# ---- design 1 ----
Fig. 1: design 1, placement by cell class
Fill, decap, tap and diode cells in gray.
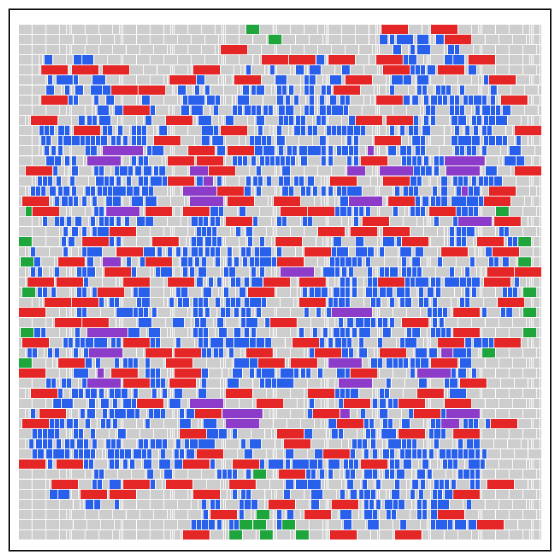

`config.mk`:
```
export PLATFORM = sky130hd
export DESIGN_NAME = operand_debounce_latch_flat
export DESIGN_NICKNAME = d
export VERILOG_FILES = /design/src/rtl/operand_debounce_latch_if.sv /design/src/rtl/operand_debounce_latch.sv /design/src/flat_wrapper.sv
export SDC_FILE = /design/constraint.sdc
export NUM_CORES = 1
export LEC_CHECK = 0
export ABC_AREA = 1
export CAP_MARGIN = 25
export CORE_MARGIN = 2
export CORE_UTILIZATION = 45
export DETAILED_ROUTE_END_ITERATION = 6
export PLACE_DENSITY_LB_ADDON = 0.15
export REMOVE_ABC_BUFFERS = 1
export SYNTH_ARGS = -nofsm -noshare
export SYNTH_HDL_FRONTEND = slang
export SYNTH_HIERARCHICAL = 1
export SYNTH_SLANG_ARGS = --single-unit
```
`constraint.sdc`:
```
create_clock -name i_clk -period 4.2 [get_ports i_clk]
set_clock_uncertainty 0.15 [all_clocks]
set_input_delay 0.84 -clock i_clk [delete_from_list [all_inputs] [get_ports i_clk]]
set_output_delay 0.84 -clock i_clk [all_outputs]
set_load 0.1 [all_outputs]
```
`src/rtl/operand_debounce_latch_if.sv`:
```
// Operand/load-key bundle between the board switches and the operand latch.
// master drives the raw inputs and observes the latched operands; slave is the latch.
interface operand_debounce_latch_if #(
    parameter int N = 3
);
    logic [N-1:0] i_sw_a;
    logic [N-1:0] i_sw_b;
    logic         i_key_n;
    logic [N-1:0] o_a;
    logic [N-1:0] o_b;
    logic         o_load;
    logic [7:0]   o_cap_cnt;

    modport master (
        output i_sw_a, i_sw_b, i_key_n,
        input  o_a, o_b, o_load, o_cap_cnt
    );

    modport slave (
        input  i_sw_a, i_sw_b, i_key_n,
        output o_a, o_b, o_load, o_cap_cnt
    );
endinterface

```
`src/rtl/operand_debounce_latch.sv`:
```
// Synchronises and debounces operand switches and the active-low load key, then
// latches both operands once per debounced key press for the adder/display path.

module operand_debounce_latch_db #(
    parameter int   SYNC_STAGES     = 2,
    parameter int   DEBOUNCE_CYCLES = 4,
    parameter logic RST_VAL         = 1'b0
) (
    input  logic clk,
    input  logic rst_n,
    input  logic raw_i,
    output logic db_o
);
    localparam int CW = (DEBOUNCE_CYCLES > 2) ? $clog2(DEBOUNCE_CYCLES) : 1;

    logic [SYNC_STAGES-1:0] sync_q;
    logic                   stable_q, stable_d;
    logic [CW-1:0]          cnt_q, cnt_d;
    logic                   sync_s;

    assign sync_s = sync_q[SYNC_STAGES-1];
    assign db_o   = stable_q;

    // A change is accepted only after it has differed from the stable value for
    // DEBOUNCE_CYCLES consecutive edges; any agreement restarts the count.
    always_comb begin
        stable_d = stable_q;
        cnt_d    = '0;
        if (sync_s != stable_q) begin
            if (cnt_q == CW'(DEBOUNCE_CYCLES - 1)) stable_d = sync_s;
            else                                   cnt_d    = cnt_q + CW'(1);
        end
    end

    always_ff @(posedge clk) begin
        if (!rst_n) begin
            sync_q   <= {SYNC_STAGES{RST_VAL}};
            stable_q <= RST_VAL;
            cnt_q    <= '0;
        end else begin
            sync_q   <= {sync_q[SYNC_STAGES-2:0], raw_i};
            stable_q <= stable_d;
            cnt_q    <= cnt_d;
        end
    end
endmodule

module operand_debounce_latch #(
    parameter int N               = 3,
    parameter int SYNC_STAGES     = 2,
    parameter int DEBOUNCE_CYCLES = 500000
) (
    input  logic                           i_clk,
    input  logic                           i_rst_n,
    operand_debounce_latch_if.slave        bus
);
    localparam int W = 2 * N + 1;

    typedef enum logic [1:0] {IDLE, CAPTURE, HELD} state_t;

    logic [W-1:0] raw_s, db_s;
    logic [N-1:0] sw_a_db, sw_b_db;
    logic         key_db;

    state_t       state_q, state_d;
    logic [N-1:0] a_q, a_d, b_q, b_d;
    logic         load_q, load_d;
    logic [7:0]   cnt_q, cnt_d;

    assign raw_s = {bus.i_key_n, bus.i_sw_b, bus.i_sw_a};

    // Key bit (MSB) idles released-high; switches idle low.
    for (genvar g = 0; g < W; g++) begin : g_db
        operand_debounce_latch_db #(
            .SYNC_STAGES    (SYNC_STAGES),
            .DEBOUNCE_CYCLES(DEBOUNCE_CYCLES),
            .RST_VAL        ((g == W - 1) ? 1'b1 : 1'b0)
        ) u_db (
            .clk  (i_clk),
            .rst_n(i_rst_n),
            .raw_i(raw_s[g]),
            .db_o (db_s[g])
        );
    end

    assign sw_a_db = db_s[N-1:0];
    assign sw_b_db = db_s[2*N-1:N];
    assign key_db  = db_s[W-1];

    always_comb begin
        state_d = state_q;
        a_d     = a_q;
        b_d     = b_q;
        load_d  = 1'b0;
        cnt_d   = cnt_q;
        unique case (state_q)
            IDLE: if (!key_db) state_d = CAPTURE;
            CAPTURE: begin
                a_d     = sw_a_db;
                b_d     = sw_b_db;
                load_d  = 1'b1;
                cnt_d   = cnt_q + 8'd1;
                state_d = HELD;
            end
            HELD: if (key_db) state_d = IDLE;
            default: state_d = IDLE;
        endcase
    end

    always_ff @(posedge i_clk) begin
        if (!i_rst_n) begin
            state_q <= IDLE;
            a_q     <= '0;
            b_q     <= '0;
            load_q  <= 1'b0;
            cnt_q   <= '0;
        end else begin
            state_q <= state_d;
            a_q     <= a_d;
            b_q     <= b_d;
            load_q  <= load_d;
            cnt_q   <= cnt_d;
        end
    end

    assign bus.o_a       = a_q;
    assign bus.o_b       = b_q;
    assign bus.o_load    = load_q;
    assign bus.o_cap_cnt = cnt_q;
endmodule

```
`src/flat_wrapper.sv`:
```
// flat-port wrapper written by rule: the top's interface ports become plain ports
module operand_debounce_latch_flat 
#(
    parameter int N               = 3,
    parameter int SYNC_STAGES     = 2,
    parameter int DEBOUNCE_CYCLES = 500000
)
  (i_clk, i_rst_n, bus_i_sw_a, bus_i_sw_b, bus_i_key_n, bus_o_a, bus_o_b, bus_o_load, bus_o_cap_cnt);
  operand_debounce_latch_if #(.N(N)) bus_i ();
  input  logic i_clk;
  input  logic i_rst_n;
  input wire logic [$bits(bus_i.i_sw_a)-1:0] bus_i_sw_a;
  input wire logic [$bits(bus_i.i_sw_b)-1:0] bus_i_sw_b;
  input wire logic [$bits(bus_i.i_key_n)-1:0] bus_i_key_n;
  output wire logic [$bits(bus_i.o_a)-1:0] bus_o_a;
  output wire logic [$bits(bus_i.o_b)-1:0] bus_o_b;
  output wire logic [$bits(bus_i.o_load)-1:0] bus_o_load;
  output wire logic [$bits(bus_i.o_cap_cnt)-1:0] bus_o_cap_cnt;
  assign bus_i.i_sw_a = bus_i_sw_a;
  assign bus_i.i_sw_b = bus_i_sw_b;
  assign bus_i.i_key_n = bus_i_key_n;
  assign bus_o_a = bus_i.o_a;
  assign bus_o_b = bus_i.o_b;
  assign bus_o_load = bus_i.o_load;
  assign bus_o_cap_cnt = bus_i.o_cap_cnt;
  operand_debounce_latch #(.N(N), .SYNC_STAGES(SYNC_STAGES), .DEBOUNCE_CYCLES(DEBOUNCE_CYCLES)) u_core (.i_clk(i_clk), .i_rst_n(i_rst_n), .bus(bus_i));
endmodule
```
# ---- design 2 ----
**config.mk**
```make
export PLATFORM = sky130hd
export DESIGN_NAME = apb_protocol_monitor
export DESIGN_NICKNAME = d
export VERILOG_FILES = /design/src/rtl/apb_mon_pkg.sv /design/src/rtl/apb_mon_sat_cnt.sv /design/src/rtl/apb_protocol_monitor.sv
export SDC_FILE = /design/constraint.sdc
export NUM_CORES = 1
export LEC_CHECK = 0
export ABC_AREA = 1
export CAP_MARGIN = 10
export CORE_MARGIN = 3
export CORE_UTILIZATION = 35
export DETAILED_ROUTE_END_ITERATION = 10
export GPL_ROUTABILITY_DRIVEN = 0
export GPL_TIMING_DRIVEN = 0
export PLACE_DENSITY = 0.73
export SLEW_MARGIN = 20
export SYNTH_ARGS = -nofsm -noshare
export SYNTH_HDL_FRONTEND = slang
export SYNTH_SLANG_ARGS = --single-unit
```
**constraint.sdc**
```tcl
create_clock -name pclk -period 6.1 [get_ports pclk]
set_clock_uncertainty 0.2 [all_clocks]
set_input_delay 0.61 -clock pclk [delete_from_list [all_inputs] [get_ports pclk]]
set_output_delay 0.61 -clock pclk [all_outputs]
set_load 0.02 [all_outputs]
```
**src/rtl/apb_mon_pkg.sv**
```systemverilog
// apb_mon_pkg
//   Shared types and helpers for the APB3 protocol monitor.
//   phase_e : bus phase decoded on every pclk edge (IDLE / SETUP / ACCESS)
//   err_e   : violation codes; the code value is also the bit index in err_sticky
//   ERR_NUM : number of distinct violation codes
//   ERR_W   : width of an encoded violation code
//   phase_of()   : decodes psel/pen into a phase
//   lowest_err() : picks the lowest-numbered set bit of a violation vector
package apb_mon_pkg;

  localparam int ERR_NUM = 5;
  localparam int ERR_W   = 3;

  typedef enum logic [1:0] {
    IDLE   = 2'd0,
    SETUP  = 2'd1,
    ACCESS = 2'd2
  } phase_e;

  typedef enum logic [ERR_W-1:0] {
    ERR_NO_ACCESS  = 3'd0,  // SETUP or stalled ACCESS not followed by ACCESS
    ERR_UNSTABLE   = 3'd1,  // address/direction/write data moved inside a transfer
    ERR_PEN_NO_SEL = 3'd2,  // penable asserted without psel
    ERR_TIMEOUT    = 3'd3,  // too many wait states
    ERR_NO_SETUP   = 3'd4   // ACCESS without a preceding SETUP
  } err_e;

  function automatic phase_e phase_of(input logic sel, input logic en);
    phase_e ph;
    if (!sel) begin
      ph = IDLE;
    end else if (!en) begin
      ph = SETUP;
    end else begin
      ph = ACCESS;
    end
    return ph;
  endfunction

  // Scan from the top down so the last hit is the lowest index.
  function automatic logic [ERR_W-1:0] lowest_err(input logic [ERR_NUM-1:0] v);
    logic [ERR_W-1:0] code;
    code = '0;
    for (int i = ERR_NUM - 1; i >= 0; i--) begin
      if (v[i]) begin
        code = ERR_W'(i);
      end
    end
    return code;
  endfunction

endpackage

```
**src/rtl/apb_mon_sat_cnt.sv**
```systemverilog
// apb_mon_sat_cnt
//   Saturating up-counter with synchronous clear. Clear has priority over
//   increment; the count sticks at all-ones instead of wrapping.
//   Ports:
//     clk   in  1  clock
//     rst_n in  1  asynchronous reset, active-low
//     clr   in  1  synchronous clear
//     inc   in  1  increment request
//     q     out W  current count
module apb_mon_sat_cnt #(
  parameter int W = 8
) (
  input  logic         clk,
  input  logic         rst_n,
  input  logic         clr,
  input  logic         inc,
  output logic [W-1:0] q
);

  always_ff @(posedge clk or negedge rst_n) begin
    if (!rst_n) begin
      q <= '0;
    end else if (clr) begin
      q <= '0;
    end else if (inc && (q != {W{1'b1}})) begin
      q <= q + W'(1);
    end
  end

endmodule

```
**src/rtl/apb_protocol_monitor.sv**
```systemverilog
// apb_protocol_monitor
//   Passive APB3 protocol monitor. Decodes every pclk edge into IDLE / SETUP /
//   ACCESS, checks phase ordering, in-transfer signal stability and wait-state
//   timeout, reports violations (pulse + lowest code + sticky vector) and
//   publishes every cleanly completed transfer.
//   Build option: define APB_MON_STATS_EN to enable the saturating
//   wr_count / rd_count / err_count statistics; otherwise they read 0.
//   Ports:
//     pclk, prst                  clock, asynchronous active-low reset
//     paddr, pwrite, psel, pen,
//     pwdata, prdata, pready,
//     pslverr                     tapped APB signals (inputs only)
//     clr_err                     clears err_sticky (a same-edge violation still sets)
//     err_valid, err_code         one-cycle violation pulse and lowest code
//     err_sticky                  accumulated violations, bit n = code n
//     xfer_valid, xfer_write,
//     xfer_addr, xfer_data,
//     xfer_err                    completed-transfer record, one cycle after pready
//     wr_count, rd_count,
//     err_count                   statistics counters
module apb_protocol_monitor
  import apb_mon_pkg::*;
#(
  parameter int ADDR_W   = 8,
  parameter int DATA_W   = 8,
  parameter int MAX_WAIT = 16,
  parameter int CNT_W    = 16
) (
  input  logic                 pclk,
  input  logic                 prst,
  input  logic [ADDR_W-1:0]    paddr,
  input  logic                 pwrite,
  input  logic                 psel,
  input  logic                 pen,
  input  logic [DATA_W-1:0]    pwdata,
  input  logic [DATA_W-1:0]    prdata,
  input  logic                 pready,
  input  logic                 pslverr,
  input  logic                 clr_err,
  output logic                 err_valid,
  output logic [ERR_W-1:0]     err_code,
  output logic [ERR_NUM-1:0]   err_sticky,
  output logic                 xfer_valid,
  output logic                 xfer_write,
  output logic [ADDR_W-1:0]    xfer_addr,
  output logic [DATA_W-1:0]    xfer_data,
  output logic                 xfer_err,
  output logic [CNT_W-1:0]     wr_count,
  output logic [CNT_W-1:0]     rd_count,
  output logic [CNT_W-1:0]     err_count
);

  // wait_cnt must be able to hold MAX_WAIT itself: it parks there after a
  // timeout so the violation is reported only once per transfer.
  localparam int              WAIT_W    = $clog2(MAX_WAIT + 1);
  localparam logic [WAIT_W-1:0] WAIT_LAST = WAIT_W'(MAX_WAIT - 1);
  localparam logic [WAIT_W-1:0] WAIT_TOP  = WAIT_W'(MAX_WAIT);

  phase_e              cur_phase;
  phase_e              prev_phase_reg;
  logic                prev_pready_reg;
  logic [ADDR_W-1:0]   cap_addr_reg;
  logic                cap_write_reg;
  logic [DATA_W-1:0]   cap_wdata_reg;
  logic [WAIT_W-1:0]   wait_cnt;

  logic                pending;
  logic                changed;
  logic                stall;
  logic                complete;
  logic                capture;
  logic [ERR_NUM-1:0]  viol;

  // ---------------------------------------------------------------------------
  // Per-edge classification and violation detection
  // ---------------------------------------------------------------------------
  always_comb begin
    cur_phase = phase_of(psel, pen);

    // A transfer is "open" if the last edge was SETUP or an ACCESS that
    // the slave stalled; the current edge must then be the (same) ACCESS.
    pending = (prev_phase_reg == SETUP) ||
              ((prev_phase_reg == ACCESS) && !prev_pready_reg);

    // Write data only matters for writes; read transfers may drive anything.
    changed = (paddr != cap_addr_reg) || (pwrite != cap_write_reg) ||
              (cap_write_reg && (pwdata != cap_wdata_reg));

    stall = (cur_phase == ACCESS) && !pready;

    viol                 = '0;
    viol[ERR_NO_ACCESS]  = pending && (cur_phase != ACCESS);
    viol[ERR_UNSTABLE]   = pending && (cur_phase == ACCESS) && changed;
    viol[ERR_PEN_NO_SEL] = pen && !psel;
    viol[ERR_TIMEOUT]    = stall && (wait_cnt == WAIT_LAST);
    viol[ERR_NO_SETUP]   = (cur_phase == ACCESS) &&
                           ((prev_phase_reg == IDLE) ||
                            ((prev_phase_reg == ACCESS) && prev_pready_reg));

    complete = (cur_phase == ACCESS) && pready && (viol == '0);

    // Re-capturing on an orphan ACCESS lets stability checks continue on
    // its wait states rather than comparing against a stale transfer.
    capture = (cur_phase == SETUP) || viol[ERR_NO_SETUP];
  end

  // ---------------------------------------------------------------------------
  // Wait-state counter: counts stalled ACCESS samples, holds at MAX_WAIT,
  // clears on any sample that is not a stall.
  // ---------------------------------------------------------------------------
  apb_mon_sat_cnt #(
    .W (WAIT_W)
  ) u_wait_cnt (
    .clk   (pclk),
    .rst_n (prst),
    .clr   (!stall),
    .inc   (stall && (wait_cnt != WAIT_TOP)),
    .q     (wait_cnt)
  );

  // ---------------------------------------------------------------------------
  // Tracking state, violation reporting and transfer publication
  // ---------------------------------------------------------------------------
  always_ff @(posedge pclk or negedge prst) begin
    if (!prst) begin
      prev_phase_reg  <= IDLE;
      prev_pready_reg <= 1'b0;
      cap_addr_reg    <= '0;
      cap_write_reg   <= 1'b0;
      cap_wdata_reg   <= '0;
      err_valid       <= 1'b0;
      err_code        <= '0;
      err_sticky      <= '0;
      xfer_valid      <= 1'b0;
      xfer_write      <= 1'b0;
      xfer_addr       <= '0;
      xfer_data       <= '0;
      xfer_err        <= 1'b0;
    end else begin
      prev_phase_reg  <= cur_phase;
      prev_pready_reg <= pready;

      if (capture) begin
        cap_addr_reg  <= paddr;
        cap_write_reg <= pwrite;
        cap_wdata_reg <= pwdata;
      end

      err_valid <= |viol;
      err_code  <= lowest_err(viol);
      // Clear first, then OR in this edge's violations so they are never lost.
      err_sticky <= (clr_err ? '0 : err_sticky) | viol;

      xfer_valid <= complete;
      if (complete) begin
        xfer_write <= pwrite;
        xfer_addr  <= paddr;
        xfer_data  <= pwrite ? pwdata : prdata;
        xfer_err   <= pslverr;
      end
    end
  end

  // ---------------------------------------------------------------------------
  // Statistics: index 0 = writes, 1 = reads, 2 = violation pulses
  // ---------------------------------------------------------------------------
`ifdef APB_MON_STATS_EN
  logic [2:0]       stat_inc;
  logic [CNT_W-1:0] stat_q [3];

  assign stat_inc[0] = xfer_valid && xfer_write;
  assign stat_inc[1] = xfer_valid && !xfer_write;
  assign stat_inc[2] = err_valid;

  for (genvar gi = 0; gi < 3; gi++) begin : g_stat
    apb_mon_sat_cnt #(
      .W (CNT_W)
    ) u_cnt (
      .clk   (pclk),
      .rst_n (prst),
      .clr   (1'b0),
      .inc   (stat_inc[gi]),
      .q     (stat_q[gi])
    );
  end

  assign wr_count  = stat_q[0];
  assign rd_count  = stat_q[1];
  assign err_count = stat_q[2];
`else
  assign wr_count  = '0;
  assign rd_count  = '0;
  assign err_count = '0;
`endif

endmodule
```
# ---- design 3 ----
**src/rtl/sprite_plotter.sv**
```systemverilog
// Erases a 4x4 sprite at its last drawn position and redraws it at a newly
// sampled one, emitting one pixel per clock for a 160x120 frame buffer.
module sprite_plotter #(
    parameter logic [15:0] SPR_MASK     = 16'hFFFF,
    parameter logic [2:0]  SPR_COLOUR   = 3'b001,
    parameter logic [2:0]  ERASE_COLOUR = 3'b000
) (
    input  logic       clk,
    input  logic       reset,
    input  logic       frame_tick,
    input  logic [7:0] pos_x,
    input  logic [6:0] pos_y,
    output logic [7:0] x,
    output logic [6:0] y,
    output logic [2:0] colour,
    output logic       plot,
    output logic       busy,
    output logic       done
);

    typedef enum logic [1:0] {
        S_IDLE,
        S_ERASE,
        S_DRAW,
        S_DONE
    } state_t;

    state_t      state_q, state_d;
    logic [3:0]  cnt_q, cnt_d;
    logic [7:0]  cur_x_q, cur_x_d;
    logic [6:0]  cur_y_q, cur_y_d;
    logic [7:0]  old_x_q, old_x_d;
    logic [6:0]  old_y_q, old_y_d;
    logic        old_valid_q, old_valid_d;

    logic [7:0]  base_x;
    logic [6:0]  base_y;
    logic [8:0]  sum_x;
    logic [8:0]  sum_y;
    logic        clipped;

    always_ff @(posedge clk) begin
        if (reset) begin
            state_q     <= S_IDLE;
            cnt_q       <= 4'd0;
            cur_x_q     <= 8'd0;
            cur_y_q     <= 7'd0;
            old_x_q     <= 8'd0;
            old_y_q     <= 7'd0;
            old_valid_q <= 1'b0;
        end else begin
            state_q     <= state_d;
            cnt_q       <= cnt_d;
            cur_x_q     <= cur_x_d;
            cur_y_q     <= cur_y_d;
            old_x_q     <= old_x_d;
            old_y_q     <= old_y_d;
            old_valid_q <= old_valid_d;
        end
    end

    always_comb begin
        state_d     = state_q;
        cnt_d       = cnt_q;
        cur_x_d     = cur_x_q;
        cur_y_d     = cur_y_q;
        old_x_d     = old_x_q;
        old_y_d     = old_y_q;
        old_valid_d = old_valid_q;

        case (state_q)
            S_IDLE: begin
                // Ticks are only honoured here; busy states drop them silently.
                if (frame_tick) begin
                    cur_x_d = pos_x;
                    cur_y_d = pos_y;
                    cnt_d   = 4'd0;
                    state_d = old_valid_q ? S_ERASE : S_DRAW;
                end
            end
            S_ERASE: begin
                cnt_d = cnt_q + 4'd1;
                if (cnt_q == 4'd15) begin
                    cnt_d   = 4'd0;
                    state_d = S_DRAW;
                end
            end
            S_DRAW: begin
                cnt_d = cnt_q + 4'd1;
                if (cnt_q == 4'd15) begin
                    cnt_d       = 4'd0;
                    old_x_d     = cur_x_q;
                    old_y_d     = cur_y_q;
                    old_valid_d = 1'b1;
                    state_d     = S_DONE;
                end
            end
            S_DONE: begin
                state_d = S_IDLE;
            end
            default: begin
                state_d = S_IDLE;
            end
        endcase
    end

    // Pixel address: row-major scan of the 4x4 box, one extra bit to detect overflow.
    always_comb begin
        base_x  = (state_q == S_ERASE) ? old_x_q : cur_x_q;
        base_y  = (state_q == S_ERASE) ? old_y_q : cur_y_q;
        sum_x   = {1'b0, base_x} + {7'd0, cnt_q[1:0]};
        sum_y   = {2'b0, base_y} + {7'd0, cnt_q[3:2]};
        clipped = (sum_x >= 9'd160) || (sum_y >= 9'd120);
    end

    always_comb begin
        x      = 8'd0;
        y      = 7'd0;
        colour = ERASE_COLOUR;
        plot   = 1'b0;
        busy   = (state_q != S_IDLE);
        done   = (state_q == S_DONE);

        case (state_q)
            S_ERASE: begin
                x      = sum_x[7:0];
                y      = sum_y[6:0];
                colour = ERASE_COLOUR;
                plot   = ~clipped;
            end
            S_DRAW: begin
                x      = sum_x[7:0];
                y      = sum_y[6:0];
                colour = SPR_COLOUR;
                plot   = SPR_MASK[cnt_q] & ~clipped;
            end
            default: begin
            end
        endcase
    end

endmodule
```
**config.mk**
```make
export PLATFORM = sky130hd
export DESIGN_NAME = sprite_plotter
export DESIGN_NICKNAME = d
export VERILOG_FILES = /design/src/rtl/sprite_plotter.sv
export SDC_FILE = /design/constraint.sdc
export NUM_CORES = 1
export LEC_CHECK = 0
export CAP_MARGIN = 20
export CORE_MARGIN = 3
export CORE_UTILIZATION = 50
export CTS_CLUSTER_SIZE = 12
export DETAILED_ROUTE_END_ITERATION = 6
export PLACE_DENSITY = 0.8
export SYNTH_ARGS = -nofsm -noshare
export SYNTH_HDL_FRONTEND = slang
export SYNTH_SLANG_ARGS = --single-unit
```
**constraint.sdc**
```tcl
create_clock -name clk -period 7.5 [get_ports clk]
set_input_delay 1.5 -clock clk [delete_from_list [all_inputs] [get_ports clk]]
set_output_delay 1.5 -clock clk [all_outputs]
set_load 0.02 [all_outputs]
```
# ---- design 4 ----
### src/rtl/key_repeat.sv
// key_repeat
// Per-button front end for the move/rotate keys. A raw push-button pin is
// synchronised, debounced and turned into 1-clock press pulses. While the key
// stays held it produces a delayed auto-shift pulse and then auto-repeat pulses.
//
// Parameters
//   DEBOUNCE_CYCLES  consecutive stable cycles needed to accept a level change
//   DAS_CYCLES       cycles from the press pulse to the first repeat pulse
//   ARR_CYCLES       cycles between later repeat pulses
//   ACTIVE_LOW       1: key_raw==0 means pressed; 0: active-high
//   REPEAT_EN        0: a single pulse per press, no auto-repeat
//
// Ports
//   clock          system clock
//   resetn         synchronous reset, active-low
//   key_raw        asynchronous raw button pin
//   edge_1clk      registered 1-clock press/repeat pulse
//   key_level      debounced level, 1 = pressed
//   repeat_active  1 while auto-repeat is running
module key_repeat #(
  parameter int DEBOUNCE_CYCLES = 500000,
  parameter int DAS_CYCLES      = 10000000,
  parameter int ARR_CYCLES      = 2500000,
  parameter int ACTIVE_LOW      = 1,
  parameter int REPEAT_EN       = 1
) (
  input  logic clock,
  input  logic resetn,
  input  logic key_raw,
  output logic edge_1clk,
  output logic key_level,
  output logic repeat_active
);

  localparam logic INACTIVE = (ACTIVE_LOW != 0);
  localparam int   DBW      = $clog2(DEBOUNCE_CYCLES + 1);
  localparam int   RMAX     = (DAS_CYCLES > ARR_CYCLES) ? DAS_CYCLES : ARR_CYCLES;
  localparam int   RW       = $clog2(RMAX + 1);

  localparam logic [DBW-1:0] DB_LAST  = DBW'(DEBOUNCE_CYCLES - 1);
  localparam logic [RW-1:0]  DAS_LAST = RW'(DAS_CYCLES - 1);
  localparam logic [RW-1:0]  ARR_LAST = RW'(ARR_CYCLES - 1);

  typedef enum logic [1:0] {IDLE, DAS, REPEAT} state_t;

  state_t         state;
  logic           sync1, sync2;
  logic [DBW-1:0] db_cnt;
  logic [RW-1:0]  rcnt;

  logic pressed_s, mismatch, db_fire, level_nx;

  // The FSM looks at the level this edge will load, so the press pulse lands in
  // the same cycle key_level first reads 1 and release wins over any expiry.
  always_comb begin
    pressed_s = sync2 ^ INACTIVE;
    mismatch  = (pressed_s != key_level);
    db_fire   = mismatch && (db_cnt == DB_LAST);
    level_nx  = db_fire ? ~key_level : key_level;
  end

  always_ff @(posedge clock) begin
    if (!resetn) begin
      sync1         <= INACTIVE;
      sync2         <= INACTIVE;
      db_cnt        <= '0;
      key_level     <= 1'b0;
      state         <= IDLE;
      rcnt          <= '0;
      edge_1clk     <= 1'b0;
      repeat_active <= 1'b0;
    end else begin
      sync1     <= key_raw;
      sync2     <= sync1;
      db_cnt    <= (!mismatch || db_fire) ? '0 : db_cnt + 1'b1;
      key_level <= level_nx;
      edge_1clk <= 1'b0;

      if (!level_nx) begin
        state         <= IDLE;
        rcnt          <= '0;
        repeat_active <= 1'b0;
      end else begin
        unique case (state)
          IDLE: begin
            edge_1clk <= 1'b1;
            rcnt      <= '0;
            state     <= DAS;
          end
          DAS: begin
            if (rcnt == DAS_LAST) begin
              // Without repeat, rcnt simply parks at its last value.
              if (REPEAT_EN != 0) begin
                edge_1clk     <= 1'b1;
                rcnt          <= '0;
                state         <= REPEAT;
                repeat_active <= 1'b1;
              end
            end else begin
              rcnt <= rcnt + 1'b1;
            end
          end
          REPEAT: begin
            if (rcnt == ARR_LAST) begin
              edge_1clk <= 1'b1;
              rcnt      <= '0;
            end else begin
              rcnt <= rcnt + 1'b1;
            end
          end
          default: begin
            state <= IDLE;
            rcnt  <= '0;
          end
        endcase
      end
    end
  end

endmodule

### config.mk
export PLATFORM = sky130hd
export DESIGN_NAME = key_repeat
export DESIGN_NICKNAME = d
export VERILOG_FILES = /design/src/rtl/key_repeat.sv
export SDC_FILE = /design/constraint.sdc
export NUM_CORES = 1
export LEC_CHECK = 0
export ABC_AREA = 1
export CAP_MARGIN = 20
export CORE_MARGIN = 10
export CORE_UTILIZATION = 55
export CTS_CLUSTER_DIAMETER = 120
export DETAILED_ROUTE_END_ITERATION = 10
export HOLD_SLACK_MARGIN = 0.03
export PLACE_DENSITY = 0.83
export SLEW_MARGIN = 20
export SYNTH_ARGS = -nofsm -noshare
export SYNTH_HDL_FRONTEND = slang
export SYNTH_SLANG_ARGS = --single-unit
### constraint.sdc
create_clock -name clock -period 1.7 [get_ports clock]
set_input_delay 0.34 -clock clock [delete_from_list [all_inputs] [get_ports clock]]
set_output_delay 0.34 -clock clock [all_outputs]
set_load 0.1 [all_outputs]

## Gallery

Port wiring.
(a)
Scale bar: 50 um.
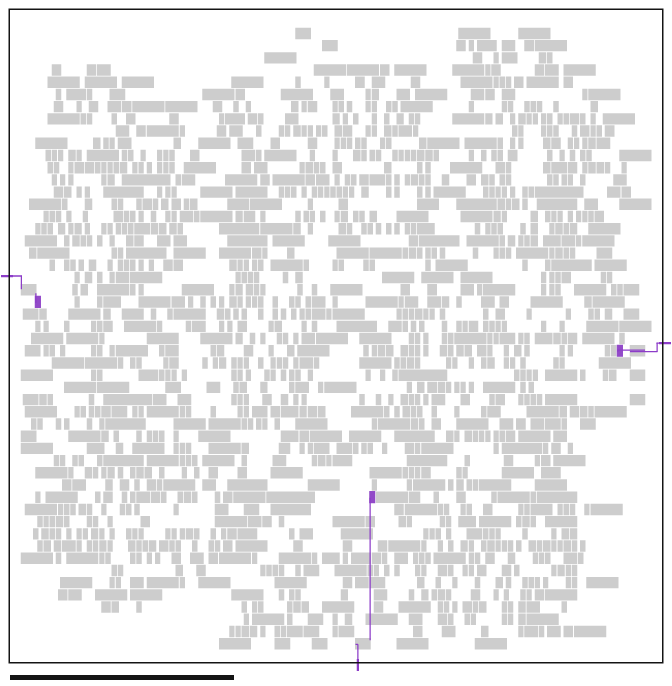
(b)
Scale bar: 20 um.
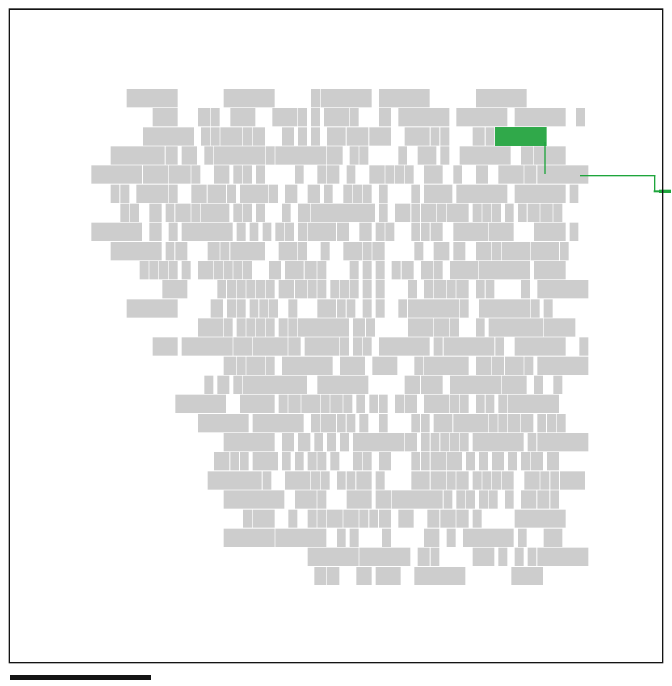
(c)
Scale bar: 20 um.
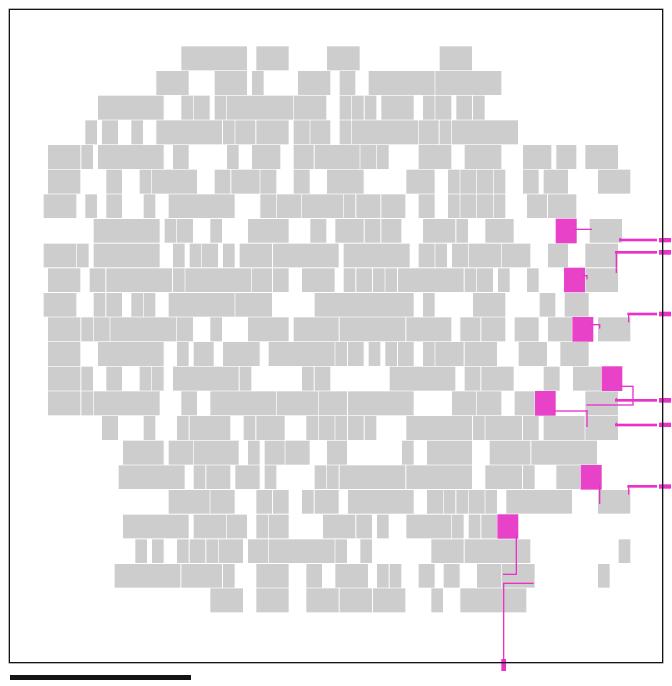
(d)
Scale bar: 20 um.
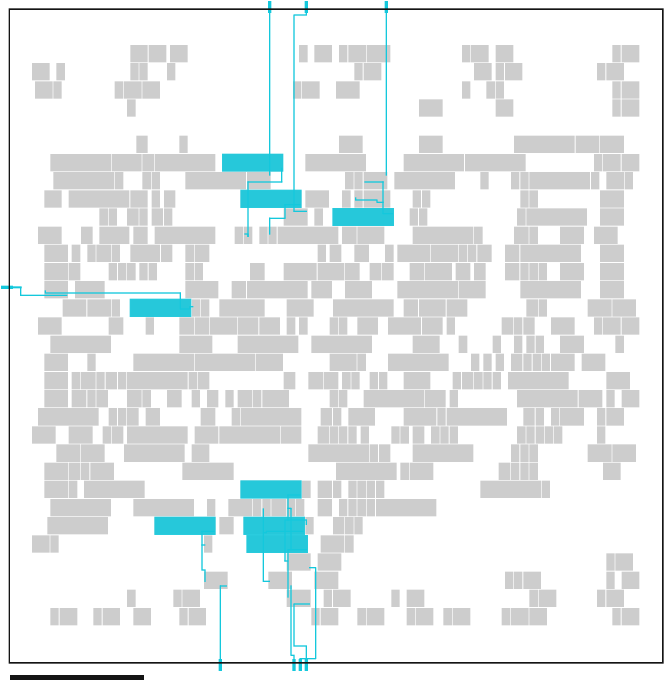
The one with the fewest cells is (c).
The one with the smallest die is (c).
(b) comes from design 4.
(c) comes from design 3.
(a) comes from design 1.
(d) comes from design 2.

Key to (b):
Green stands for `edge_1clk`, bits 1, direction output, edge right, end cells 1, buffers 1, wire 17.9 um.

Fig. 2: design 3, placement by cell class
Fill, decap, tap and diode cells in gray.
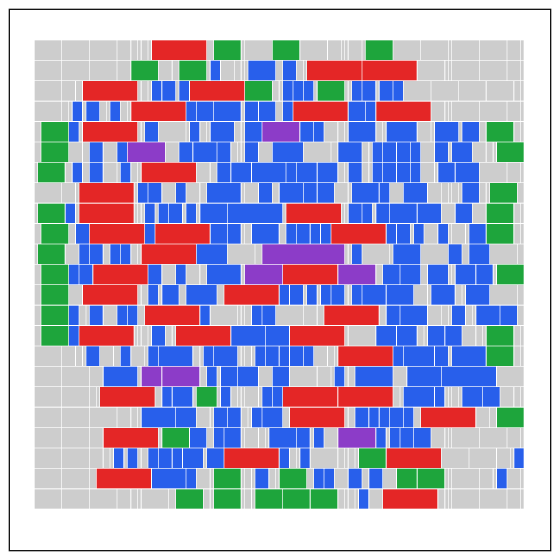
Red stands for sequential cells, cells 37, share of their area 29%. Purple stands for clock drivers and dummy loads, cells 8, share of their area 4.6%. Blue stands for remaining logic cells, cells 229, share of their area 52%. Green stands for remaining buffers and delay cells, cells 38, share of their area 14%.
Finished Cell Area: 0.002661 mm2
Seq area share: 27.83%

==> results.ini, design 3 <==
[synthesis]
netlist_area_mm2=0.002177
synth-simple-area-share_pct=27.36

[pwr]
pg_seq_mw=0.246
p_per_area_mw_per_mm2=290.3
power_leakage_nw=0.9532

[clock_tree]
cts_setup_buffers=0
clock-root-buffer=clkbuf_8
clock-sinks=37

[status]
outcome=complete, no violations

[die]
core.rowCount=23

[cells_and_area]
final-clk-cell-share_pct=4.513
fill_cells=370
flops=37

[job]
drv_cap=0

[grt]
grt_use_met1_pct=25.67

[routing]
routed.top_layer=met4

==> design 3: cell usage after synthesis, types with 2 or more instances <==
library cell	count	area (um2)
nand2_1	70	262.8
dfxtp_1	37	740.7
a21oi_1	36	180.2
and2_1	14	87.58
nor2_1	14	52.55
clkbuf_1	11	41.29
mux2i_1	11	110.1
ha_1	9	112.6
nand3_1	8	40.04
o21ai_0	7	35.03
a211oi_1	6	45.04
mux2_2	6	67.56
xor2_1	6	52.55
inv_1	4	15.01
nand3b_1	4	30.03
nor3_1	4	20.02
xnor2_1	4	35.03
and3_1	3	18.77
buf_4	3	22.52
buf_2	2	10.01
fa_1	2	40.04
nor2b_1	2	12.51
nor3b_1	2	15.01
o21a_1	2	15.01
==> design 3: critical path: cells and delay by family (launching register included) <==
family                     cells  cell delay [ns]
AOI/OAI and AO/OA              1             0.25
adders and majority gates      3             0.78
DFF                            1             0.33
and+or+nand+nor                3             0.56
muxes                          1             0.38
buffers and inverters          4             1.13
==> design 3: sequential cells by signal, indices dropped and copies added, names as in the netlist <==
signal / count
cur_y_q: 7
cur_x_q: 8
old_y_q: 7
old_valid_q: 1
old_x_q: 8
state_q: 2
cnt_q: 4
Fig. 3: design 1, signal metal coverage by tile
The die is cut into 29 by 29 equal tiles; dark blue is low, red is high, scaled to the fullest tile. Values are wire area over tile area, all layers added.
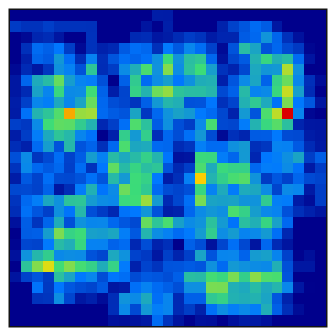
14% of the tiles are nearly empty. The mean over all tiles is 0.13. 5.9% of the tiles are over half the peak.

Notes on Fig. 1 above:
Red stands for sequential cells, cells 171, share of their area 35%. Blue stands for remaining logic cells, cells 1160, share of their area 56%. Green stands for remaining buffers and delay cells, cells 23, share of their area 2.3%. Purple stands for clock drivers and dummy loads, cells 32, share of their area 6.9%.

==> results.ini, design 1 <==
[grt]
grt_overflow=0

[die]
dieWidth_um=145.3

[final_timing]
max_slew_margin_pct=33.48
finalMaxSlewViolations=0
finalClockPeriodUsage_pct=72.18
setup_viol=0
max_freq_mhz=329.9
timing.final.crit_period_ns=3.032

[status]
outcome=complete, no violations

[critical_path]
critical_path_class=flop to output pin
critPathCapture=bus_o_cap_cnt[0]
crit_chain=clkdlybuf4s50_1

[pwr]
power_leakage_nw=3.775
internal-power_mw=2.762
netSwitchingFraction_pct=19.43

[synthesis]
netlist_area_mm2=0.008985
top_area_share_pct=38.10
xor_share_pct=6.434

[place]
dpl.cell_count=1619
dpl_cell_area_mm2=0.009405

[clock_tree]
clock-sinks=171

[cells_and_area]
design_area_mm2=0.01007

[routing]
wirelength_um=17330

==> design 1: layout make-up <==
cell class / count / share of cell area (%)
clock inverters: 11 / 1.875
well taps: 265 / 3.291
inverters: 194 / 7.265
flip-flops and latches: 171 / 33.98
multi-input cells: 966 / 46.58
clock buffers: 21 / 4.769
repair buffers: 23 / 2.235
==> design 1: registers in the layout, summed over array words and instances (netlist names) <==
signal / count
u_core/g_db.u_db/cnt_q: 133
u_core/g_db.u_db/sync_q: 14
u_core/bus.o_cap_cnt: 8
u_core/g_db.u_db/db_o: 7
u_core/bus.o_a: 3
u_core/bus.o_b: 3
u_core/state_q: 2
u_core/bus.o_load: 1
==> design 1: cell usage after synthesis, types with 9 or more instances <==
master   instances
nor2_1         256
xor2_1          50
nor2_2         100
inv_1          183
dfxtp_1        171
nand2_1        338
o21ai_0         29
a21oi_1         22
nand3_2         16
or2_2           13
xnor2_1         16
nand3_1         92
inv_2            9
==> design 1: routing by layer <==
metal	vias up	GRT usage (%)	part of all wire, %
met3	9	3.836	3.6
li1	4141	-	-
met4	0	4.020	0.81
met5	-	0	0
met2	80	28.18	45
met1	3279	23.26	51
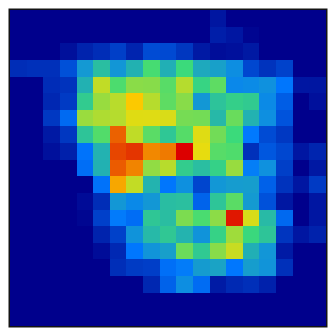
Fig. 4. Signal metal coverage by tile (design 4).
The die is cut into 19 by 19 equal tiles; dark blue is low, red is high, scaled to the fullest tile. Values are wire area over tile area, all layers added.
The densest ninth of the die: middle. The fullest tile reaches 0.61. 15% of the tiles are over half the peak. The emptiest ninth of the die: bottom left. The mean over all tiles is 0.12. 41% of the tiles are nearly empty.
Routed WL: 6537 um
Total Routing Usage GR: 14.89%
WL/cell: 12.67 um

==> results.ini, design 4 <==
[die]
ioPinCount=6
die_h_um=92.79
initial_core_util_pct=57.06

[critical_path]
crit_path_end_kind=flop
cp_data_arrival_time_ns=1.77
rrSetupSlack_ns=0.13

[status]
outcome=complete, no violations

[pwr]
p_seq_share_pct=61.6
switching_power_mw=0.3957
internal-power_mw=1.510

[cells_and_area]
syn2layout_area_growth_pct=12.07
utilization_pct=63.94
n_antenna_cell=0

[clock_tree]
path_clk_slew_ns=0.09
clock-root-buffer=clkbuf_8

[final_timing]
max_freq_mhz=635.2
holdWs_ns=0.4211
max_slew_margin_pct=72.00
rsz0062_at_grt=false
final.setup.worst_slack_ns=0.1257

[synthesis]
logic_family=simple AND/OR/NAND/NOR gates
postSynthSeqShare_pct=34.35
netlist_area_mm2=0.002914
aoi_share_pct=5.367
yosys-top-cells-count=nand2_1, nor2_1, inv_1, dfxtp_1, nand3_1
synthFlopType=dfxtp_1

[hold_path]
holdPathStages=2

[routing]
drc=0

design 4: power by group through the flow:
stage / Sequential [mW] / Clock [mW] / Combinational [mW]
2_1_floorplan: 1.20 / 0 / 0.00872
3_3_place_gp: 1.20 / 0 / 0.0178
3_5_place_dp: 1.20 / 0 / 0.0184
4_1_cts: 1.17 / 0.730 / 0.0185
5_1_grt: 1.17 / 0.759 / 0.0220
6_report: 1.17 / 0.713 / 0.0189
design 4: registers in the layout (all words and copies together), names as in the netlist:
name and flops:
state 2, sync1 1, db_cnt 19, rcnt 24, repeat_active 1, sync2 1, key_level 1, edge_1clk 1
design 4: area by class of cell:
cell class | instances | area [um2] | area share (%)
repair buffers | 15 | 188.9 | 5.785
inverters | 58 | 217.7 | 6.667
multi-input cells | 315 | 1672 | 51.19
flip-flops and latches | 50 | 1008 | 30.88
clock buffers | 7 | 86.33 | 2.644
clock inverters | 1 | 5.005 | 0.1533
well taps | 70 | 87.58 | 2.682
design 4: worst max-delay path, cell delays in order (launching register included):
cell	delay, ns
dfxtp_4	0.38
ha_4	0.16
nand2_1	0.07
nor2_2	0.16
nand3_2	0.08
nor2_2	0.15
nand3_2	0.11
nand3_4	0.15
clkbuf_16	0.17
nor3_2	0.04
Fig. 5: design 2, floorplan with the power grid
Scale bar: 20 um. Pins as bars on the die edge. Tap cells in gray.
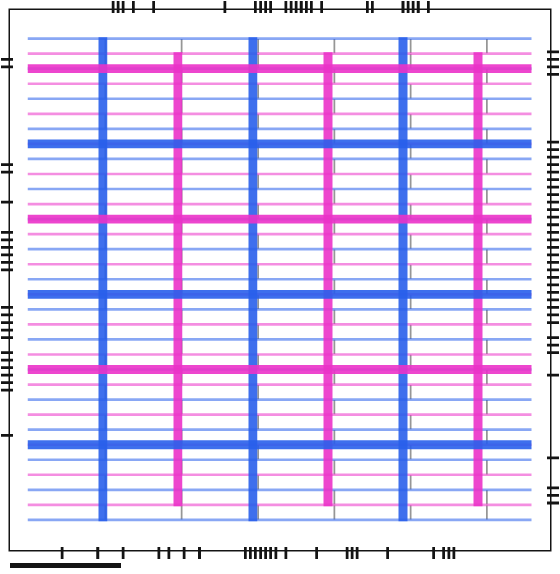
Blue stands for VSS. Magenta stands for VDD.
The core has 32 rows. 102 tap cells. 108 signal pins sit on the boundary. 6 straps on met4.

==> results.ini, design 2 <==
[synthesis]
ys_area_mm2=0.002940
synthTopCellsByArea=dfrtp_1, buf_4, nand2_1, inv_1, mux2_2
yosysTopAreaCell=dfrtp_1
synth_top_cell_by_count=nand2_1
top_area_share_pct=45.11

[routing]
drt.antenna.violating_nets=0
dr.pass1.iters=4
wirelength_um=6589
wl_met3_um=393
wl_met1_um=2927

[status]
outcome=complete, no violations

[clock_tree]
max-clock-path-buffers=2
insertion_delay_ns=0.30
ctsHoldBuffers=0
path_clk_slew_ns=0.09
clock-root-buffer=clkbuf_8

[place]
hpwl_um=5065

[cells_and_area]
fin_nets=489

[pwr]
p_seq_share_pct=45.9
switching_power_mw=0.3059

[critical_path]
reg2regPathDepth=11

[job]
warnings=28

[grt]
grt_overflow=0

design 2: power by group through the flow:
stage | clock network (mW) | registers (mW) | logic, mW
finish | 0.202 | 0.433 | 0.309
global route | 0.221 | 0.441 | 0.338
CTS | 0.205 | 0.434 | 0.312
detailed placement | 0 | 0.441 | 0.310
global placement | 0 | 0.439 | 0.306
floorplan | 0 | 0.479 | 0.143
design 2: cell type report:
cell class,instances,share of cell area (%)
Timing Repair Buffer,58,14.79
Multi-Input combinational cell,238,30.92
Buffer,57,11.04
Clock buffer,7,2.209
Tap cell,102,3.265
Sequential cell,53,33.93
Inverter,40,3.841
design 2: worst max-delay path, stage by stage:
cell and delay, ns:
clkdlybuf4s50_1 0.52, nand2_2 0.16, nor2_1 0.19, inv_1 0.11
nand2_2 0.17, buf_2 0.27, mux2_2 0.36
design 2: cells by family (layout without fill, tap and decap cells):
family / after synthesis / after routing / share of synthesized area [%]
and+or+nand+nor: 139 / 139 / 21.15
buffers and inverters: 97 / 162 / 19.79
DFF: 53 / 53 / 45.11
AOI/OAI and AO/OA: 27 / 27 / 5.149
muxes: 12 / 12 / 4.596
xor gates and xnor gates: 8 / 8 / 2.383
adders and majority gates: 4 / 4 / 1.702
other: 1 / 48 / 0.1275

# ---- design 5 ----
<file path="src/rtl/bus_arbiter_pkg.sv">
// Shared constants and types for the two-master bus arbiter: bus widths,
// default slave timeout and the arbiter FSM state encoding.
package bus_arbiter_pkg;

    localparam int CPU_ADDR_WIDTH = 32;
    localparam int CPU_DATA_WIDTH = 32;
    localparam int MEM_ADDR_WIDTH = 16;
    localparam int IO_ADDR_WIDTH  = 8;

    // Wait counter is 8 bits wide, so TIMEOUT must stay within 1..255.
    localparam int ARB_TIMEOUT    = 255;
    localparam int ARB_WAIT_WIDTH = 8;

    typedef enum logic [1:0] {
        IDLE   = 2'd0,
        GRANT0 = 2'd1,
        GRANT1 = 2'd2,
        DONE   = 2'd3
    } arb_state_e;

    function automatic logic is_grant(input arb_state_e s);
        return (s == GRANT0) || (s == GRANT1);
    endfunction

endpackage

</file>
<file path="src/rtl/bus_arbiter_if.sv">
// Bus bundle between the cpu/dma masters, the arbiter and the address
// splitter slave. Each side has its own modport.
interface bus_arbiter_if import bus_arbiter_pkg::*; #(
    parameter int ADDR_WIDTH = CPU_ADDR_WIDTH,
    parameter int DATA_WIDTH = CPU_DATA_WIDTH
) ();

    // Handshake: a master raises read or write (write wins if both) and holds
    // read/write/addr/wdata stable until its one-cycle ack; err is valid only
    // with ack. The slave completes a granted strobe by raising ready for one
    // cycle, with rdata valid in that same cycle.
    logic                  m0_read;
    logic                  m0_write;
    logic [ADDR_WIDTH-1:0] m0_addr;
    logic [DATA_WIDTH-1:0] m0_wdata;
    logic [DATA_WIDTH-1:0] m0_rdata;
    logic                  m0_ack;
    logic                  m0_err;

    logic                  m1_read;
    logic                  m1_write;
    logic [ADDR_WIDTH-1:0] m1_addr;
    logic [DATA_WIDTH-1:0] m1_wdata;
    logic [DATA_WIDTH-1:0] m1_rdata;
    logic                  m1_ack;
    logic                  m1_err;

    logic                  s_read;
    logic                  s_write;
    logic [ADDR_WIDTH-1:0] s_addr;
    logic [DATA_WIDTH-1:0] s_wdata;
    logic [DATA_WIDTH-1:0] s_rdata;
    logic                  s_ready;

    logic                  busy;

    modport arbiter (
        input  m0_read, m0_write, m0_addr, m0_wdata,
        output m0_rdata, m0_ack, m0_err,
        input  m1_read, m1_write, m1_addr, m1_wdata,
        output m1_rdata, m1_ack, m1_err,
        output s_read, s_write, s_addr, s_wdata,
        input  s_rdata, s_ready,
        output busy
    );

    modport master (
        output m0_read, m0_write, m0_addr, m0_wdata,
        input  m0_rdata, m0_ack, m0_err,
        output m1_read, m1_write, m1_addr, m1_wdata,
        input  m1_rdata, m1_ack, m1_err,
        input  busy
    );

    modport slave (
        input  s_read, s_write, s_addr, s_wdata,
        output s_rdata, s_ready
    );

endinterface

</file>
<file path="src/rtl/bus_arbiter_rr_pick.sv">
// Two-way round-robin pick: a lone requester wins outright, a tie goes to
// the master that was not granted last.
module rr_pick (
    input  logic [1:0] req,
    input  logic       last,
    output logic       grant
);

    always_comb begin
        grant = 1'b0;
        case (req)
            2'b01:   grant = 1'b0;
            2'b10:   grant = 1'b1;
            2'b11:   grant = ~last;
            default: grant = 1'b0;
        endcase
    end

endmodule

</file>
<file path="src/rtl/bus_arbiter.sv">
// Two-master (cpu = 0, dma = 1) single-slave bus arbiter with round-robin
// tie break, registered acks and a per-transaction slave timeout.
module bus_arbiter import bus_arbiter_pkg::*; #(
    parameter int ADDR_WIDTH = CPU_ADDR_WIDTH,
    parameter int DATA_WIDTH = CPU_DATA_WIDTH,
    parameter int TIMEOUT    = ARB_TIMEOUT
) (
    input  logic                  clk,
    input  logic                  rst,
    bus_arbiter_if.arbiter        bus,
    output arb_state_e            state_dbg
);

    // Timeout fires on the TIMEOUT-th grant cycle without ready, i.e. when
    // the counter would step to TIMEOUT.
    localparam logic [ARB_WAIT_WIDTH-1:0] WAIT_LAST = ARB_WAIT_WIDTH'(TIMEOUT - 1);

    arb_state_e                state_q, state_d;
    logic                      last_q, last_d;
    logic [ARB_WAIT_WIDTH-1:0] wait_q, wait_d;
    logic [1:0]                ack_q, ack_d;
    logic [1:0]                err_q, err_d;
    logic [DATA_WIDTH-1:0]     rdata_q [2];
    logic [DATA_WIDTH-1:0]     rdata_d [2];

    logic [1:0]                req_rd, req_wr, req;
    logic [ADDR_WIDTH-1:0]     req_addr  [2];
    logic [DATA_WIDTH-1:0]     req_wdata [2];
    logic                      pick;
    logic                      gidx;

    logic                      s_read_c, s_write_c;
    logic [ADDR_WIDTH-1:0]     s_addr_c;
    logic [DATA_WIDTH-1:0]     s_wdata_c;

    assign req_rd       = {bus.m1_read,  bus.m0_read};
    assign req_wr       = {bus.m1_write, bus.m0_write};
    assign req          = req_rd | req_wr;
    assign req_addr[0]  = bus.m0_addr;
    assign req_addr[1]  = bus.m1_addr;
    assign req_wdata[0] = bus.m0_wdata;
    assign req_wdata[1] = bus.m1_wdata;
    assign gidx         = (state_q == GRANT1);

    rr_pick u_rr_pick (
        .req   (req),
        .last  (last_q),
        .grant (pick)
    );

    always_ff @(posedge clk or posedge rst) begin
        if (rst) begin
            state_q    <= IDLE;
            last_q     <= 1'b1;
            wait_q     <= '0;
            ack_q      <= '0;
            err_q      <= '0;
            rdata_q[0] <= '0;
            rdata_q[1] <= '0;
        end else begin
            state_q    <= state_d;
            last_q     <= last_d;
            wait_q     <= wait_d;
            ack_q      <= ack_d;
            err_q      <= err_d;
            rdata_q[0] <= rdata_d[0];
            rdata_q[1] <= rdata_d[1];
        end
    end

    always_comb begin
        state_d   = state_q;
        last_d    = last_q;
        wait_d    = wait_q;
        ack_d     = '0;
        err_d     = '0;
        rdata_d   = rdata_q;
        s_read_c  = 1'b0;
        s_write_c = 1'b0;
        s_addr_c  = '0;
        s_wdata_c = '0;

        case (state_q)
            IDLE: begin
                wait_d = '0;
                if (|req) begin
                    state_d = pick ? GRANT1 : GRANT0;
                end
            end

            GRANT0, GRANT1: begin
                // Write has priority when a master raises both strobes.
                s_write_c = req_wr[gidx];
                s_read_c  = req_rd[gidx] & ~req_wr[gidx];
                s_addr_c  = req_addr[gidx];
                s_wdata_c = req_wdata[gidx];
                if (bus.s_ready) begin
                    state_d       = DONE;
                    ack_d[gidx]   = 1'b1;
                    rdata_d[gidx] = bus.s_rdata;
                    last_d        = gidx;
                end else if (wait_q == WAIT_LAST) begin
                    state_d       = DONE;
                    ack_d[gidx]   = 1'b1;
                    err_d[gidx]   = 1'b1;
                    rdata_d[gidx] = '1;
                    last_d        = gidx;
                end else begin
                    wait_d = wait_q + 1'b1;
                end
            end

            DONE: begin
                wait_d  = '0;
                state_d = IDLE;
            end

            default: state_d = IDLE;
        endcase
    end

    assign bus.s_read   = s_read_c;
    assign bus.s_write  = s_write_c;
    assign bus.s_addr   = s_addr_c;
    assign bus.s_wdata  = s_wdata_c;

    assign bus.m0_ack   = ack_q[0];
    assign bus.m0_err   = err_q[0];
    assign bus.m0_rdata = rdata_q[0];
    assign bus.m1_ack   = ack_q[1];
    assign bus.m1_err   = err_q[1];
    assign bus.m1_rdata = rdata_q[1];

    assign bus.busy     = (state_q != IDLE);
    assign state_dbg    = state_q;

endmodule
</file>
<file path="src/flat_wrapper.sv">
// flat-port wrapper written by rule: the top's interface ports become plain ports
module bus_arbiter_flat import bus_arbiter_pkg::*;
#(
    parameter int ADDR_WIDTH = CPU_ADDR_WIDTH,
    parameter int DATA_WIDTH = CPU_DATA_WIDTH,
    parameter int TIMEOUT    = ARB_TIMEOUT
)
  (clk, rst, state_dbg, bus_m0_read, bus_m0_write, bus_m0_addr, bus_m0_wdata, bus_m0_rdata, bus_m0_ack, bus_m0_err, bus_m1_read, bus_m1_write, bus_m1_addr, bus_m1_wdata, bus_m1_rdata, bus_m1_ack, bus_m1_err, bus_s_read, bus_s_write, bus_s_addr, bus_s_wdata, bus_s_rdata, bus_s_ready, bus_busy);
  bus_arbiter_if #(.ADDR_WIDTH(ADDR_WIDTH), .DATA_WIDTH(DATA_WIDTH)) bus_i ();
  input  logic clk;
  input  logic rst;
  output arb_state_e state_dbg;
  input wire logic [$bits(bus_i.m0_read)-1:0] bus_m0_read;
  input wire logic [$bits(bus_i.m0_write)-1:0] bus_m0_write;
  input wire logic [$bits(bus_i.m0_addr)-1:0] bus_m0_addr;
  input wire logic [$bits(bus_i.m0_wdata)-1:0] bus_m0_wdata;
  output wire logic [$bits(bus_i.m0_rdata)-1:0] bus_m0_rdata;
  output wire logic [$bits(bus_i.m0_ack)-1:0] bus_m0_ack;
  output wire logic [$bits(bus_i.m0_err)-1:0] bus_m0_err;
  input wire logic [$bits(bus_i.m1_read)-1:0] bus_m1_read;
  input wire logic [$bits(bus_i.m1_write)-1:0] bus_m1_write;
  input wire logic [$bits(bus_i.m1_addr)-1:0] bus_m1_addr;
  input wire logic [$bits(bus_i.m1_wdata)-1:0] bus_m1_wdata;
  output wire logic [$bits(bus_i.m1_rdata)-1:0] bus_m1_rdata;
  output wire logic [$bits(bus_i.m1_ack)-1:0] bus_m1_ack;
  output wire logic [$bits(bus_i.m1_err)-1:0] bus_m1_err;
  output wire logic [$bits(bus_i.s_read)-1:0] bus_s_read;
  output wire logic [$bits(bus_i.s_write)-1:0] bus_s_write;
  output wire logic [$bits(bus_i.s_addr)-1:0] bus_s_addr;
  output wire logic [$bits(bus_i.s_wdata)-1:0] bus_s_wdata;
  input wire logic [$bits(bus_i.s_rdata)-1:0] bus_s_rdata;
  input wire logic [$bits(bus_i.s_ready)-1:0] bus_s_ready;
  output wire logic [$bits(bus_i.busy)-1:0] bus_busy;
  assign bus_i.m0_read = bus_m0_read;
  assign bus_i.m0_write = bus_m0_write;
  assign bus_i.m0_addr = bus_m0_addr;
  assign bus_i.m0_wdata = bus_m0_wdata;
  assign bus_m0_rdata = bus_i.m0_rdata;
  assign bus_m0_ack = bus_i.m0_ack;
  assign bus_m0_err = bus_i.m0_err;
  assign bus_i.m1_read = bus_m1_read;
  assign bus_i.m1_write = bus_m1_write;
  assign bus_i.m1_addr = bus_m1_addr;
  assign bus_i.m1_wdata = bus_m1_wdata;
  assign bus_m1_rdata = bus_i.m1_rdata;
  assign bus_m1_ack = bus_i.m1_ack;
  assign bus_m1_err = bus_i.m1_err;
  assign bus_s_read = bus_i.s_read;
  assign bus_s_write = bus_i.s_write;
  assign bus_s_addr = bus_i.s_addr;
  assign bus_s_wdata = bus_i.s_wdata;
  assign bus_i.s_rdata = bus_s_rdata;
  assign bus_i.s_ready = bus_s_ready;
  assign bus_busy = bus_i.busy;
  bus_arbiter #(.ADDR_WIDTH(ADDR_WIDTH), .DATA_WIDTH(DATA_WIDTH), .TIMEOUT(TIMEOUT)) u_core (.clk(clk), .rst(rst), .bus(bus_i), .state_dbg(state_dbg));
endmodule
</file>
<file path="config.mk">
export PLATFORM = sky130hd
export DESIGN_NAME = bus_arbiter_flat
export DESIGN_NICKNAME = d
export VERILOG_FILES = /design/src/rtl/bus_arbiter_pkg.sv /design/src/rtl/bus_arbiter_if.sv /design/src/rtl/bus_arbiter_rr_pick.sv /design/src/rtl/bus_arbiter.sv /design/src/flat_wrapper.sv
export SDC_FILE = /design/constraint.sdc
export NUM_CORES = 1
export LEC_CHECK = 0
export ABC_AREA = 0
export CAP_MARGIN = 25
export CORE_AREA = 2 2 103 155
export CTS_CLUSTER_DIAMETER = 40
export CTS_CLUSTER_SIZE = 20
export DETAILED_ROUTE_END_ITERATION = 6
export DIE_AREA = 0 0 105 157
export GPL_TIMING_DRIVEN = 0
export PLACE_DENSITY = 0.83
export SLEW_MARGIN = 20
export SYNTH_ARGS = -nofsm -noshare
export SYNTH_HDL_FRONTEND = slang
export SYNTH_SLANG_ARGS = --single-unit
</file>
<file path="constraint.sdc">
create_clock -name clk -period 2.2 [get_ports clk]
set_input_delay 0.22 -clock clk [delete_from_list [all_inputs] [get_ports clk]]
set_output_delay 0.22 -clock clk [all_outputs]
set_load 0.01 [all_outputs]
</file>
# ---- design 6 ----
### src/rtl/run_sequencer.sv
// run_sequencer: host-side initiator for a core's req/done handshake.
// On an accepted start it performs NRUNS runs. Each run holds the core in reset for
// RST_CYC cycles, pulses req for one cycle, then counts RUN cycles until done.
//
// Ports:
//   clk          system clock, rising edge
//   reset        synchronous active-high reset
//   start        host request, accepted only in IDLE, FINISH or TOUT
//   core_done    core completion, observed only in RUN
//   core_reset   drives the core's reset (high whenever not running)
//   core_req     one-cycle request to the core
//   busy         high in CRST, REQ, RUN and REPORT
//   run_idx      index of the current or last run
//   cycles       RUN cycle count latched for the last completed run
//   result_valid one-cycle pulse when cycles updates
//   all_done     sequence completed, held until next start or reset
//   timed_out    run aborted on timeout, held until next start or reset
//
// Optional feature: define RUN_SEQUENCER_TIMEOUT_EN to abort a run after TMO RUN cycles.
// Without it, timed_out stays 0 and RUN waits for core_done indefinitely.

module run_sequencer #(
    parameter int unsigned NRUNS   = 3,
    parameter int unsigned RW      = 2,
    parameter int unsigned CW      = 16,
    parameter int unsigned RST_CYC = 2,
    parameter int unsigned TMO     = 4096
) (
    input  logic          clk,
    input  logic          reset,
    input  logic          start,
    input  logic          core_done,
    output logic          core_reset,
    output logic          core_req,
    output logic          busy,
    output logic [RW-1:0] run_idx,
    output logic [CW-1:0] cycles,
    output logic          result_valid,
    output logic          all_done,
    output logic          timed_out
);

    typedef enum logic [2:0] {
        StIdle, StCrst, StReq, StRun, StReport, StFinish, StTout
    } state_e;

    localparam logic [RW-1:0] LastIdx = RW'(NRUNS - 1);
    localparam logic [CW-1:0] TmoLast = CW'(TMO - 1);
    localparam logic [31:0]   RstLoad = 32'(RST_CYC - 1);

`ifdef RUN_SEQUENCER_TIMEOUT_EN
    localparam bit TmoEn = 1'b1;
`else
    localparam bit TmoEn = 1'b0;
`endif

    state_e        state;
    logic [CW-1:0] cnt;
    logic [31:0]   rst_cnt;
    logic          tmo_hit;

    // Constant-false when the timeout feature is compiled out, so TOUT is unreachable.
    assign tmo_hit = TmoEn && (cnt == TmoLast);

    always_ff @(posedge clk) begin
        if (reset) begin
            state        <= StIdle;
            cnt          <= '0;
            rst_cnt      <= '0;
            run_idx      <= '0;
            cycles       <= '0;
            result_valid <= 1'b0;
            all_done     <= 1'b0;
            timed_out    <= 1'b0;
        end else begin
            result_valid <= 1'b0;
            case (state)
                StIdle, StFinish, StTout: begin
                    if (start) begin
                        state     <= StCrst;
                        run_idx   <= '0;
                        all_done  <= 1'b0;
                        timed_out <= 1'b0;
                        rst_cnt   <= RstLoad;
                    end
                end
                StCrst: begin
                    if (rst_cnt == '0) begin
                        state <= StReq;
                    end else begin
                        rst_cnt <= rst_cnt - 32'd1;
                    end
                end
                StReq: begin
                    cnt   <= '0;
                    state <= StRun;
                end
                StRun: begin
                    // done takes priority over a coincident timeout
                    if (core_done) begin
                        cycles       <= cnt;
                        result_valid <= 1'b1;
                        state        <= StReport;
                    end else if (tmo_hit) begin
                        timed_out <= 1'b1;
                        state     <= StTout;
                    end else if (cnt != '1) begin
                        cnt <= cnt + 1'b1;
                    end
                end
                StReport: begin
                    if (run_idx == LastIdx) begin
                        all_done <= 1'b1;
                        state    <= StFinish;
                    end else begin
                        run_idx <= run_idx + 1'b1;
                        rst_cnt <= RstLoad;
                        state   <= StCrst;
                    end
                end
                default: state <= StIdle;
            endcase
        end
    end

    // Decoded from the state register only; no input-to-output paths.
    assign core_reset = (state == StIdle) || (state == StCrst) ||
                        (state == StFinish) || (state == StTout);
    assign core_req   = (state == StReq);
    assign busy       = (state == StCrst) || (state == StReq) ||
                        (state == StRun) || (state == StReport);

endmodule

### config.mk
export PLATFORM = sky130hd
export DESIGN_NAME = run_sequencer
export DESIGN_NICKNAME = d
export VERILOG_FILES = /design/src/rtl/run_sequencer.sv
export SDC_FILE = /design/constraint.sdc
export NUM_CORES = 1
export LEC_CHECK = 0
export CAP_MARGIN = 10
export CORE_MARGIN = 2
export CORE_UTILIZATION = 45
export CTS_BUF_LIST = sky130_fd_sc_hd__clkbuf_8
export CTS_CLUSTER_SIZE = 8
export DETAILED_ROUTE_END_ITERATION = 7
export GPL_ROUTABILITY_DRIVEN = 0
export HOLD_SLACK_MARGIN = 0.05
export PLACE_DENSITY_LB_ADDON = 0.15
export SYNTH_ARGS = -nofsm -noshare
export SYNTH_HDL_FRONTEND = slang
export SYNTH_SLANG_ARGS = --single-unit
### constraint.sdc
create_clock -name clk -period 2.5 [get_ports clk]
set_clock_uncertainty 0.2 [all_clocks]
set_input_delay 0.75 -clock clk [delete_from_list [all_inputs] [get_ports clk]]
set_output_delay 0.75 -clock clk [all_outputs]
set_load 0.005 [all_outputs]
# ---- design 7 ----
`config.mk`:
```
export PLATFORM = sky130hd
export DESIGN_NAME = vr_hold_source_flat
export DESIGN_NICKNAME = d
export VERILOG_FILES = /design/src/rtl/vr_pkg.sv /design/src/rtl/vr_hold_source_if.sv /design/src/rtl/vr_sync_fifo.sv /design/src/rtl/vr_hold_source.sv /design/src/flat_wrapper.sv
export SDC_FILE = /design/constraint.sdc
export NUM_CORES = 1
export LEC_CHECK = 0
export CAP_MARGIN = 20
export CORE_MARGIN = 2
export CORE_UTILIZATION = 40
export CTS_BUF_LIST = sky130_fd_sc_hd__clkbuf_4
export CTS_CLUSTER_DIAMETER = 50
export DETAILED_ROUTE_END_ITERATION = 6
export PLACE_DENSITY = 0.71
export SLEW_MARGIN = 20
export SYNTH_ARGS = -nofsm -noshare
export SYNTH_HDL_FRONTEND = slang
export SYNTH_HIERARCHICAL = 1
export SYNTH_SLANG_ARGS = --single-unit
```
`constraint.sdc`:
```
create_clock -name clk -period 3.11 [get_ports clk]
set_input_delay 0.933 -clock clk [delete_from_list [all_inputs] [get_ports clk]]
set_output_delay 0.933 -clock clk [all_outputs]
set_load 0.02 [all_outputs]
```
`src/rtl/vr_pkg.sv`:
```
// Shared types for the valid/ready hold link: producer FSM states and a width helper.
package vr_pkg;

    typedef enum logic [1:0] {
        VR_IDLE    = 2'd0,
        VR_PRESENT = 2'd1,
        VR_GAP     = 2'd2
    } vr_state_e;

    // Occupancy counters need one extra bit so "full" is representable.
    function automatic int vr_cw(input int depth);
        return $clog2(depth) + 1;
    endfunction

endpackage

```
`src/rtl/vr_hold_source_if.sv`:
```
// Valid/ready link: valid rises and holds with data until a one-cycle ready, then both drop.
interface vr_hold_source_if #(
    parameter int DW = 8
) ();
    logic          valid;
    logic [DW-1:0] data;
    logic          ready;

    modport master (output valid, output data, input ready);
    modport slave  (input valid, input data, output ready);
endinterface

```
`src/rtl/vr_sync_fifo.sv`:
```
// Small synchronous FIFO with head-of-queue read data and occupancy count.
module vr_sync_fifo
    import vr_pkg::*;
#(
    parameter int DW    = 8,
    parameter int DEPTH = 4
) (
    input  logic                    clk,
    input  logic                    rst,
    input  logic                    wr,
    input  logic [DW-1:0]           wr_data,
    input  logic                    rd,
    output logic [DW-1:0]           rd_data,
    output logic [vr_cw(DEPTH)-1:0] count,
    output logic                    full,
    output logic                    empty
);
    localparam int AW = $clog2(DEPTH);
    localparam int CW = vr_cw(DEPTH);

    logic [DW-1:0] mem [DEPTH];
    logic [AW-1:0] wr_ptr;
    logic [AW-1:0] rd_ptr;
    logic          do_wr;
    logic          do_rd;

    // Full is judged before any same-cycle pop, so a write while full is always dropped.
    assign full    = (count == CW'(DEPTH));
    assign empty   = (count == '0);
    assign do_wr   = wr && !full;
    assign do_rd   = rd && !empty;
    assign rd_data = mem[rd_ptr];

    always_ff @(posedge clk) begin
        if (do_wr) mem[wr_ptr] <= wr_data;
    end

    always_ff @(posedge clk) begin
        if (rst) begin
            wr_ptr <= '0;
            rd_ptr <= '0;
            count  <= '0;
        end else begin
            if (do_wr) wr_ptr <= wr_ptr + 1'b1;
            if (do_rd) rd_ptr <= rd_ptr + 1'b1;
            case ({do_wr, do_rd})
                2'b10:   count <= count + 1'b1;
                2'b01:   count <= count - 1'b1;
                default: count <= count;
            endcase
        end
    end

endmodule

```
`src/rtl/vr_hold_source.sv`:
```
// Producer for the hold-until-ready link: buffers local writes and presents them one per
// PRESENT/GAP pair, flagging consumer protocol faults, stalls and writer overflow.
module vr_hold_source
    import vr_pkg::*;
#(
    parameter int DW      = 8,
    parameter int DEPTH   = 4,
    parameter int TIMEOUT = 16
) (
    input  logic                    clk,
    input  logic                    rst,
    input  logic                    in_wr,
    input  logic [DW-1:0]           in_data,
    output logic                    in_full,
    vr_hold_source_if.master        link,
    output logic [vr_cw(DEPTH)-1:0] count,
    output logic                    timeout_err,
    output logic                    proto_err,
    output logic                    ovf_err,
    output vr_state_e               state
);
    localparam int TW = $clog2(TIMEOUT + 1);

    vr_state_e     state_q;
    vr_state_e     state_d;
    logic [DW-1:0] head;
    logic          empty;
    logic          pop;
    logic [TW-1:0] tcnt;

    vr_sync_fifo #(.DW(DW), .DEPTH(DEPTH)) u_fifo (
        .clk     (clk),
        .rst     (rst),
        .wr      (in_wr),
        .wr_data (in_data),
        .rd      (pop),
        .rd_data (head),
        .count   (count),
        .full    (in_full),
        .empty   (empty)
    );

    assign state = state_q;

    always_ff @(posedge clk) begin
        if (rst) state_q <= VR_IDLE;
        else     state_q <= state_d;
    end

    always_comb begin
        state_d = state_q;
        case (state_q)
            VR_IDLE:    if (!empty) state_d = VR_PRESENT;
            VR_PRESENT: if (link.ready) state_d = VR_GAP;
            VR_GAP:     state_d = empty ? VR_IDLE : VR_PRESENT;
            default:    state_d = VR_IDLE;
        endcase
    end

    // The head is stable for the whole PRESENT interval because only an accept pops it.
    always_comb begin
        link.valid = (state_q == VR_PRESENT);
        link.data  = '0;
        pop        = 1'b0;
        if (state_q == VR_PRESENT) begin
            link.data = head;
            pop       = link.ready;
        end
    end

    always_ff @(posedge clk) begin
        if (rst) begin
            tcnt        <= '0;
            timeout_err <= 1'b0;
            proto_err   <= 1'b0;
            ovf_err     <= 1'b0;
        end else begin
            if (state_q != VR_PRESENT && state_d == VR_PRESENT) begin
                tcnt <= '0;
            end else if (state_q == VR_PRESENT && !link.ready && tcnt != TW'(TIMEOUT)) begin
                tcnt <= tcnt + 1'b1;
            end
            // Flag on the cycle that completes TIMEOUT waiting cycles; valid keeps holding.
            if (state_q == VR_PRESENT && !link.ready && tcnt == TW'(TIMEOUT - 1))
                timeout_err <= 1'b1;
            if (link.ready && state_q != VR_PRESENT)
                proto_err <= 1'b1;
            if (in_wr && in_full)
                ovf_err <= 1'b1;
        end
    end

endmodule

```
`src/flat_wrapper.sv`:
```
// flat-port wrapper written by rule: the top's interface ports become plain ports
module vr_hold_source_flat import vr_pkg::*;
#(
    parameter int DW      = 8,
    parameter int DEPTH   = 4,
    parameter int TIMEOUT = 16
)
  (clk, rst, in_wr, in_data, in_full, count, timeout_err, proto_err, ovf_err, state, link_valid, link_data, link_ready);
  vr_hold_source_if #(.DW(DW)) link_i ();
  input  logic clk;
  input  logic rst;
  input  logic in_wr;
  input  logic [DW-1:0] in_data;
  output logic in_full;
  output logic [vr_cw(DEPTH)-1:0] count;
  output logic timeout_err;
  output logic proto_err;
  output logic ovf_err;
  output vr_state_e state;
  output wire logic [$bits(link_i.valid)-1:0] link_valid;
  output wire logic [$bits(link_i.data)-1:0] link_data;
  input wire logic [$bits(link_i.ready)-1:0] link_ready;
  assign link_valid = link_i.valid;
  assign link_data = link_i.data;
  assign link_i.ready = link_ready;
  vr_hold_source #(.DW(DW), .DEPTH(DEPTH), .TIMEOUT(TIMEOUT)) u_core (.clk(clk), .rst(rst), .in_wr(in_wr), .in_data(in_data), .in_full(in_full), .link(link_i), .count(count), .timeout_err(timeout_err), .proto_err(proto_err), .ovf_err(ovf_err), .state(state));
endmodule
```
Fig. 6: design 7, placement by cell class
Fill, decap, tap and diode cells in gray.
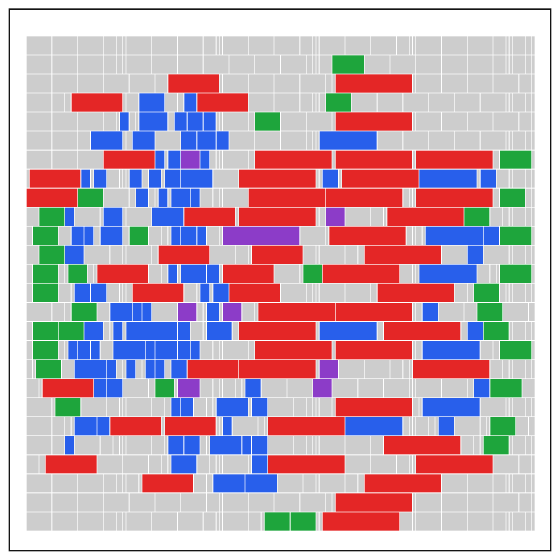
Blue stands for remaining logic cells, cells 101, share of their area 31%. Red stands for sequential cells, cells 51, share of their area 53%. Green stands for remaining buffers and delay cells, cells 33, share of their area 13%. Purple stands for clock drivers and dummy loads, cells 8, share of their area 3.3%.

==> results.ini, design 7 <==
[synthesis]
yosysTopAreaCell=edfxtp_1
synth_cell_types=35
synthFlopType=edfxtp_1

[grt]
grt_pass1_wl_um=6065
met2_usage_pct=21.39
grt_overflow=0

[status]
outcome=complete, no violations

[critical_path]
crit_chain=buf_4, mux4_2, and2_1, clkdlybuf4s50_1
rr_startpoint=u_core/state[0]

[pwr]
power_leakage_nw=1.013
pg_seq_mw=0.781
power_mw=1.402

[hold_path]
holdPathStages=2
hold_end=u_core/timeout_err

[die]
core_mm2=0.005140

[clock_tree]
cts_tree=done
cts_setup_buffers=0

[final_timing]
max_slew_margin_pct=70.59

design 7: repair_timing:
item | in CTS | in global routing
endpoints found under the setup margin | 0 | 6
hold endpoints to repair | 0 | 0
resized | 0 | 6
hold buffers | 0 | 0
design 7: cell type report:
cell class                      instances  area (um2)  share of cell area (%)
Multi-Input combinational cell         88       732.0                   27.84
Timing Repair Buffer                   33       335.3                   12.76
Clock inverter                          3       46.29                   1.761
Clock buffer                            5       37.54                   1.428
Sequential cell                        51        1341                   51.02
Inverter                               13       48.80                   1.856
Tap cell                               70       87.58                   3.332
design 7: critical path: cells and delay by family, from the launching register on:
| kind | cells | cell delay (ns) |
|---|---|---|
| buffers and inverters | 2 | 0.73 |
| flip-flops | 1 | 0.34 |
| multiplexers | 1 | 0.50 |
| AND/OR/NAND/NOR | 1 | 0.14 |
design 7: sequential cells by signal (all words and copies together), names as in the netlist, named ones only:
register	flops
u_core/u_fifo/wr_ptr	2
u_core/u_fifo/count	3
u_core/ovf_err	1
u_core/proto_err	1
u_core/state	2
u_core/u_fifo/rd_ptr	2
u_core/u_fifo/mem	32
u_core/tcnt	5
u_core/timeout_err	1
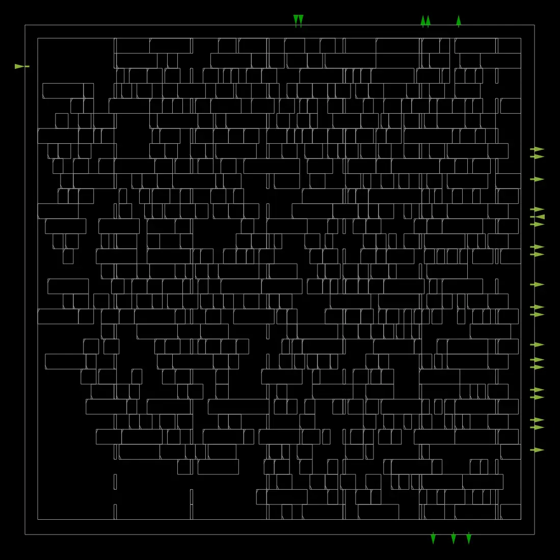
Fig. 7. Cell placement (design 6).
Core Area: 0.007607 mm2
Flops: 71
num rows: 32
Layout Cells excl Fill: 615

Fig. 8: design 6, placement by cell class
Fill, decap, tap and diode cells in gray.
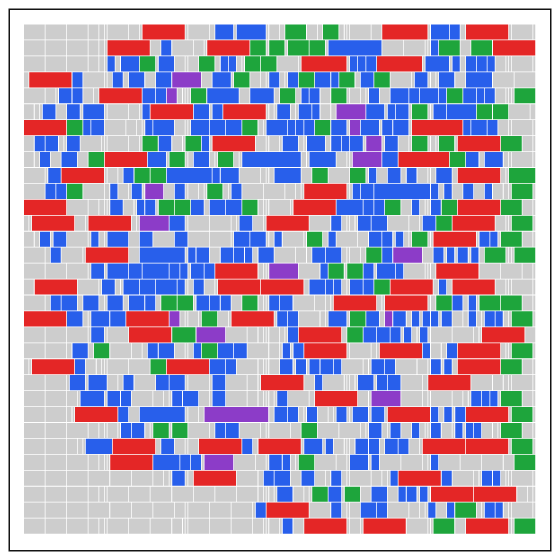
Green stands for remaining buffers and delay cells, cells 91, share of their area 17%. Red stands for sequential cells, cells 71, share of their area 32%. Purple stands for clock drivers and dummy loads, cells 16, share of their area 4.2%. Blue stands for remaining logic cells, cells 335, share of their area 47%.

==> results.ini, design 6 <==
[pwr]
power_leader=combinational cells
pwr-share-comb_pct=63.5
p_comb_mw=4.37
p_clk_mw=0.905
pg_seq_mw=1.61

[grt]
antenna_found_initial=0
grt_pass1_wl_um=14500
grt_use_met1_pct=26.52
track_usage_pct=21.16
use_met3_pct=3.287
grt_start_max_net_pins=28

[status]
outcome=complete, no violations

[synthesis]
yosys-stat-cells=430
enable_flop_cells=0
synth_top_cell_by_count=dfxtp_1
yosys-top-cells-count=dfxtp_1, nand2_1, a21oi_1, or3_1, o21ai_0

[critical_path]
crit_chain=or4_1, a2111oi_4, o211ai_2, buf_6, or4_1, a21oi_2
crit_path_end_kind=flop
cp_data_arrival_time_ns=2.57

[clock_tree]
ctsHoldBuffers=0
insertion_delay_ns=0.36

[final_timing]
finalHoldViolations=0
finalClockPeriodUsage_pct=99.04

[routing]
drt.antenna.violating_nets=0
wl_met1_um=4060
routed-wl-met2_um=4246
drtIter0Drc=111

[cells_and_area]
regArea_mm2=0.001433
seq_share_pct=31.21

-- design 6: per-stage QoR --
step	instances	area (um2)	util [%]
floorplan	430	3497	-
global placement	591	4214	55.39
detailed placement	591	4214	55.39
CTS	611	4467	58.72
global route	615	4591	60.35
finish	615	4591	60.35
-- design 6: tightest hold or removal path, delay by kind of cell, from the launching register on --
family | cells | cell delay, ns
and+or+nand+nor | 1 | 0.05
AOI/OAI and AO/OA | 1 | 0.05
DFF | 1 | 0.31
-- design 6: path summary, 6_finish.rpt --
kind                            startpoint     endpoint  slack [ns]  cells after the start
worst max-delay path            rst_cnt[8]  rst_cnt[30]        0.02                      6
worst min-delay path             cycles[9]    cycles[9]        0.25                      2
worst max register to register  rst_cnt[8]  rst_cnt[30]        0.02                      6
worst min register to register   cycles[9]    cycles[9]        0.25                      2
-- design 6: repair_timing --
| item | 4_1_cts | 5_1_grt |
|---|---|---|
| gates cloned | 0 | 0 |
| buffers inserted | 4 | 4 |
| resized | 12 | 20 |
| setup endpoints to repair | 15 | 42 |
| pin swaps | 5 | 5 |
-- design 6: state kept, by name, summed over array words and instances (netlist names) --
signal	cells
all_done	1
cycles	16
run_idx	2
rst_cnt	32
result_valid	1
state	3
cnt	16
Fig. 9: design 5, floorplan with the power grid
Scale bar: 20 um. Pins as bars on the die edge. Tap cells in gray.
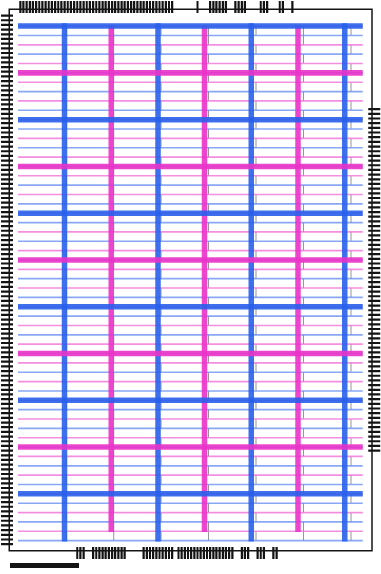
Blue stands for VSS. Magenta stands for VDD.
199 tap cells. 56 met1 rails follow the rows. The core has 55 rows.

==> results.ini, design 5 <==
[grt]
grt_use_met1_pct=30.91
grt_overflow=0
track_usage_pct=26.62
grt_busiest_layer=met2

[synthesis]
async_flop_share_pct=100.0
synthTopCellsByArea=dfrtp_1, mux2i_1, o21ai_0, nand4b_1, a21oi_1

[cells_and_area]
fin_cells=1137

[place]
hpwl_um=17830

[routing]
routed.top_layer=met5
drt.antenna.violating_nets=0

[pwr]
pg_seq_mw=2.41
switching_power_mw=6.045

[die]
core.rowCount=55

[status]
violations=setup timing
outcome=complete, but fails checks

[final_timing]
final.setup.worst_slack_ns=-0.002659
setup_viol=1

[clock_tree]
cts_tree=done

design 5: layout by cell type, fill, tap and decap left out, types with 24 or more instances in the layout:
cell type,synthesis,layout
clkbuf_2,0,26
inv_1,71,69
nor2_1,73,70
mux2i_1,71,55
dfrtp_1,78,78
or4bb_1,24,24
a21oi_1,56,56
nand4b_1,33,33
clkdlybuf4s50_1,0,236
buf_2,22,30
o21ai_0,64,64
design 5: worst paths after layout:
| path | start | to | cells after the start |
|---|---|---|---|
| min in group clk | bus_s_ready | u_core.bus.m0_rdata[28] | 4 |
| hold reg to reg | u_core.bus.m1_rdata[14] | u_core.bus.m1_rdata[14] | 2 |
| hold / removal | rst | u_core.bus.m0_rdata[24] | 2 |
| setup reg to reg | u_core.state_dbg[0] | u_core.bus.m1_rdata[31] | 10 |
| setup / recovery | u_core.state_dbg[0] | bus_s_addr[0] | 9 |
| max in group asynchronous | rst | u_core.last_q | 3 |
design 5: cell type report:
class,instances,share of cell area [%]
flip-flops and latches,79,21.54
repair buffers,323,33.23
clock inverters,5,1.158
well taps,199,2.712
plain buffers,54,4.864
multi-input cells,395,30.93
inverters,72,3.066
clock buffers,10,2.494

# ---- design 8 ----
## src/rtl/det_window_counter.sv

```systemverilog
// Counts upstream detector hits over fixed WIN_LEN-cycle windows and reports the count with a one-cycle strobe and an alarm.
// Optional DET_EDGE_MODE_EN: count only 0->1 transitions of det_in instead of every high cycle.
module det_window_counter #(
    parameter int WIN_LEN = 16,
    parameter int CNT_W   = 5,
    parameter int THRESH  = 3
) (
    input  logic             clk,
    input  logic             rst,
    input  logic             en,
    input  logic             det_in,
    output logic [CNT_W-1:0] count_out,
    output logic             count_valid,
    output logic             alarm,
    output logic             busy
);
    localparam int               WIN_W    = (WIN_LEN > 1) ? $clog2(WIN_LEN) : 1;
    localparam logic [WIN_W-1:0] WIN_LAST = WIN_W'(WIN_LEN - 1);
    localparam logic [CNT_W-1:0] CNT_MAX  = '1;
    localparam logic [CNT_W-1:0] THR      = CNT_W'(THRESH);

    typedef enum logic [1:0] {IDLE, WINDOW, REPORT} state_t;

    state_t           state;
    logic [WIN_W-1:0] win_cnt;
    logic [CNT_W-1:0] evt_cnt;
    logic [CNT_W-1:0] evt_nxt;
    logic             hit;

`ifdef DET_EDGE_MODE_EN
    logic det_prev;

    // Held at 0 outside WINDOW so a level already high on the first window cycle counts as an edge.
    always_ff @(posedge clk) begin
        if (rst || state != WINDOW) det_prev <= 1'b0;
        else                        det_prev <= det_in;
    end

    assign hit = det_in & ~det_prev;
`else
    assign hit = det_in;
`endif

    // Saturating increment; also the value reported on the final window edge.
    assign evt_nxt = (hit && evt_cnt != CNT_MAX) ? evt_cnt + 1'b1 : evt_cnt;

    always_ff @(posedge clk) begin
        if (rst) begin
            state       <= IDLE;
            win_cnt     <= '0;
            evt_cnt     <= '0;
            count_out   <= '0;
            count_valid <= 1'b0;
            alarm       <= 1'b0;
            busy        <= 1'b0;
        end else begin
            case (state)
                IDLE: begin
                    count_valid <= 1'b0;
                    win_cnt     <= '0;
                    evt_cnt     <= '0;
                    if (en) begin
                        state <= WINDOW;
                        busy  <= 1'b1;
                    end
                end
                WINDOW: begin
                    evt_cnt <= evt_nxt;
                    win_cnt <= win_cnt + 1'b1;
                    if (win_cnt == WIN_LAST) begin
                        state       <= REPORT;
                        count_valid <= 1'b1;
                        count_out   <= evt_nxt;
                        alarm       <= (evt_nxt >= THR);
                    end
                end
                REPORT: begin
                    count_valid <= 1'b0;
                    win_cnt     <= '0;
                    evt_cnt     <= '0;
                    if (en) begin
                        state <= WINDOW;
                    end else begin
                        state <= IDLE;
                        busy  <= 1'b0;
                    end
                end
                default: begin
                    state       <= IDLE;
                    count_valid <= 1'b0;
                    busy        <= 1'b0;
                end
            endcase
        end
    end
endmodule
```

## config.mk

```make
export PLATFORM = sky130hd
export DESIGN_NAME = det_window_counter
export DESIGN_NICKNAME = d
export VERILOG_FILES = /design/src/rtl/det_window_counter.sv
export SDC_FILE = /design/constraint.sdc
export NUM_CORES = 1
export LEC_CHECK = 0
export CORE_MARGIN = 3
export CORE_UTILIZATION = 55
export CTS_BUF_LIST = sky130_fd_sc_hd__clkbuf_8
export CTS_CLUSTER_DIAMETER = 40
export DETAILED_ROUTE_END_ITERATION = 7
export PLACE_DENSITY = 0.8
export SLEW_MARGIN = 10
export SYNTH_ARGS = -nofsm -noshare
export SYNTH_HDL_FRONTEND = slang
export SYNTH_SLANG_ARGS = --single-unit
```

## constraint.sdc

```tcl
create_clock -name clk -period 2.04 [get_ports clk]
set_input_delay 0.408 -clock clk [delete_from_list [all_inputs] [get_ports clk]]
set_output_delay 0.408 -clock clk [all_outputs]
set_load 0.1 [all_outputs]
```

# ---- design 9 ----
<file path="config.mk">
export PLATFORM = sky130hd
export DESIGN_NAME = seq_divider_flat
export DESIGN_NICKNAME = d
export VERILOG_FILES = /design/src/rtl/seq_divider_if.sv /design/src/rtl/seq_divider.sv /design/src/flat_wrapper.sv
export SDC_FILE = /design/constraint.sdc
export NUM_CORES = 1
export LEC_CHECK = 0
export CORE_UTILIZATION = 59
export CTS_CLUSTER_SIZE = 8
export DETAILED_ROUTE_END_ITERATION = 10
export PLACE_DENSITY = 0.88
export SLEW_MARGIN = 20
export SYNTH_ARGS = -nofsm -noshare
export SYNTH_HDL_FRONTEND = slang
export SYNTH_SLANG_ARGS = --single-unit
</file>
<file path="constraint.sdc">
create_clock -name clk -period 5.1 [get_ports clk]
set_clock_uncertainty 0.2 [all_clocks]
set_input_delay 1.02 -clock clk [delete_from_list [all_inputs] [get_ports clk]]
set_output_delay 1.02 -clock clk [all_outputs]
set_load 0.02 [all_outputs]
</file>
<file path="src/rtl/seq_divider_if.sv">
// Handshake and result bundle for the sequential signed divider.
// The requester drives start/dvd/dvs; the divider drives busy, done and the results.
interface seq_divider_if #(
  parameter int WIDTH = 8
);
  logic             start;
  logic [WIDTH-1:0] dvd;
  logic [WIDTH-1:0] dvs;
  logic             busy;
  logic             done;
  logic [WIDTH-1:0] quot;
  logic [WIDTH-1:0] rem;
  logic             dbz;
  logic             ovf;

  modport master (
    output start, dvd, dvs,
    input  busy, done, quot, rem, dbz, ovf
  );

  modport slave (
    input  start, dvd, dvs,
    output busy, done, quot, rem, dbz, ovf
  );
endinterface

</file>
<file path="src/rtl/seq_divider.sv">
// Restoring shift-subtract signed divider: one quotient bit per clock on magnitudes,
// with a final sign-fix cycle. Results are registered and held until the next done.
module seq_divider #(
  parameter int WIDTH = 8,
  parameter int CW    = $clog2(WIDTH + 1)
) (
  input  logic         clk,
  input  logic         rst_n,
  seq_divider_if.slave bus,
  output logic [1:0]   state_dbg
);

  // Handshake: a request is taken on any rising edge where start=1 and the block is
  // idle (busy=0); start while busy is dropped. done pulses for one cycle with results.
  typedef enum logic [1:0] {
    IDLE = 2'd0,
    CALC = 2'd1,
    FIX  = 2'd2
  } state_t;

  localparam logic [WIDTH-1:0] MIN_VAL  = {1'b1, {(WIDTH-1){1'b0}}};
  localparam logic [CW-1:0]    CNT_LAST = CW'(WIDTH - 1);

  state_t state, state_nxt;

  logic [WIDTH:0]   p_q;
  logic [WIDTH-1:0] qm_q;
  logic [WIDTH-1:0] dvs_mag_q;
  logic [CW-1:0]    cnt_q;
  logic             sign_q_q;
  logic             sign_r_q;
  logic             dbz_pend_q;
  logic             ovf_pend_q;

  logic [WIDTH-1:0] quot_q;
  logic [WIDTH-1:0] rem_q;
  logic             done_q;
  logic             dbz_q;
  logic             ovf_q;

  logic [WIDTH-1:0] dvd_mag;
  logic [WIDTH-1:0] dvs_mag;
  logic [WIDTH:0]   p_sh;
  logic [WIDTH:0]   trial;

  // Negating the most-negative value wraps to 2^(WIDTH-1), which is the correct
  // unsigned magnitude.
  assign dvd_mag = bus.dvd[WIDTH-1] ? -bus.dvd : bus.dvd;
  assign dvs_mag = bus.dvs[WIDTH-1] ? -bus.dvs : bus.dvs;
  assign p_sh    = {p_q[WIDTH-1:0], qm_q[WIDTH-1]};
  assign trial   = p_sh - {1'b0, dvs_mag_q};

  always_ff @(posedge clk) begin
    if (!rst_n) begin
      state <= IDLE;
    end else begin
      state <= state_nxt;
    end
  end

  always_comb begin
    state_nxt = state;
    case (state)
      IDLE:    if (bus.start) state_nxt = CALC;
      CALC:    if (cnt_q == CNT_LAST) state_nxt = FIX;
      FIX:     state_nxt = IDLE;
      default: state_nxt = IDLE;
    endcase
  end

  always_ff @(posedge clk) begin
    if (!rst_n) begin
      p_q        <= '0;
      qm_q       <= '0;
      dvs_mag_q  <= '0;
      cnt_q      <= '0;
      sign_q_q   <= 1'b0;
      sign_r_q   <= 1'b0;
      dbz_pend_q <= 1'b0;
      ovf_pend_q <= 1'b0;
      quot_q     <= '0;
      rem_q      <= '0;
      done_q     <= 1'b0;
      dbz_q      <= 1'b0;
      ovf_q      <= 1'b0;
    end else begin
      done_q <= 1'b0;
      case (state)
        IDLE: begin
          if (bus.start) begin
            sign_q_q   <= bus.dvd[WIDTH-1] ^ bus.dvs[WIDTH-1];
            sign_r_q   <= bus.dvd[WIDTH-1];
            qm_q       <= dvd_mag;
            dvs_mag_q  <= dvs_mag;
            p_q        <= '0;
            cnt_q      <= '0;
            dbz_pend_q <= (bus.dvs == '0);
            ovf_pend_q <= (bus.dvd == MIN_VAL) && (bus.dvs == '1);
          end
        end
        CALC: begin
          cnt_q <= cnt_q + CW'(1);
          if (!trial[WIDTH]) begin
            p_q  <= trial;
            qm_q <= {qm_q[WIDTH-2:0], 1'b1};
          end else begin
            p_q  <= p_sh;
            qm_q <= {qm_q[WIDTH-2:0], 1'b0};
          end
        end
        FIX: begin
          // A zero divisor leaves |dvd| in P, so the remainder path already yields dvd.
          quot_q <= dbz_pend_q ? '1 : (sign_q_q ? -qm_q : qm_q);
          rem_q  <= sign_r_q ? -p_q[WIDTH-1:0] : p_q[WIDTH-1:0];
          dbz_q  <= dbz_pend_q;
          ovf_q  <= ovf_pend_q;
          done_q <= 1'b1;
        end
        default: ;
      endcase
    end
  end

  assign bus.busy  = (state != IDLE);
  assign bus.done  = done_q;
  assign bus.quot  = quot_q;
  assign bus.rem   = rem_q;
  assign bus.dbz   = dbz_q;
  assign bus.ovf   = ovf_q;
  assign state_dbg = state;

endmodule

</file>
<file path="src/flat_wrapper.sv">
// flat-port wrapper written by rule: the top's interface ports become plain ports
module seq_divider_flat 
#(
  parameter int WIDTH = 8,
  parameter int CW    = $clog2(WIDTH + 1)
)
  (clk, rst_n, state_dbg, bus_start, bus_dvd, bus_dvs, bus_busy, bus_done, bus_quot, bus_rem, bus_dbz, bus_ovf);
  seq_divider_if #(.WIDTH(WIDTH)) bus_i ();
  input  logic clk;
  input  logic rst_n;
  output logic [1:0] state_dbg;
  input wire logic [$bits(bus_i.start)-1:0] bus_start;
  input wire logic [$bits(bus_i.dvd)-1:0] bus_dvd;
  input wire logic [$bits(bus_i.dvs)-1:0] bus_dvs;
  output wire logic [$bits(bus_i.busy)-1:0] bus_busy;
  output wire logic [$bits(bus_i.done)-1:0] bus_done;
  output wire logic [$bits(bus_i.quot)-1:0] bus_quot;
  output wire logic [$bits(bus_i.rem)-1:0] bus_rem;
  output wire logic [$bits(bus_i.dbz)-1:0] bus_dbz;
  output wire logic [$bits(bus_i.ovf)-1:0] bus_ovf;
  assign bus_i.start = bus_start;
  assign bus_i.dvd = bus_dvd;
  assign bus_i.dvs = bus_dvs;
  assign bus_busy = bus_i.busy;
  assign bus_done = bus_i.done;
  assign bus_quot = bus_i.quot;
  assign bus_rem = bus_i.rem;
  assign bus_dbz = bus_i.dbz;
  assign bus_ovf = bus_i.ovf;
  seq_divider #(.WIDTH(WIDTH), .CW(CW)) u_core (.clk(clk), .rst_n(rst_n), .bus(bus_i), .state_dbg(state_dbg));
endmodule
</file>
# ---- design 10 ----
`src/rtl/mdu_pkg.sv`:
```
// Shared definitions for the multiply/divide unit: op codes, FSM states,
// divider timing and a small sign helper.
package mdu_pkg;

  // Op codes carried on EX_MDOp
  localparam logic [3:0] MD_NONE  = 4'd0;
  localparam logic [3:0] MD_MULT  = 4'd1;
  localparam logic [3:0] MD_MULTU = 4'd2;
  localparam logic [3:0] MD_DIV   = 4'd3;
  localparam logic [3:0] MD_DIVU  = 4'd4;
  localparam logic [3:0] MD_MTHI  = 4'd5;
  localparam logic [3:0] MD_MTLO  = 4'd6;
  localparam logic [3:0] MD_MADD  = 4'd7;
  localparam logic [3:0] MD_MADDU = 4'd8;
  localparam logic [3:0] MD_MSUB  = 4'd9;
  localparam logic [3:0] MD_MSUBU = 4'd10;

  typedef enum logic [1:0] {
    IDLE = 2'd0,
    MUL  = 2'd1,
    DIV  = 2'd2
  } state_t;

  // 32 restoring iterations plus one sign-fixup cycle
  localparam int DIV_CYCLES = 33;
  localparam int DIV_ITERS  = DIV_CYCLES - 1;

  // Two's-complement negate when neg is set
  function automatic logic [31:0] apply_sign(input logic [31:0] v, input logic neg);
    return neg ? (~v + 32'd1) : v;
  endfunction

endpackage

```
`src/rtl/mdu_div.sv`:
```
// Iterative radix-2 restoring divider working on magnitudes. done is high
// during the sign-fixup cycle; quotient/remainder are valid while done is high.
module mdu_div
  import mdu_pkg::*;
(
  input  logic        clk,
  input  logic        rst,
  input  logic        start,
  input  logic        is_signed,
  input  logic [31:0] a,
  input  logic [31:0] b,
  output logic        done,
  output logic [31:0] quotient,
  output logic [31:0] remainder
);

  logic        running;
  logic [5:0]  count;
  logic [31:0] divisor;
  logic [31:0] quo;
  logic [31:0] rem;
  logic        neg_q;
  logic        neg_r;
  logic [32:0] trial_shift;
  logic [32:0] trial_diff;

  // Trial subtraction of the divisor from the shifted partial remainder
  always_comb begin
    trial_shift = {rem, quo[31]};
    trial_diff  = trial_shift - {1'b0, divisor};
  end

  // Iteration counter: 0..31 iterate, 32 is the fixup cycle
  always_ff @(posedge clk) begin
    // NOTE: state is updated with non-blocking assignments so every flop samples pre-edge values.
    if (rst) begin
      running <= 1'b0;
      count   <= '0;
    end else if (start) begin
      running <= 1'b1;
      count   <= '0;
    end else if (running) begin
      if (count == 6'(DIV_ITERS)) begin
        running <= 1'b0;
        count   <= '0;
      end else begin
        count <= count + 6'd1;
      end
    end
  end

  // Operand capture and one restoring step per cycle
  always_ff @(posedge clk) begin
    // NOTE: datapath registers carry no reset; running/count qualify when they are meaningful.
    if (start) begin
      divisor <= apply_sign(b, is_signed & b[31]);
      quo     <= apply_sign(a, is_signed & a[31]);
      rem     <= '0;
      neg_q   <= is_signed & (a[31] ^ b[31]);
      neg_r   <= is_signed & a[31];
    end else if (running && count != 6'(DIV_ITERS)) begin
      if (!trial_diff[32]) begin
        rem <= trial_diff[31:0];
        quo <= {quo[30:0], 1'b1};
      end else begin
        rem <= trial_shift[31:0];
        quo <= {quo[30:0], 1'b0};
      end
    end
  end

  // Sign fixup applied combinationally during the final cycle
  always_comb begin
    done      = running && (count == 6'(DIV_ITERS));
    quotient  = apply_sign(quo, neg_q);
    remainder = apply_sign(rem, neg_r);
  end

endmodule

```
`src/rtl/mdu.sv`:
```
// Multi-cycle multiply/divide unit owning HI/LO.
// Optional feature: define MDU_MADD_EN to accept MADD/MADDU/MSUB/MSUBU.
module mdu
  import mdu_pkg::*;
#(
  parameter int MUL_LAT = 2
) (
  input  logic        clk,
  input  logic        rst,
  input  logic [3:0]  EX_MDOp,
  input  logic        EX_MEM1Wr,
  input  logic        flush,
  input  logic [31:0] EX_rs_data,
  input  logic [31:0] EX_rt_data,
  output logic        isbusy,
  output logic [31:0] HI,
  output logic [31:0] LO
);

  localparam int CW   = (MUL_LAT > 1) ? $clog2(MUL_LAT) : 1;
  localparam int NSTG = (MUL_LAT > 1) ? MUL_LAT - 1 : 1;

  state_t state, state_next;

  logic op_mul, op_div, op_mt, op_signed, op_acc, op_sub;
  logic issue;

  logic signed [32:0] mul_a, mul_b;
  logic               mul_acc, mul_sub;
  logic [CW-1:0]      mul_cnt;
  logic               mul_last;
  logic signed [65:0] prod_full;
  logic [63:0]        product;
  logic [63:0]        prod_stage [NSTG];
  logic [63:0]        mul_result;
  logic [63:0]        hilo_next;

  logic        div_done;
  logic [31:0] div_q, div_r;

  // Op decode and issue qualification
  always_comb begin
    // NOTE: every output of this block gets a default first so no latch is inferred.
    op_mul    = 1'b0;
    op_div    = 1'b0;
    op_mt     = 1'b0;
    op_signed = 1'b0;
    op_acc    = 1'b0;
    op_sub    = 1'b0;
    case (EX_MDOp)
      MD_MULT:  begin op_mul = 1'b1; op_signed = 1'b1; end
      MD_MULTU: op_mul = 1'b1;
      MD_DIV:   begin op_div = 1'b1; op_signed = 1'b1; end
      MD_DIVU:  op_div = 1'b1;
      MD_MTHI,
      MD_MTLO:  op_mt = 1'b1;
`ifdef MDU_MADD_EN
      MD_MADD:  begin op_mul = 1'b1; op_signed = 1'b1; op_acc = 1'b1; end
      MD_MADDU: begin op_mul = 1'b1; op_acc = 1'b1; end
      MD_MSUB:  begin op_mul = 1'b1; op_signed = 1'b1; op_acc = 1'b1; op_sub = 1'b1; end
      MD_MSUBU: begin op_mul = 1'b1; op_acc = 1'b1; op_sub = 1'b1; end
`endif
      default: ;
    endcase
    issue = (op_mul | op_div | op_mt) & EX_MEM1Wr & ~flush & (state == IDLE);
  end

  // State register
  always_ff @(posedge clk) begin
    if (rst) state <= IDLE;
    else     state <= state_next;
  end

  // Next-state logic
  always_comb begin
    state_next = state;
    case (state)
      IDLE: begin
        if (issue && op_mul)      state_next = MUL;
        else if (issue && op_div) state_next = DIV;
      end
      MUL:     if (mul_last) state_next = IDLE;
      DIV:     if (div_done) state_next = IDLE;
      default: state_next = IDLE;
    endcase
  end

  assign isbusy = (state != IDLE);

  // Multiplier operand capture at issue
  always_ff @(posedge clk) begin
    if (issue && op_mul) begin
      mul_a   <= {op_signed & EX_rs_data[31], EX_rs_data};
      mul_b   <= {op_signed & EX_rt_data[31], EX_rt_data};
      mul_acc <= op_acc;
      mul_sub <= op_sub;
    end
  end

  // Multiply latency counter
  always_ff @(posedge clk) begin
    if (rst)                      mul_cnt <= '0;
    else if (issue && op_mul)     mul_cnt <= '0;
    else if (mul_last)            mul_cnt <= '0;
    else if (state == MUL)        mul_cnt <= mul_cnt + 1'b1;
  end

  assign mul_last  = (state == MUL) && (mul_cnt == CW'(MUL_LAT - 1));
  assign prod_full = 66'(mul_a) * 66'(mul_b);
  assign product   = prod_full[63:0];

  // Product pipeline; operands stay constant for the whole op
  always_ff @(posedge clk) begin
    prod_stage[0] <= product;
    for (int i = 1; i < NSTG; i++) prod_stage[i] <= prod_stage[i-1];
  end

  if (MUL_LAT == 1) begin : g_mul_comb
    assign mul_result = product;
  end else begin : g_mul_reg
    assign mul_result = prod_stage[NSTG-1];
  end

  // Accumulate/subtract path for the multiply-add family
  always_comb begin
    hilo_next = mul_result;
    if (mul_acc) hilo_next = mul_sub ? ({HI, LO} - mul_result) : ({HI, LO} + mul_result);
  end

  mdu_div u_div (
    .clk       (clk),
    .rst       (rst),
    .start     (issue & op_div),
    .is_signed (op_signed),
    .a         (EX_rs_data),
    .b         (EX_rt_data),
    .done      (div_done),
    .quotient  (div_q),
    .remainder (div_r)
  );

  // HI/LO update: moves at issue, results only on completion
  always_ff @(posedge clk) begin
    if (rst) begin
      HI <= '0;
      LO <= '0;
    end else if (issue && EX_MDOp == MD_MTHI) begin
      HI <= EX_rs_data;
    end else if (issue && EX_MDOp == MD_MTLO) begin
      LO <= EX_rs_data;
    end else if (mul_last) begin
      {HI, LO} <= hilo_next;
    end else if (div_done) begin
      LO <= div_q;
      HI <= div_r;
    end
  end

endmodule

```
`config.mk`:
```
export PLATFORM = sky130hd
export DESIGN_NAME = mdu
export DESIGN_NICKNAME = d
export VERILOG_FILES = /design/src/rtl/mdu_pkg.sv /design/src/rtl/mdu_div.sv /design/src/rtl/mdu.sv
export SDC_FILE = /design/constraint.sdc
export NUM_CORES = 2
export LEC_CHECK = 0
export CAP_MARGIN = 30
export CORE_AREA = 2 2 343 345
export DETAILED_ROUTE_END_ITERATION = 16
export DIE_AREA = 0 0 345 347
export PLACE_DENSITY = 0.59
export REMOVE_ABC_BUFFERS = 1
export SLEW_MARGIN = 20
export SYNTH_ARGS = -nofsm -noshare
export SYNTH_HDL_FRONTEND = slang
export SYNTH_SLANG_ARGS = --single-unit
export TNS_END_PERCENT = 50
```
`constraint.sdc`:
```
create_clock -name clk -period 23.7 [get_ports clk]
set_input_delay 3.555 -clock clk [delete_from_list [all_inputs] [get_ports clk]]
set_output_delay 3.555 -clock clk [all_outputs]
set_load 0.03 [all_outputs]
```

==> screenshots <==
Floorplan with the power grid.
Plate I
Scale bar: 100 um. Pins as bars on the die edge. Tap cells in gray.
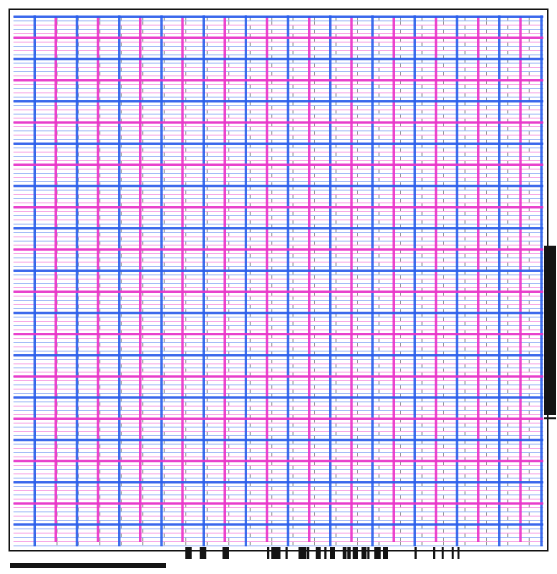
Plate II
Scale bar: 20 um. Pins as bars on the die edge. Tap cells in gray.
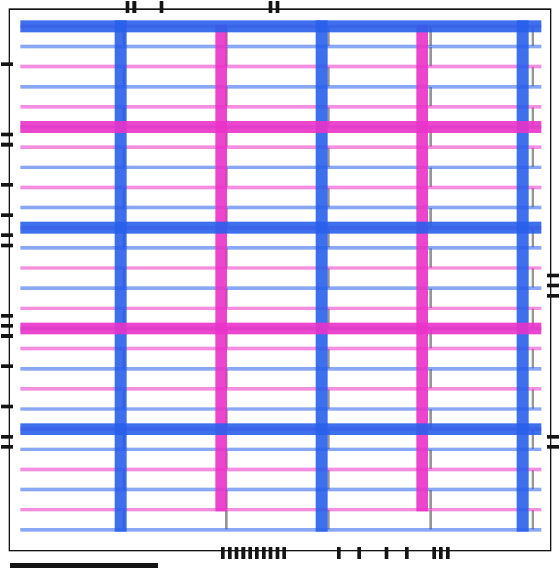
Plate III
Scale bar: 10 um. Pins as bars on the die edge. Tap cells in gray.
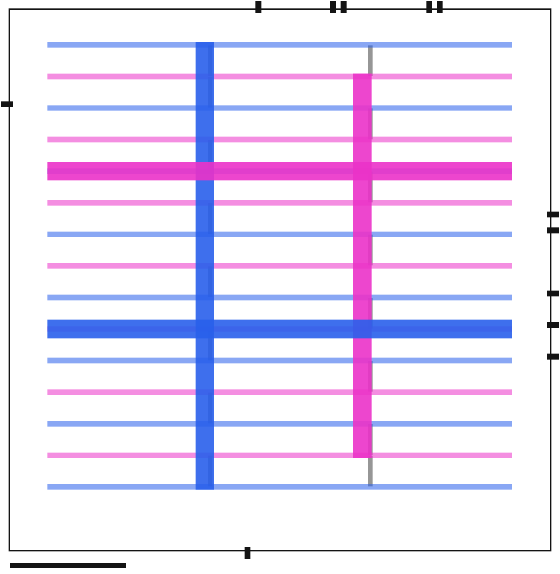
Design 10 is Plate I.
Design 9 is Plate II.
Design 8 is Plate III.
Of these, smallest die: Plate III
Of these, largest die: Plate I

Fig. 10: design 9, placement by cell class
Fill, decap, tap and diode cells in gray.
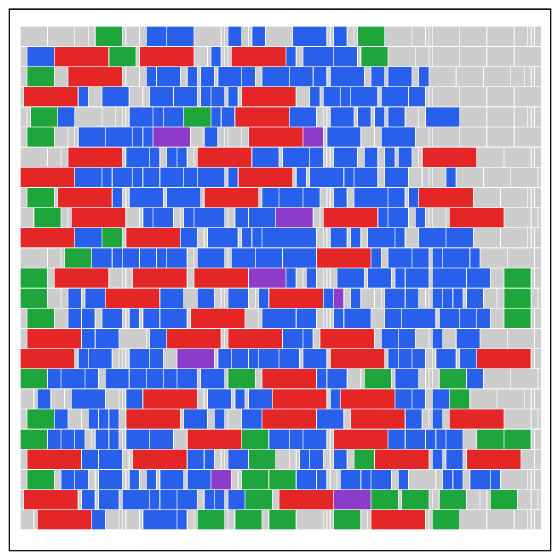
Purple stands for clock drivers and dummy loads, cells 8, share of their area 2.6%. Green stands for remaining buffers and delay cells, cells 43, share of their area 12%. Blue stands for remaining logic cells, cells 277, share of their area 54%. Red stands for sequential cells, cells 53, share of their area 31%.
num rows: 25
fin util: 72.76%

Fig. 11: design 9, signal metal coverage by tile
The die is cut into 15 by 15 equal tiles; dark blue is low, red is high, scaled to the fullest tile. Values are wire area over tile area, all layers added.
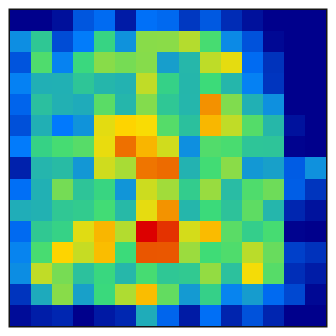
The emptiest ninth of the die: top right. The fullest tile reaches 0.52. The densest ninth of the die: middle. 34% of the tiles are over half the peak.

==> results.ini, design 9 <==
[status]
outcome=complete, no violations

[cells_and_area]
fill_cells=369
final-clk-cell-share_pct=2.515

[place]
dpl.cell_count=440
hpwl_um=4887

[clock_tree]
cts_setup_buffers=0
path_clk_slew_ns=0.10
clock-root-buffer=clkbuf_8

[synthesis]
syn_avg_cell_area_um2=8.504
syn_nets=383
yosys-top-cells-count=dfxtp_1, nand2_1, inv_1, o21ai_0
logic_family=AND-OR/OR-AND gates

[routing]
routed_via_density=5.842

[final_timing]
rsz0062_at_grt=false
max_freq_mhz=333.3

[critical_path]
cp_num_buf_inv=1
worstPathRequired_ns=5.11

[hold_path]
hp-class=flop to flop

## design 9: metal layers
layer,track usage (%),wire (um)
met5,0,0
met4,10.68,145
met3,4.144,367
met2,44.76,3181
met1,35.41,3019
## design 9: sequential cells by signal (all words and copies together), names as in the netlist, 2 cells and up
register / flops
u_core.bus.rem: 8
u_core.p_q: 8
u_core.state_dbg: 2
u_core.bus.quot: 8
u_core.cnt_q: 4
u_core.qm_q: 8
u_core.dvs_mag_q: 8
## design 9: worst paths after layout
kind,slack [ns],from,cells after the start,endpoint
worst max-delay path,2.10,u_core.qm_q[7],9,u_core.p_q[0]
worst min-delay path,0.27,u_core.bus.dbz,2,u_core.bus.dbz
worst max register to register,2.10,u_core.qm_q[7],9,u_core.p_q[0]
worst min register to register,0.27,u_core.bus.dbz,2,u_core.bus.dbz
## design 9: worst min-delay path: stages (launching register included)
cell	delay, ns
dfxtp_1	0.32
nand2_1	0.04
a21boi_0	0.06
Fig. 12: design 10, placement by cell class
Fill, decap, tap and diode cells in gray.
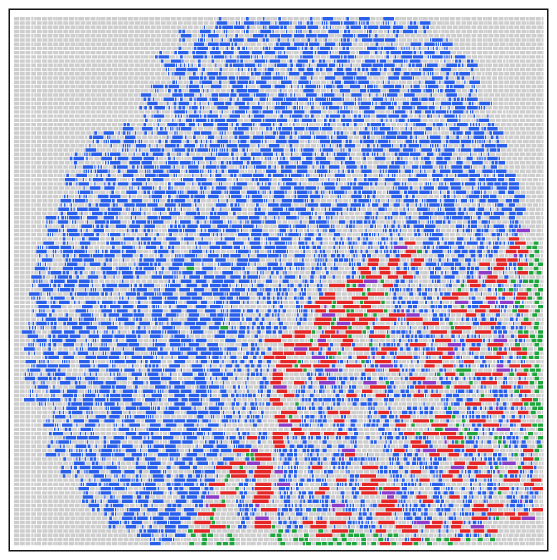
Blue stands for remaining logic cells, cells 5058, share of their area 81%. Purple stands for clock drivers and dummy loads, cells 63, share of their area 2.0%. Green stands for remaining buffers and delay cells, cells 223, share of their area 3.7%. Red stands for sequential cells, cells 302, share of their area 13%.
Core Area: 0.1157 mm2
Seq area share: 12.93%

==> results.ini, design 10 <==
[status]
outcome=complete, no violations

[place]
dpl_cell_area_mm2=0.05577
dpl.cell_count=7103

[final_timing]
setup_viol=0
max_slew_margin_pct=36.80
fin_setup_tns_ns=0
finalHoldViolations=0

[hold_path]
holdPathStages=1

[die]
initial_core_util_pct=45.82

[grt]
grt_pass1_wl_um=250900
track_usage_pct=27.16

[clock_tree]
clock-sinks=302
max-clock-path-buffers=3
clock-root-buffer=clkbuf_16

[routing]
routed_via_density=5.458
drtIter0Drc=2796
routed.top_layer=met4
dr.pass1.iters=6
drt.antenna.violating_nets=0

[critical_path]
cp.depth=24
start_kind=flop

[cells_and_area]
regArea_mm2=0.007367
drive_above_1_share_pct=3.082
final-clk-cell-share_pct=1.964

[synthesis]
async_flop_share_pct=0
logic_family=adder cells

[design 10: synth_stat cells (5+ instances only)]
master / instances
and3_1: 12
clkbuf_1: 277
o41ai_1: 19
ha_1: 250
dfxtp_1: 170
o31ai_1: 27
a31oi_1: 17
o21ai_0: 148
nand2_1: 705
a211oi_1: 93
a211o_1: 6
a21oi_1: 175
a22oi_1: 11
a311oi_1: 5
o21a_1: 9
buf_2: 6
or3_1: 12
nand4_1: 16
o21bai_1: 13
nor3_1: 55
o31a_1: 6
fa_1: 1126
o211ai_1: 14
nor4b_1: 7
inv_1: 1110
edfxtp_1: 132
nor2_1: 189
nand3_1: 29
mux2i_1: 33
nor4_1: 11
and2_1: 544
and4_1: 5
a21o_1: 44
nand2b_1: 19
or4_1: 10
nor2b_1: 46
xnor2_1: 133
xor2_1: 95
buf_6: 5
[design 10: state kept, by name, summed over array words and instances (netlist names), 2 cells and up]
| name | count |
|---|---|
| HI | 32 |
| LO | 32 |
| mul_a | 33 |
| mul_b | 33 |
| prod_stage | 64 |
| state | 2 |
| u_div.count | 6 |
| u_div.divisor | 32 |
| u_div.quo | 32 |
| u_div.rem | 32 |
Fig. 13: design 8, cell placement
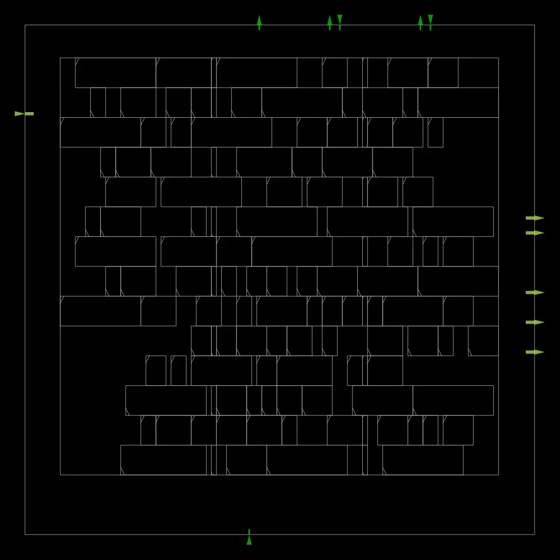
num rows: 14
Seq area share: 35.42%
Layout Cells excl Fill: 128

==> results.ini, design 8 <==
[synthesis]
yosysWarnings=0
yosys-stat-cells=97
ys_ff=19
yosysTopAreaCell=dfxtp_1

[routing]
routed.top_layer=met4
num_vias=700

[final_timing]
holdWs_ns=0.4987
worst_pin_slew_ns=0.4935

[die]
chip_area_mm2=0.002165
die_h_um=46.53

[job]
drv_cap=0

[place]
place.gp.congestion=0.8175
post-place-ws_ns=0.1129

[status]
outcome=complete, no violations

[clock_tree]
insertion_delay_ns=0.25

[critical_path]
crit_slowest_cell=dfxtp_2

## design 8: area by class of cell
class	instances	area, um2	share of cell area [%]
clock buffers	3	41.29	3.833
clock inverters	1	5.005	0.4646
inverters	1	3.754	0.3484
multi-input cells	72	498.0	46.23
flip-flops and latches	19	381.6	35.42
well taps	16	20.02	1.858
repair buffers	16	127.6	11.85
## design 8: cell usage after synthesis (2+ instances only)
library cell / instances
nor3_1: 4
buf_2: 2
ha_1: 3
nand2_1: 7
nor2b_1: 3
nand2b_1: 2
xor2_1: 5
a211oi_1: 2
a21oi_1: 3
nand3b_1: 2
a311oi_2: 3
clkbuf_1: 2
xnor2_1: 4
nand3_1: 2
o21ai_0: 3
dfxtp_1: 19
nor2_1: 14
## design 8: state kept, by name, indices dropped and copies added, names as in the netlist
name and flops:
state 2, count_valid 1, evt_cnt 5, alarm 1
win_cnt 4, count_out 5, busy 1

# ---- design 11 ----
Fig. 14: design 11, cell placement
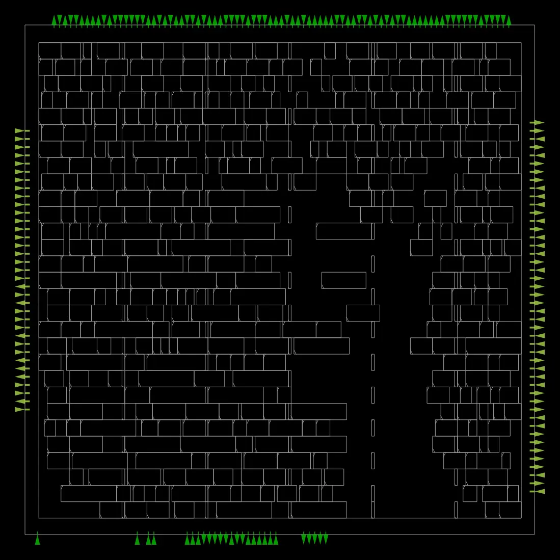
Fig. 15: design 11, port wiring
Scale bar: 20 um.
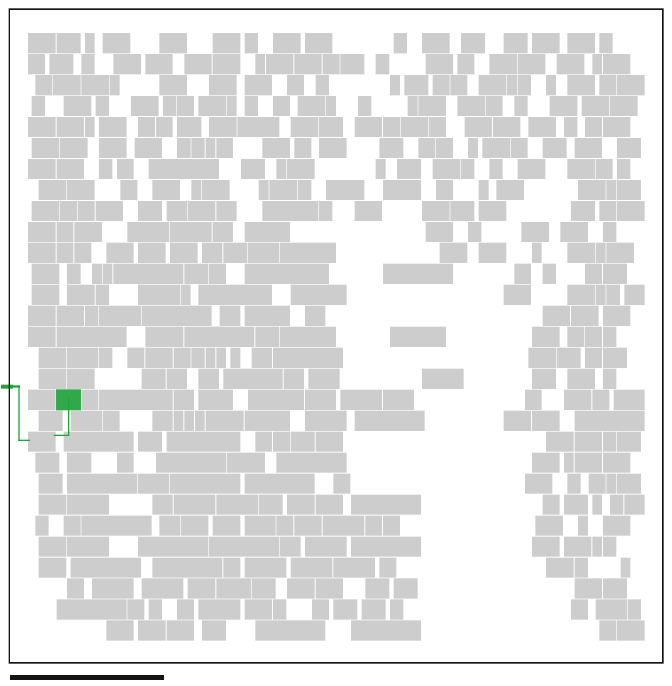
Fig. 16: design 11, floorplan with the power grid
Scale bar: 20 um. Pins as bars on the die edge. Tap cells in gray.
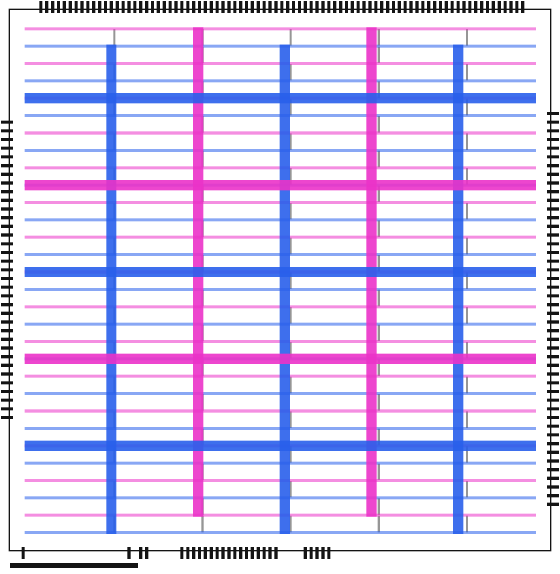
### config.mk
export PLATFORM = sky130hd
export DESIGN_NAME = ahb_dm_bridge
export DESIGN_NICKNAME = d
export VERILOG_FILES = /design/src/rtl/ahb_dm_bridge.sv
export SDC_FILE = /design/constraint.sdc
export NUM_CORES = 1
export LEC_CHECK = 0
export ABC_AREA = 0
export CAP_MARGIN = 10
export CORE_MARGIN = 2
export CORE_UTILIZATION = 31
export CTS_BUF_LIST = sky130_fd_sc_hd__clkbuf_4 sky130_fd_sc_hd__clkbuf_8 sky130_fd_sc_hd__clkbuf_16
export CTS_CLUSTER_SIZE = 20
export DETAILED_ROUTE_END_ITERATION = 12
export PLACE_DENSITY = 0.91
export SLEW_MARGIN = 15
export SYNTH_ARGS = -nofsm -noshare
export SYNTH_HDL_FRONTEND = slang
export SYNTH_SLANG_ARGS = --single-unit
### constraint.sdc
create_clock -name clk -period 2 [get_ports clk]
set_input_delay 0.2 -clock clk [delete_from_list [all_inputs] [get_ports clk]]
set_output_delay 0.2 -clock clk [all_outputs]
set_load 0.01 [all_outputs]
### src/rtl/ahb_dm_bridge.sv
// AHB-Lite responder driving the initiator side of a DM word-memory port.
// Sub-word writes merge HWDATA into DM_out in the access cycle (the DM port has no byte mask).
module ahb_dm_bridge #(
    parameter int unsigned WAIT_STATES = 0,
    parameter int unsigned ADDR_BITS   = 18
) (
    input  logic        clk,
    input  logic        rst,
    input  logic        HSEL,
    input  logic [31:0] HADDR,
    input  logic [1:0]  HTRANS,
    input  logic        HWRITE,
    input  logic [2:0]  HSIZE,
    input  logic [31:0] HWDATA,
    input  logic        HREADY,
    output logic        HREADYOUT,
    output logic        HRESP,
    output logic [31:0] HRDATA,
    output logic        DM_enable,
    output logic        DM_write,
    output logic [15:0] DM_address,
    output logic [31:0] DM_in,
    input  logic [31:0] DM_out
);

    typedef enum logic [2:0] {
        StIdle,
        StWait,
        StAccess,
        StErr1,
        StErr2
    } state_e;

    localparam logic [1:0] WaitInit = (WAIT_STATES > 0) ? 2'(WAIT_STATES - 1) : 2'd0;

    state_e      state_q, state_d;
    logic [1:0]  cnt_q, cnt_d;
    logic [17:0] addr_q;
    logic        write_q;
    logic [1:0]  size_q;

    logic        can_accept;
    logic        accept;
    logic        size_bad;
    logic        misaligned;
    logic        out_of_range;
    logic        req_err;
    logic [3:0]  lanes;
    logic [31:0] merged;

    // Only the cycles that end a data phase (HREADYOUT high) may take a new address phase.
    assign can_accept = (state_q == StIdle) || (state_q == StAccess) || (state_q == StErr2);
    assign accept     = HSEL & HREADY & HTRANS[1] & can_accept;

    assign size_bad     = HSIZE > 3'd2;
    assign misaligned   = ((HSIZE == 3'd1) && HADDR[0]) || ((HSIZE == 3'd2) && (HADDR[1:0] != 2'b00));
    assign out_of_range = (HADDR >> ADDR_BITS) != 32'd0;
    assign req_err      = size_bad | misaligned | out_of_range;

    always_ff @(posedge clk or negedge rst) begin
        if (!rst) begin
            state_q <= StIdle;
            cnt_q   <= 2'd0;
            addr_q  <= 18'd0;
            write_q <= 1'b0;
            size_q  <= 2'd0;
        end else begin
            state_q <= state_d;
            cnt_q   <= cnt_d;
            if (accept) begin
                addr_q  <= HADDR[17:0];
                write_q <= HWRITE;
                size_q  <= HSIZE[1:0];
            end
        end
    end

    always_comb begin
        state_d = state_q;
        cnt_d   = cnt_q;
        unique case (state_q)
            StIdle, StAccess, StErr2: begin
                if (!accept) begin
                    state_d = StIdle;
                end else if (req_err) begin
                    state_d = StErr1;
                end else if (WAIT_STATES == 0) begin
                    state_d = StAccess;
                end else begin
                    state_d = StWait;
                    cnt_d   = WaitInit;
                end
            end
            StWait: begin
                if (cnt_q == 2'd0) begin
                    state_d = StAccess;
                end else begin
                    cnt_d = cnt_q - 2'd1;
                end
            end
            StErr1: state_d = StErr2;
            default: state_d = StIdle;
        endcase
    end

    always_comb begin
        lanes = 4'b1111;
        case (size_q)
            2'd0:    lanes = 4'b0001 << addr_q[1:0];
            2'd1:    lanes = addr_q[1] ? 4'b1100 : 4'b0011;
            default: lanes = 4'b1111;
        endcase
    end

    always_comb begin
        merged = DM_out;
        for (int b = 0; b < 4; b++) begin
            if (lanes[b]) begin
                merged[8*b +: 8] = HWDATA[8*b +: 8];
            end
        end
    end

    always_comb begin
        HREADYOUT  = 1'b1;
        HRESP      = 1'b0;
        HRDATA     = 32'd0;
        DM_enable  = 1'b0;
        DM_write   = 1'b0;
        DM_address = 16'd0;
        DM_in      = 32'd0;
        unique case (state_q)
            StWait: HREADYOUT = 1'b0;
            StAccess: begin
                DM_enable  = 1'b1;
                DM_address = addr_q[17:2];
                if (write_q) begin
                    DM_write = 1'b1;
                    DM_in    = merged;
                end else begin
                    HRDATA = DM_out;
                end
            end
            StErr1: begin
                HREADYOUT = 1'b0;
                HRESP     = 1'b1;
            end
            StErr2: HRESP = 1'b1;
            default: ;
        endcase
    end

endmodule

==> results.ini <==
[synthesis]
synthTopCellsByArea=dfrtp_1, mux2i_1, and2_1, mux2_4, nor2_1
xor_share_pct=0.4356
synthFlopType=dfrtp_1
synth-simple-area-share_pct=27.32
aoi_share_pct=4.356
ys_ff=26

[clock_tree]
cts_made_buffers=3
clock-sinks=26

[critical_path]
rr_startpoint=state_q[0]

[final_timing]
setup_viol=2
final.setup.worst_slack_ns=-0.001855

[cells_and_area]
fill_cells=515
regArea_um2=654.4
lay_top_cells=clkdlybuf4s50_1, and2_1, dlygate4sd2_1, buf_2
syn2layout_area_growth_pct=107.8

[place]
hpwl_um=5579
place.gp.congestion=0.7830

[status]
outcome=complete, but fails checks
violations=setup timing

[routing]
drtIter0Drc=42
dr.pass1.iters=4
post_drt_wl_per_cell_um=15.31
num_vias=2301

[pwr]
netSwitchingFraction_pct=29.25
power_leakage_nw=2.159
pg_seq_mw=0.689
power_mw=2.264
internal-power_mw=1.601

[grt]
antenna_found_initial=0

## Picture notes: Fig. 14
Layout Cells excl Fill: 495
Seq area share: 15.66%
TAP cells: 77

## Picture notes: Fig. 15
Green stands for `HSEL`, bits 1, direction input, edge left, end cells 1, buffers 1, wire 15.7 um.
IO buf count: 188
I/O pin count: 190

## Picture notes: Fig. 16
Magenta stands for VDD. Blue stands for VSS.
5 straps on met4. 190 signal pins sit on the boundary.
Die W: 84.54 um
maximum VDD drop: 0.5359 mV
die height: 84.54 um
Core Area: 0.006314 mm2

-- registers in the layout, summed over array words and instances (netlist names) --
name and flops:
addr_q 18, state_q 3, cnt_q 2, size_q 2
write_q 1
-- cell type report --
type	instances	share of cell area [%]
inverters	6	0.5389
clock buffers	3	0.9880
multi-input cells	164	31.65
well taps	77	2.305
repair buffers	218	48.14
clock inverters	1	0.7186
flip-flops and latches	26	15.66
-- per-layer routing --
metal / GRT usage [%] / routed length (um) / share of wire (%)
met2: 35.93 / 3913 / 52
met3: 3.933 / 506 / 6.7
met1: 23.64 / 3030 / 40
met5: 0 / 0 / 0
met4: 3.752 / 129 / 1.7
-- through the flow --
stage               instance area, um2  utilization, %  hold slack [ns]
detailed placement                4056           64.25           0.4649
finish                            4179           66.19           0.3011
global placement                  4056           64.25           0.4608
floorplan                         2011               -         -0.09559
global route                      4179           66.19           0.3281
CTS                               4093           64.82           0.3160
-- worst max-delay path, cell delays in order (launching register included) --
cell and delay (ns):
dfrtp_1 0.41, or2_4 0.28, buf_6 0.12, a21oi_4 0.15
buf_12 0.15, mux2i_2 0.21, nor2_1 0.06, buf_2 0.14


## Gallery

Cell placement.
picture 1
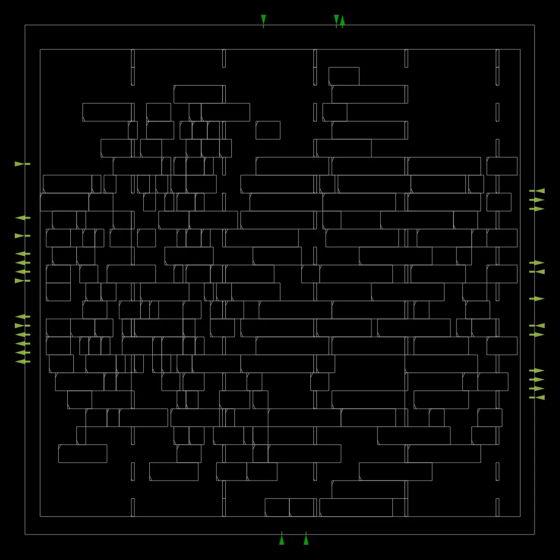
picture 2
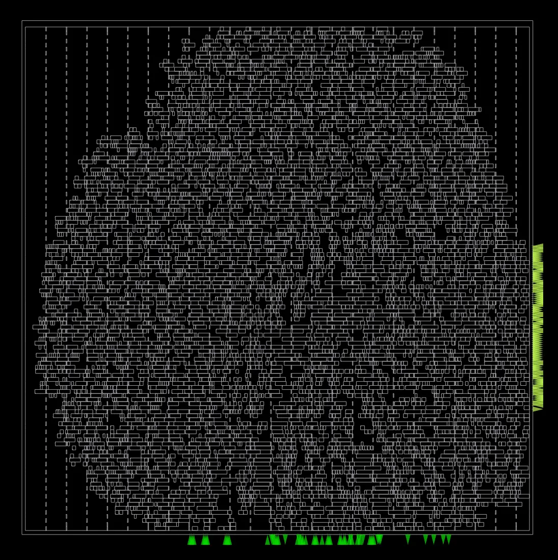
picture 3
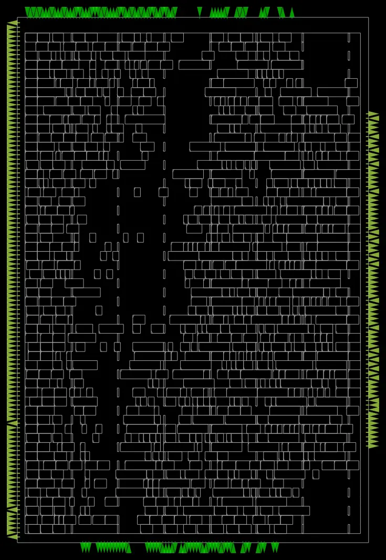
picture 4
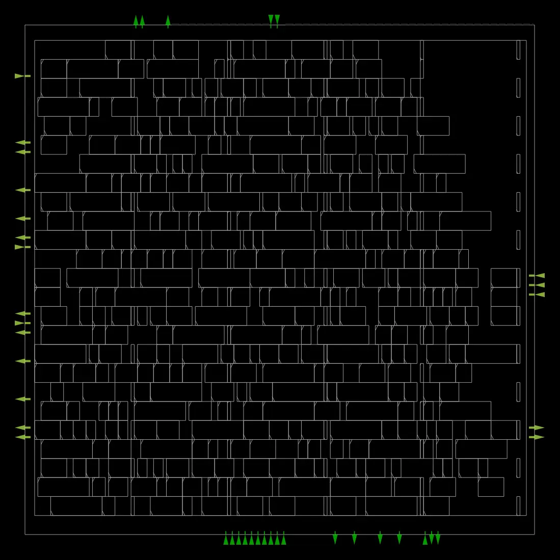
picture 5
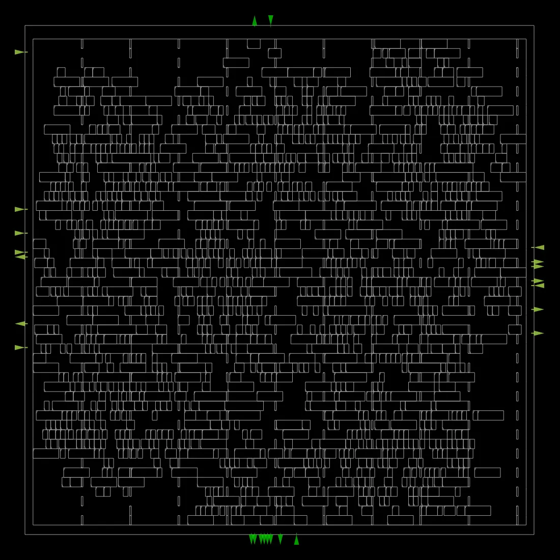
picture 6
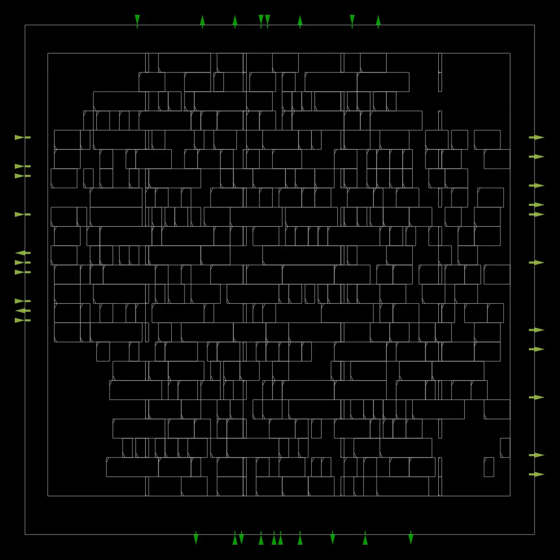
For design 5, see picture 3.
For design 10, see picture 2.
For design 1, see picture 5.
For design 9, see picture 4.
For design 7, see picture 1.
For design 3, see picture 6.


## Gallery

Signal metal coverage by tile.
panel A
The die is cut into 18 by 18 equal tiles; dark blue is low, red is high, scaled to the fullest tile. Values are wire area over tile area, all layers added.
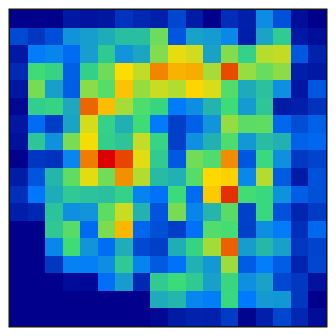
panel B
The die is cut into 15 by 15 equal tiles; dark blue is low, red is high, scaled to the fullest tile. Values are wire area over tile area, all layers added.
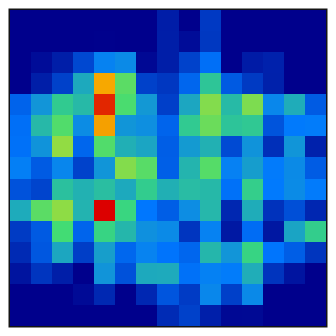
panel C
The die is cut into 9 by 9 equal tiles; dark blue is low, red is high, scaled to the fullest tile. Values are wire area over tile area, all layers added.
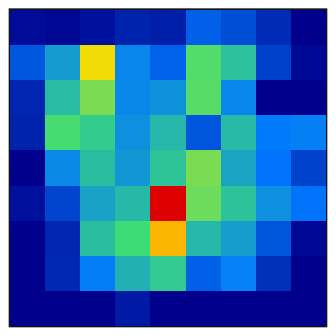
panel D
The die is cut into 20 by 20 equal tiles; dark blue is low, red is high, scaled to the fullest tile. Values are wire area over tile area, all layers added.
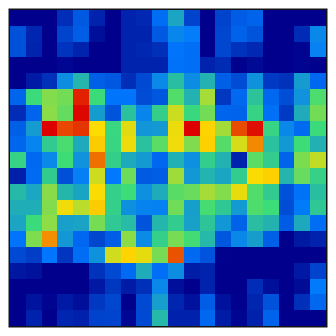
panel E
The die is cut into 14 by 14 equal tiles; dark blue is low, red is high, scaled to the fullest tile. Values are wire area over tile area, all layers added.
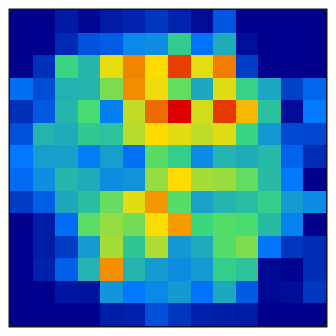
panel F
The die is cut into 34 by 35 equal tiles; dark blue is low, red is high, scaled to the fullest tile. Values are wire area over tile area, all layers added.
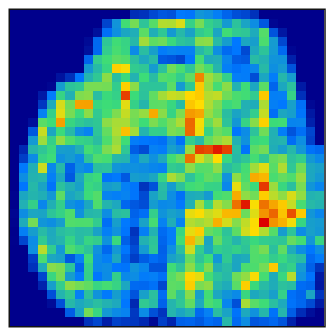
design 10 -> panel F
design 6 -> panel A
design 8 -> panel C
design 2 -> panel D
design 3 -> panel E
design 7 -> panel B

Key to panel F:
The emptiest ninth of the die: top left. The fullest tile reaches 0.60. 26% of the tiles are over half the peak. 15% of the tiles are nearly empty. The mean over all tiles is 0.21.

Power and IR drop assume default switching activity.
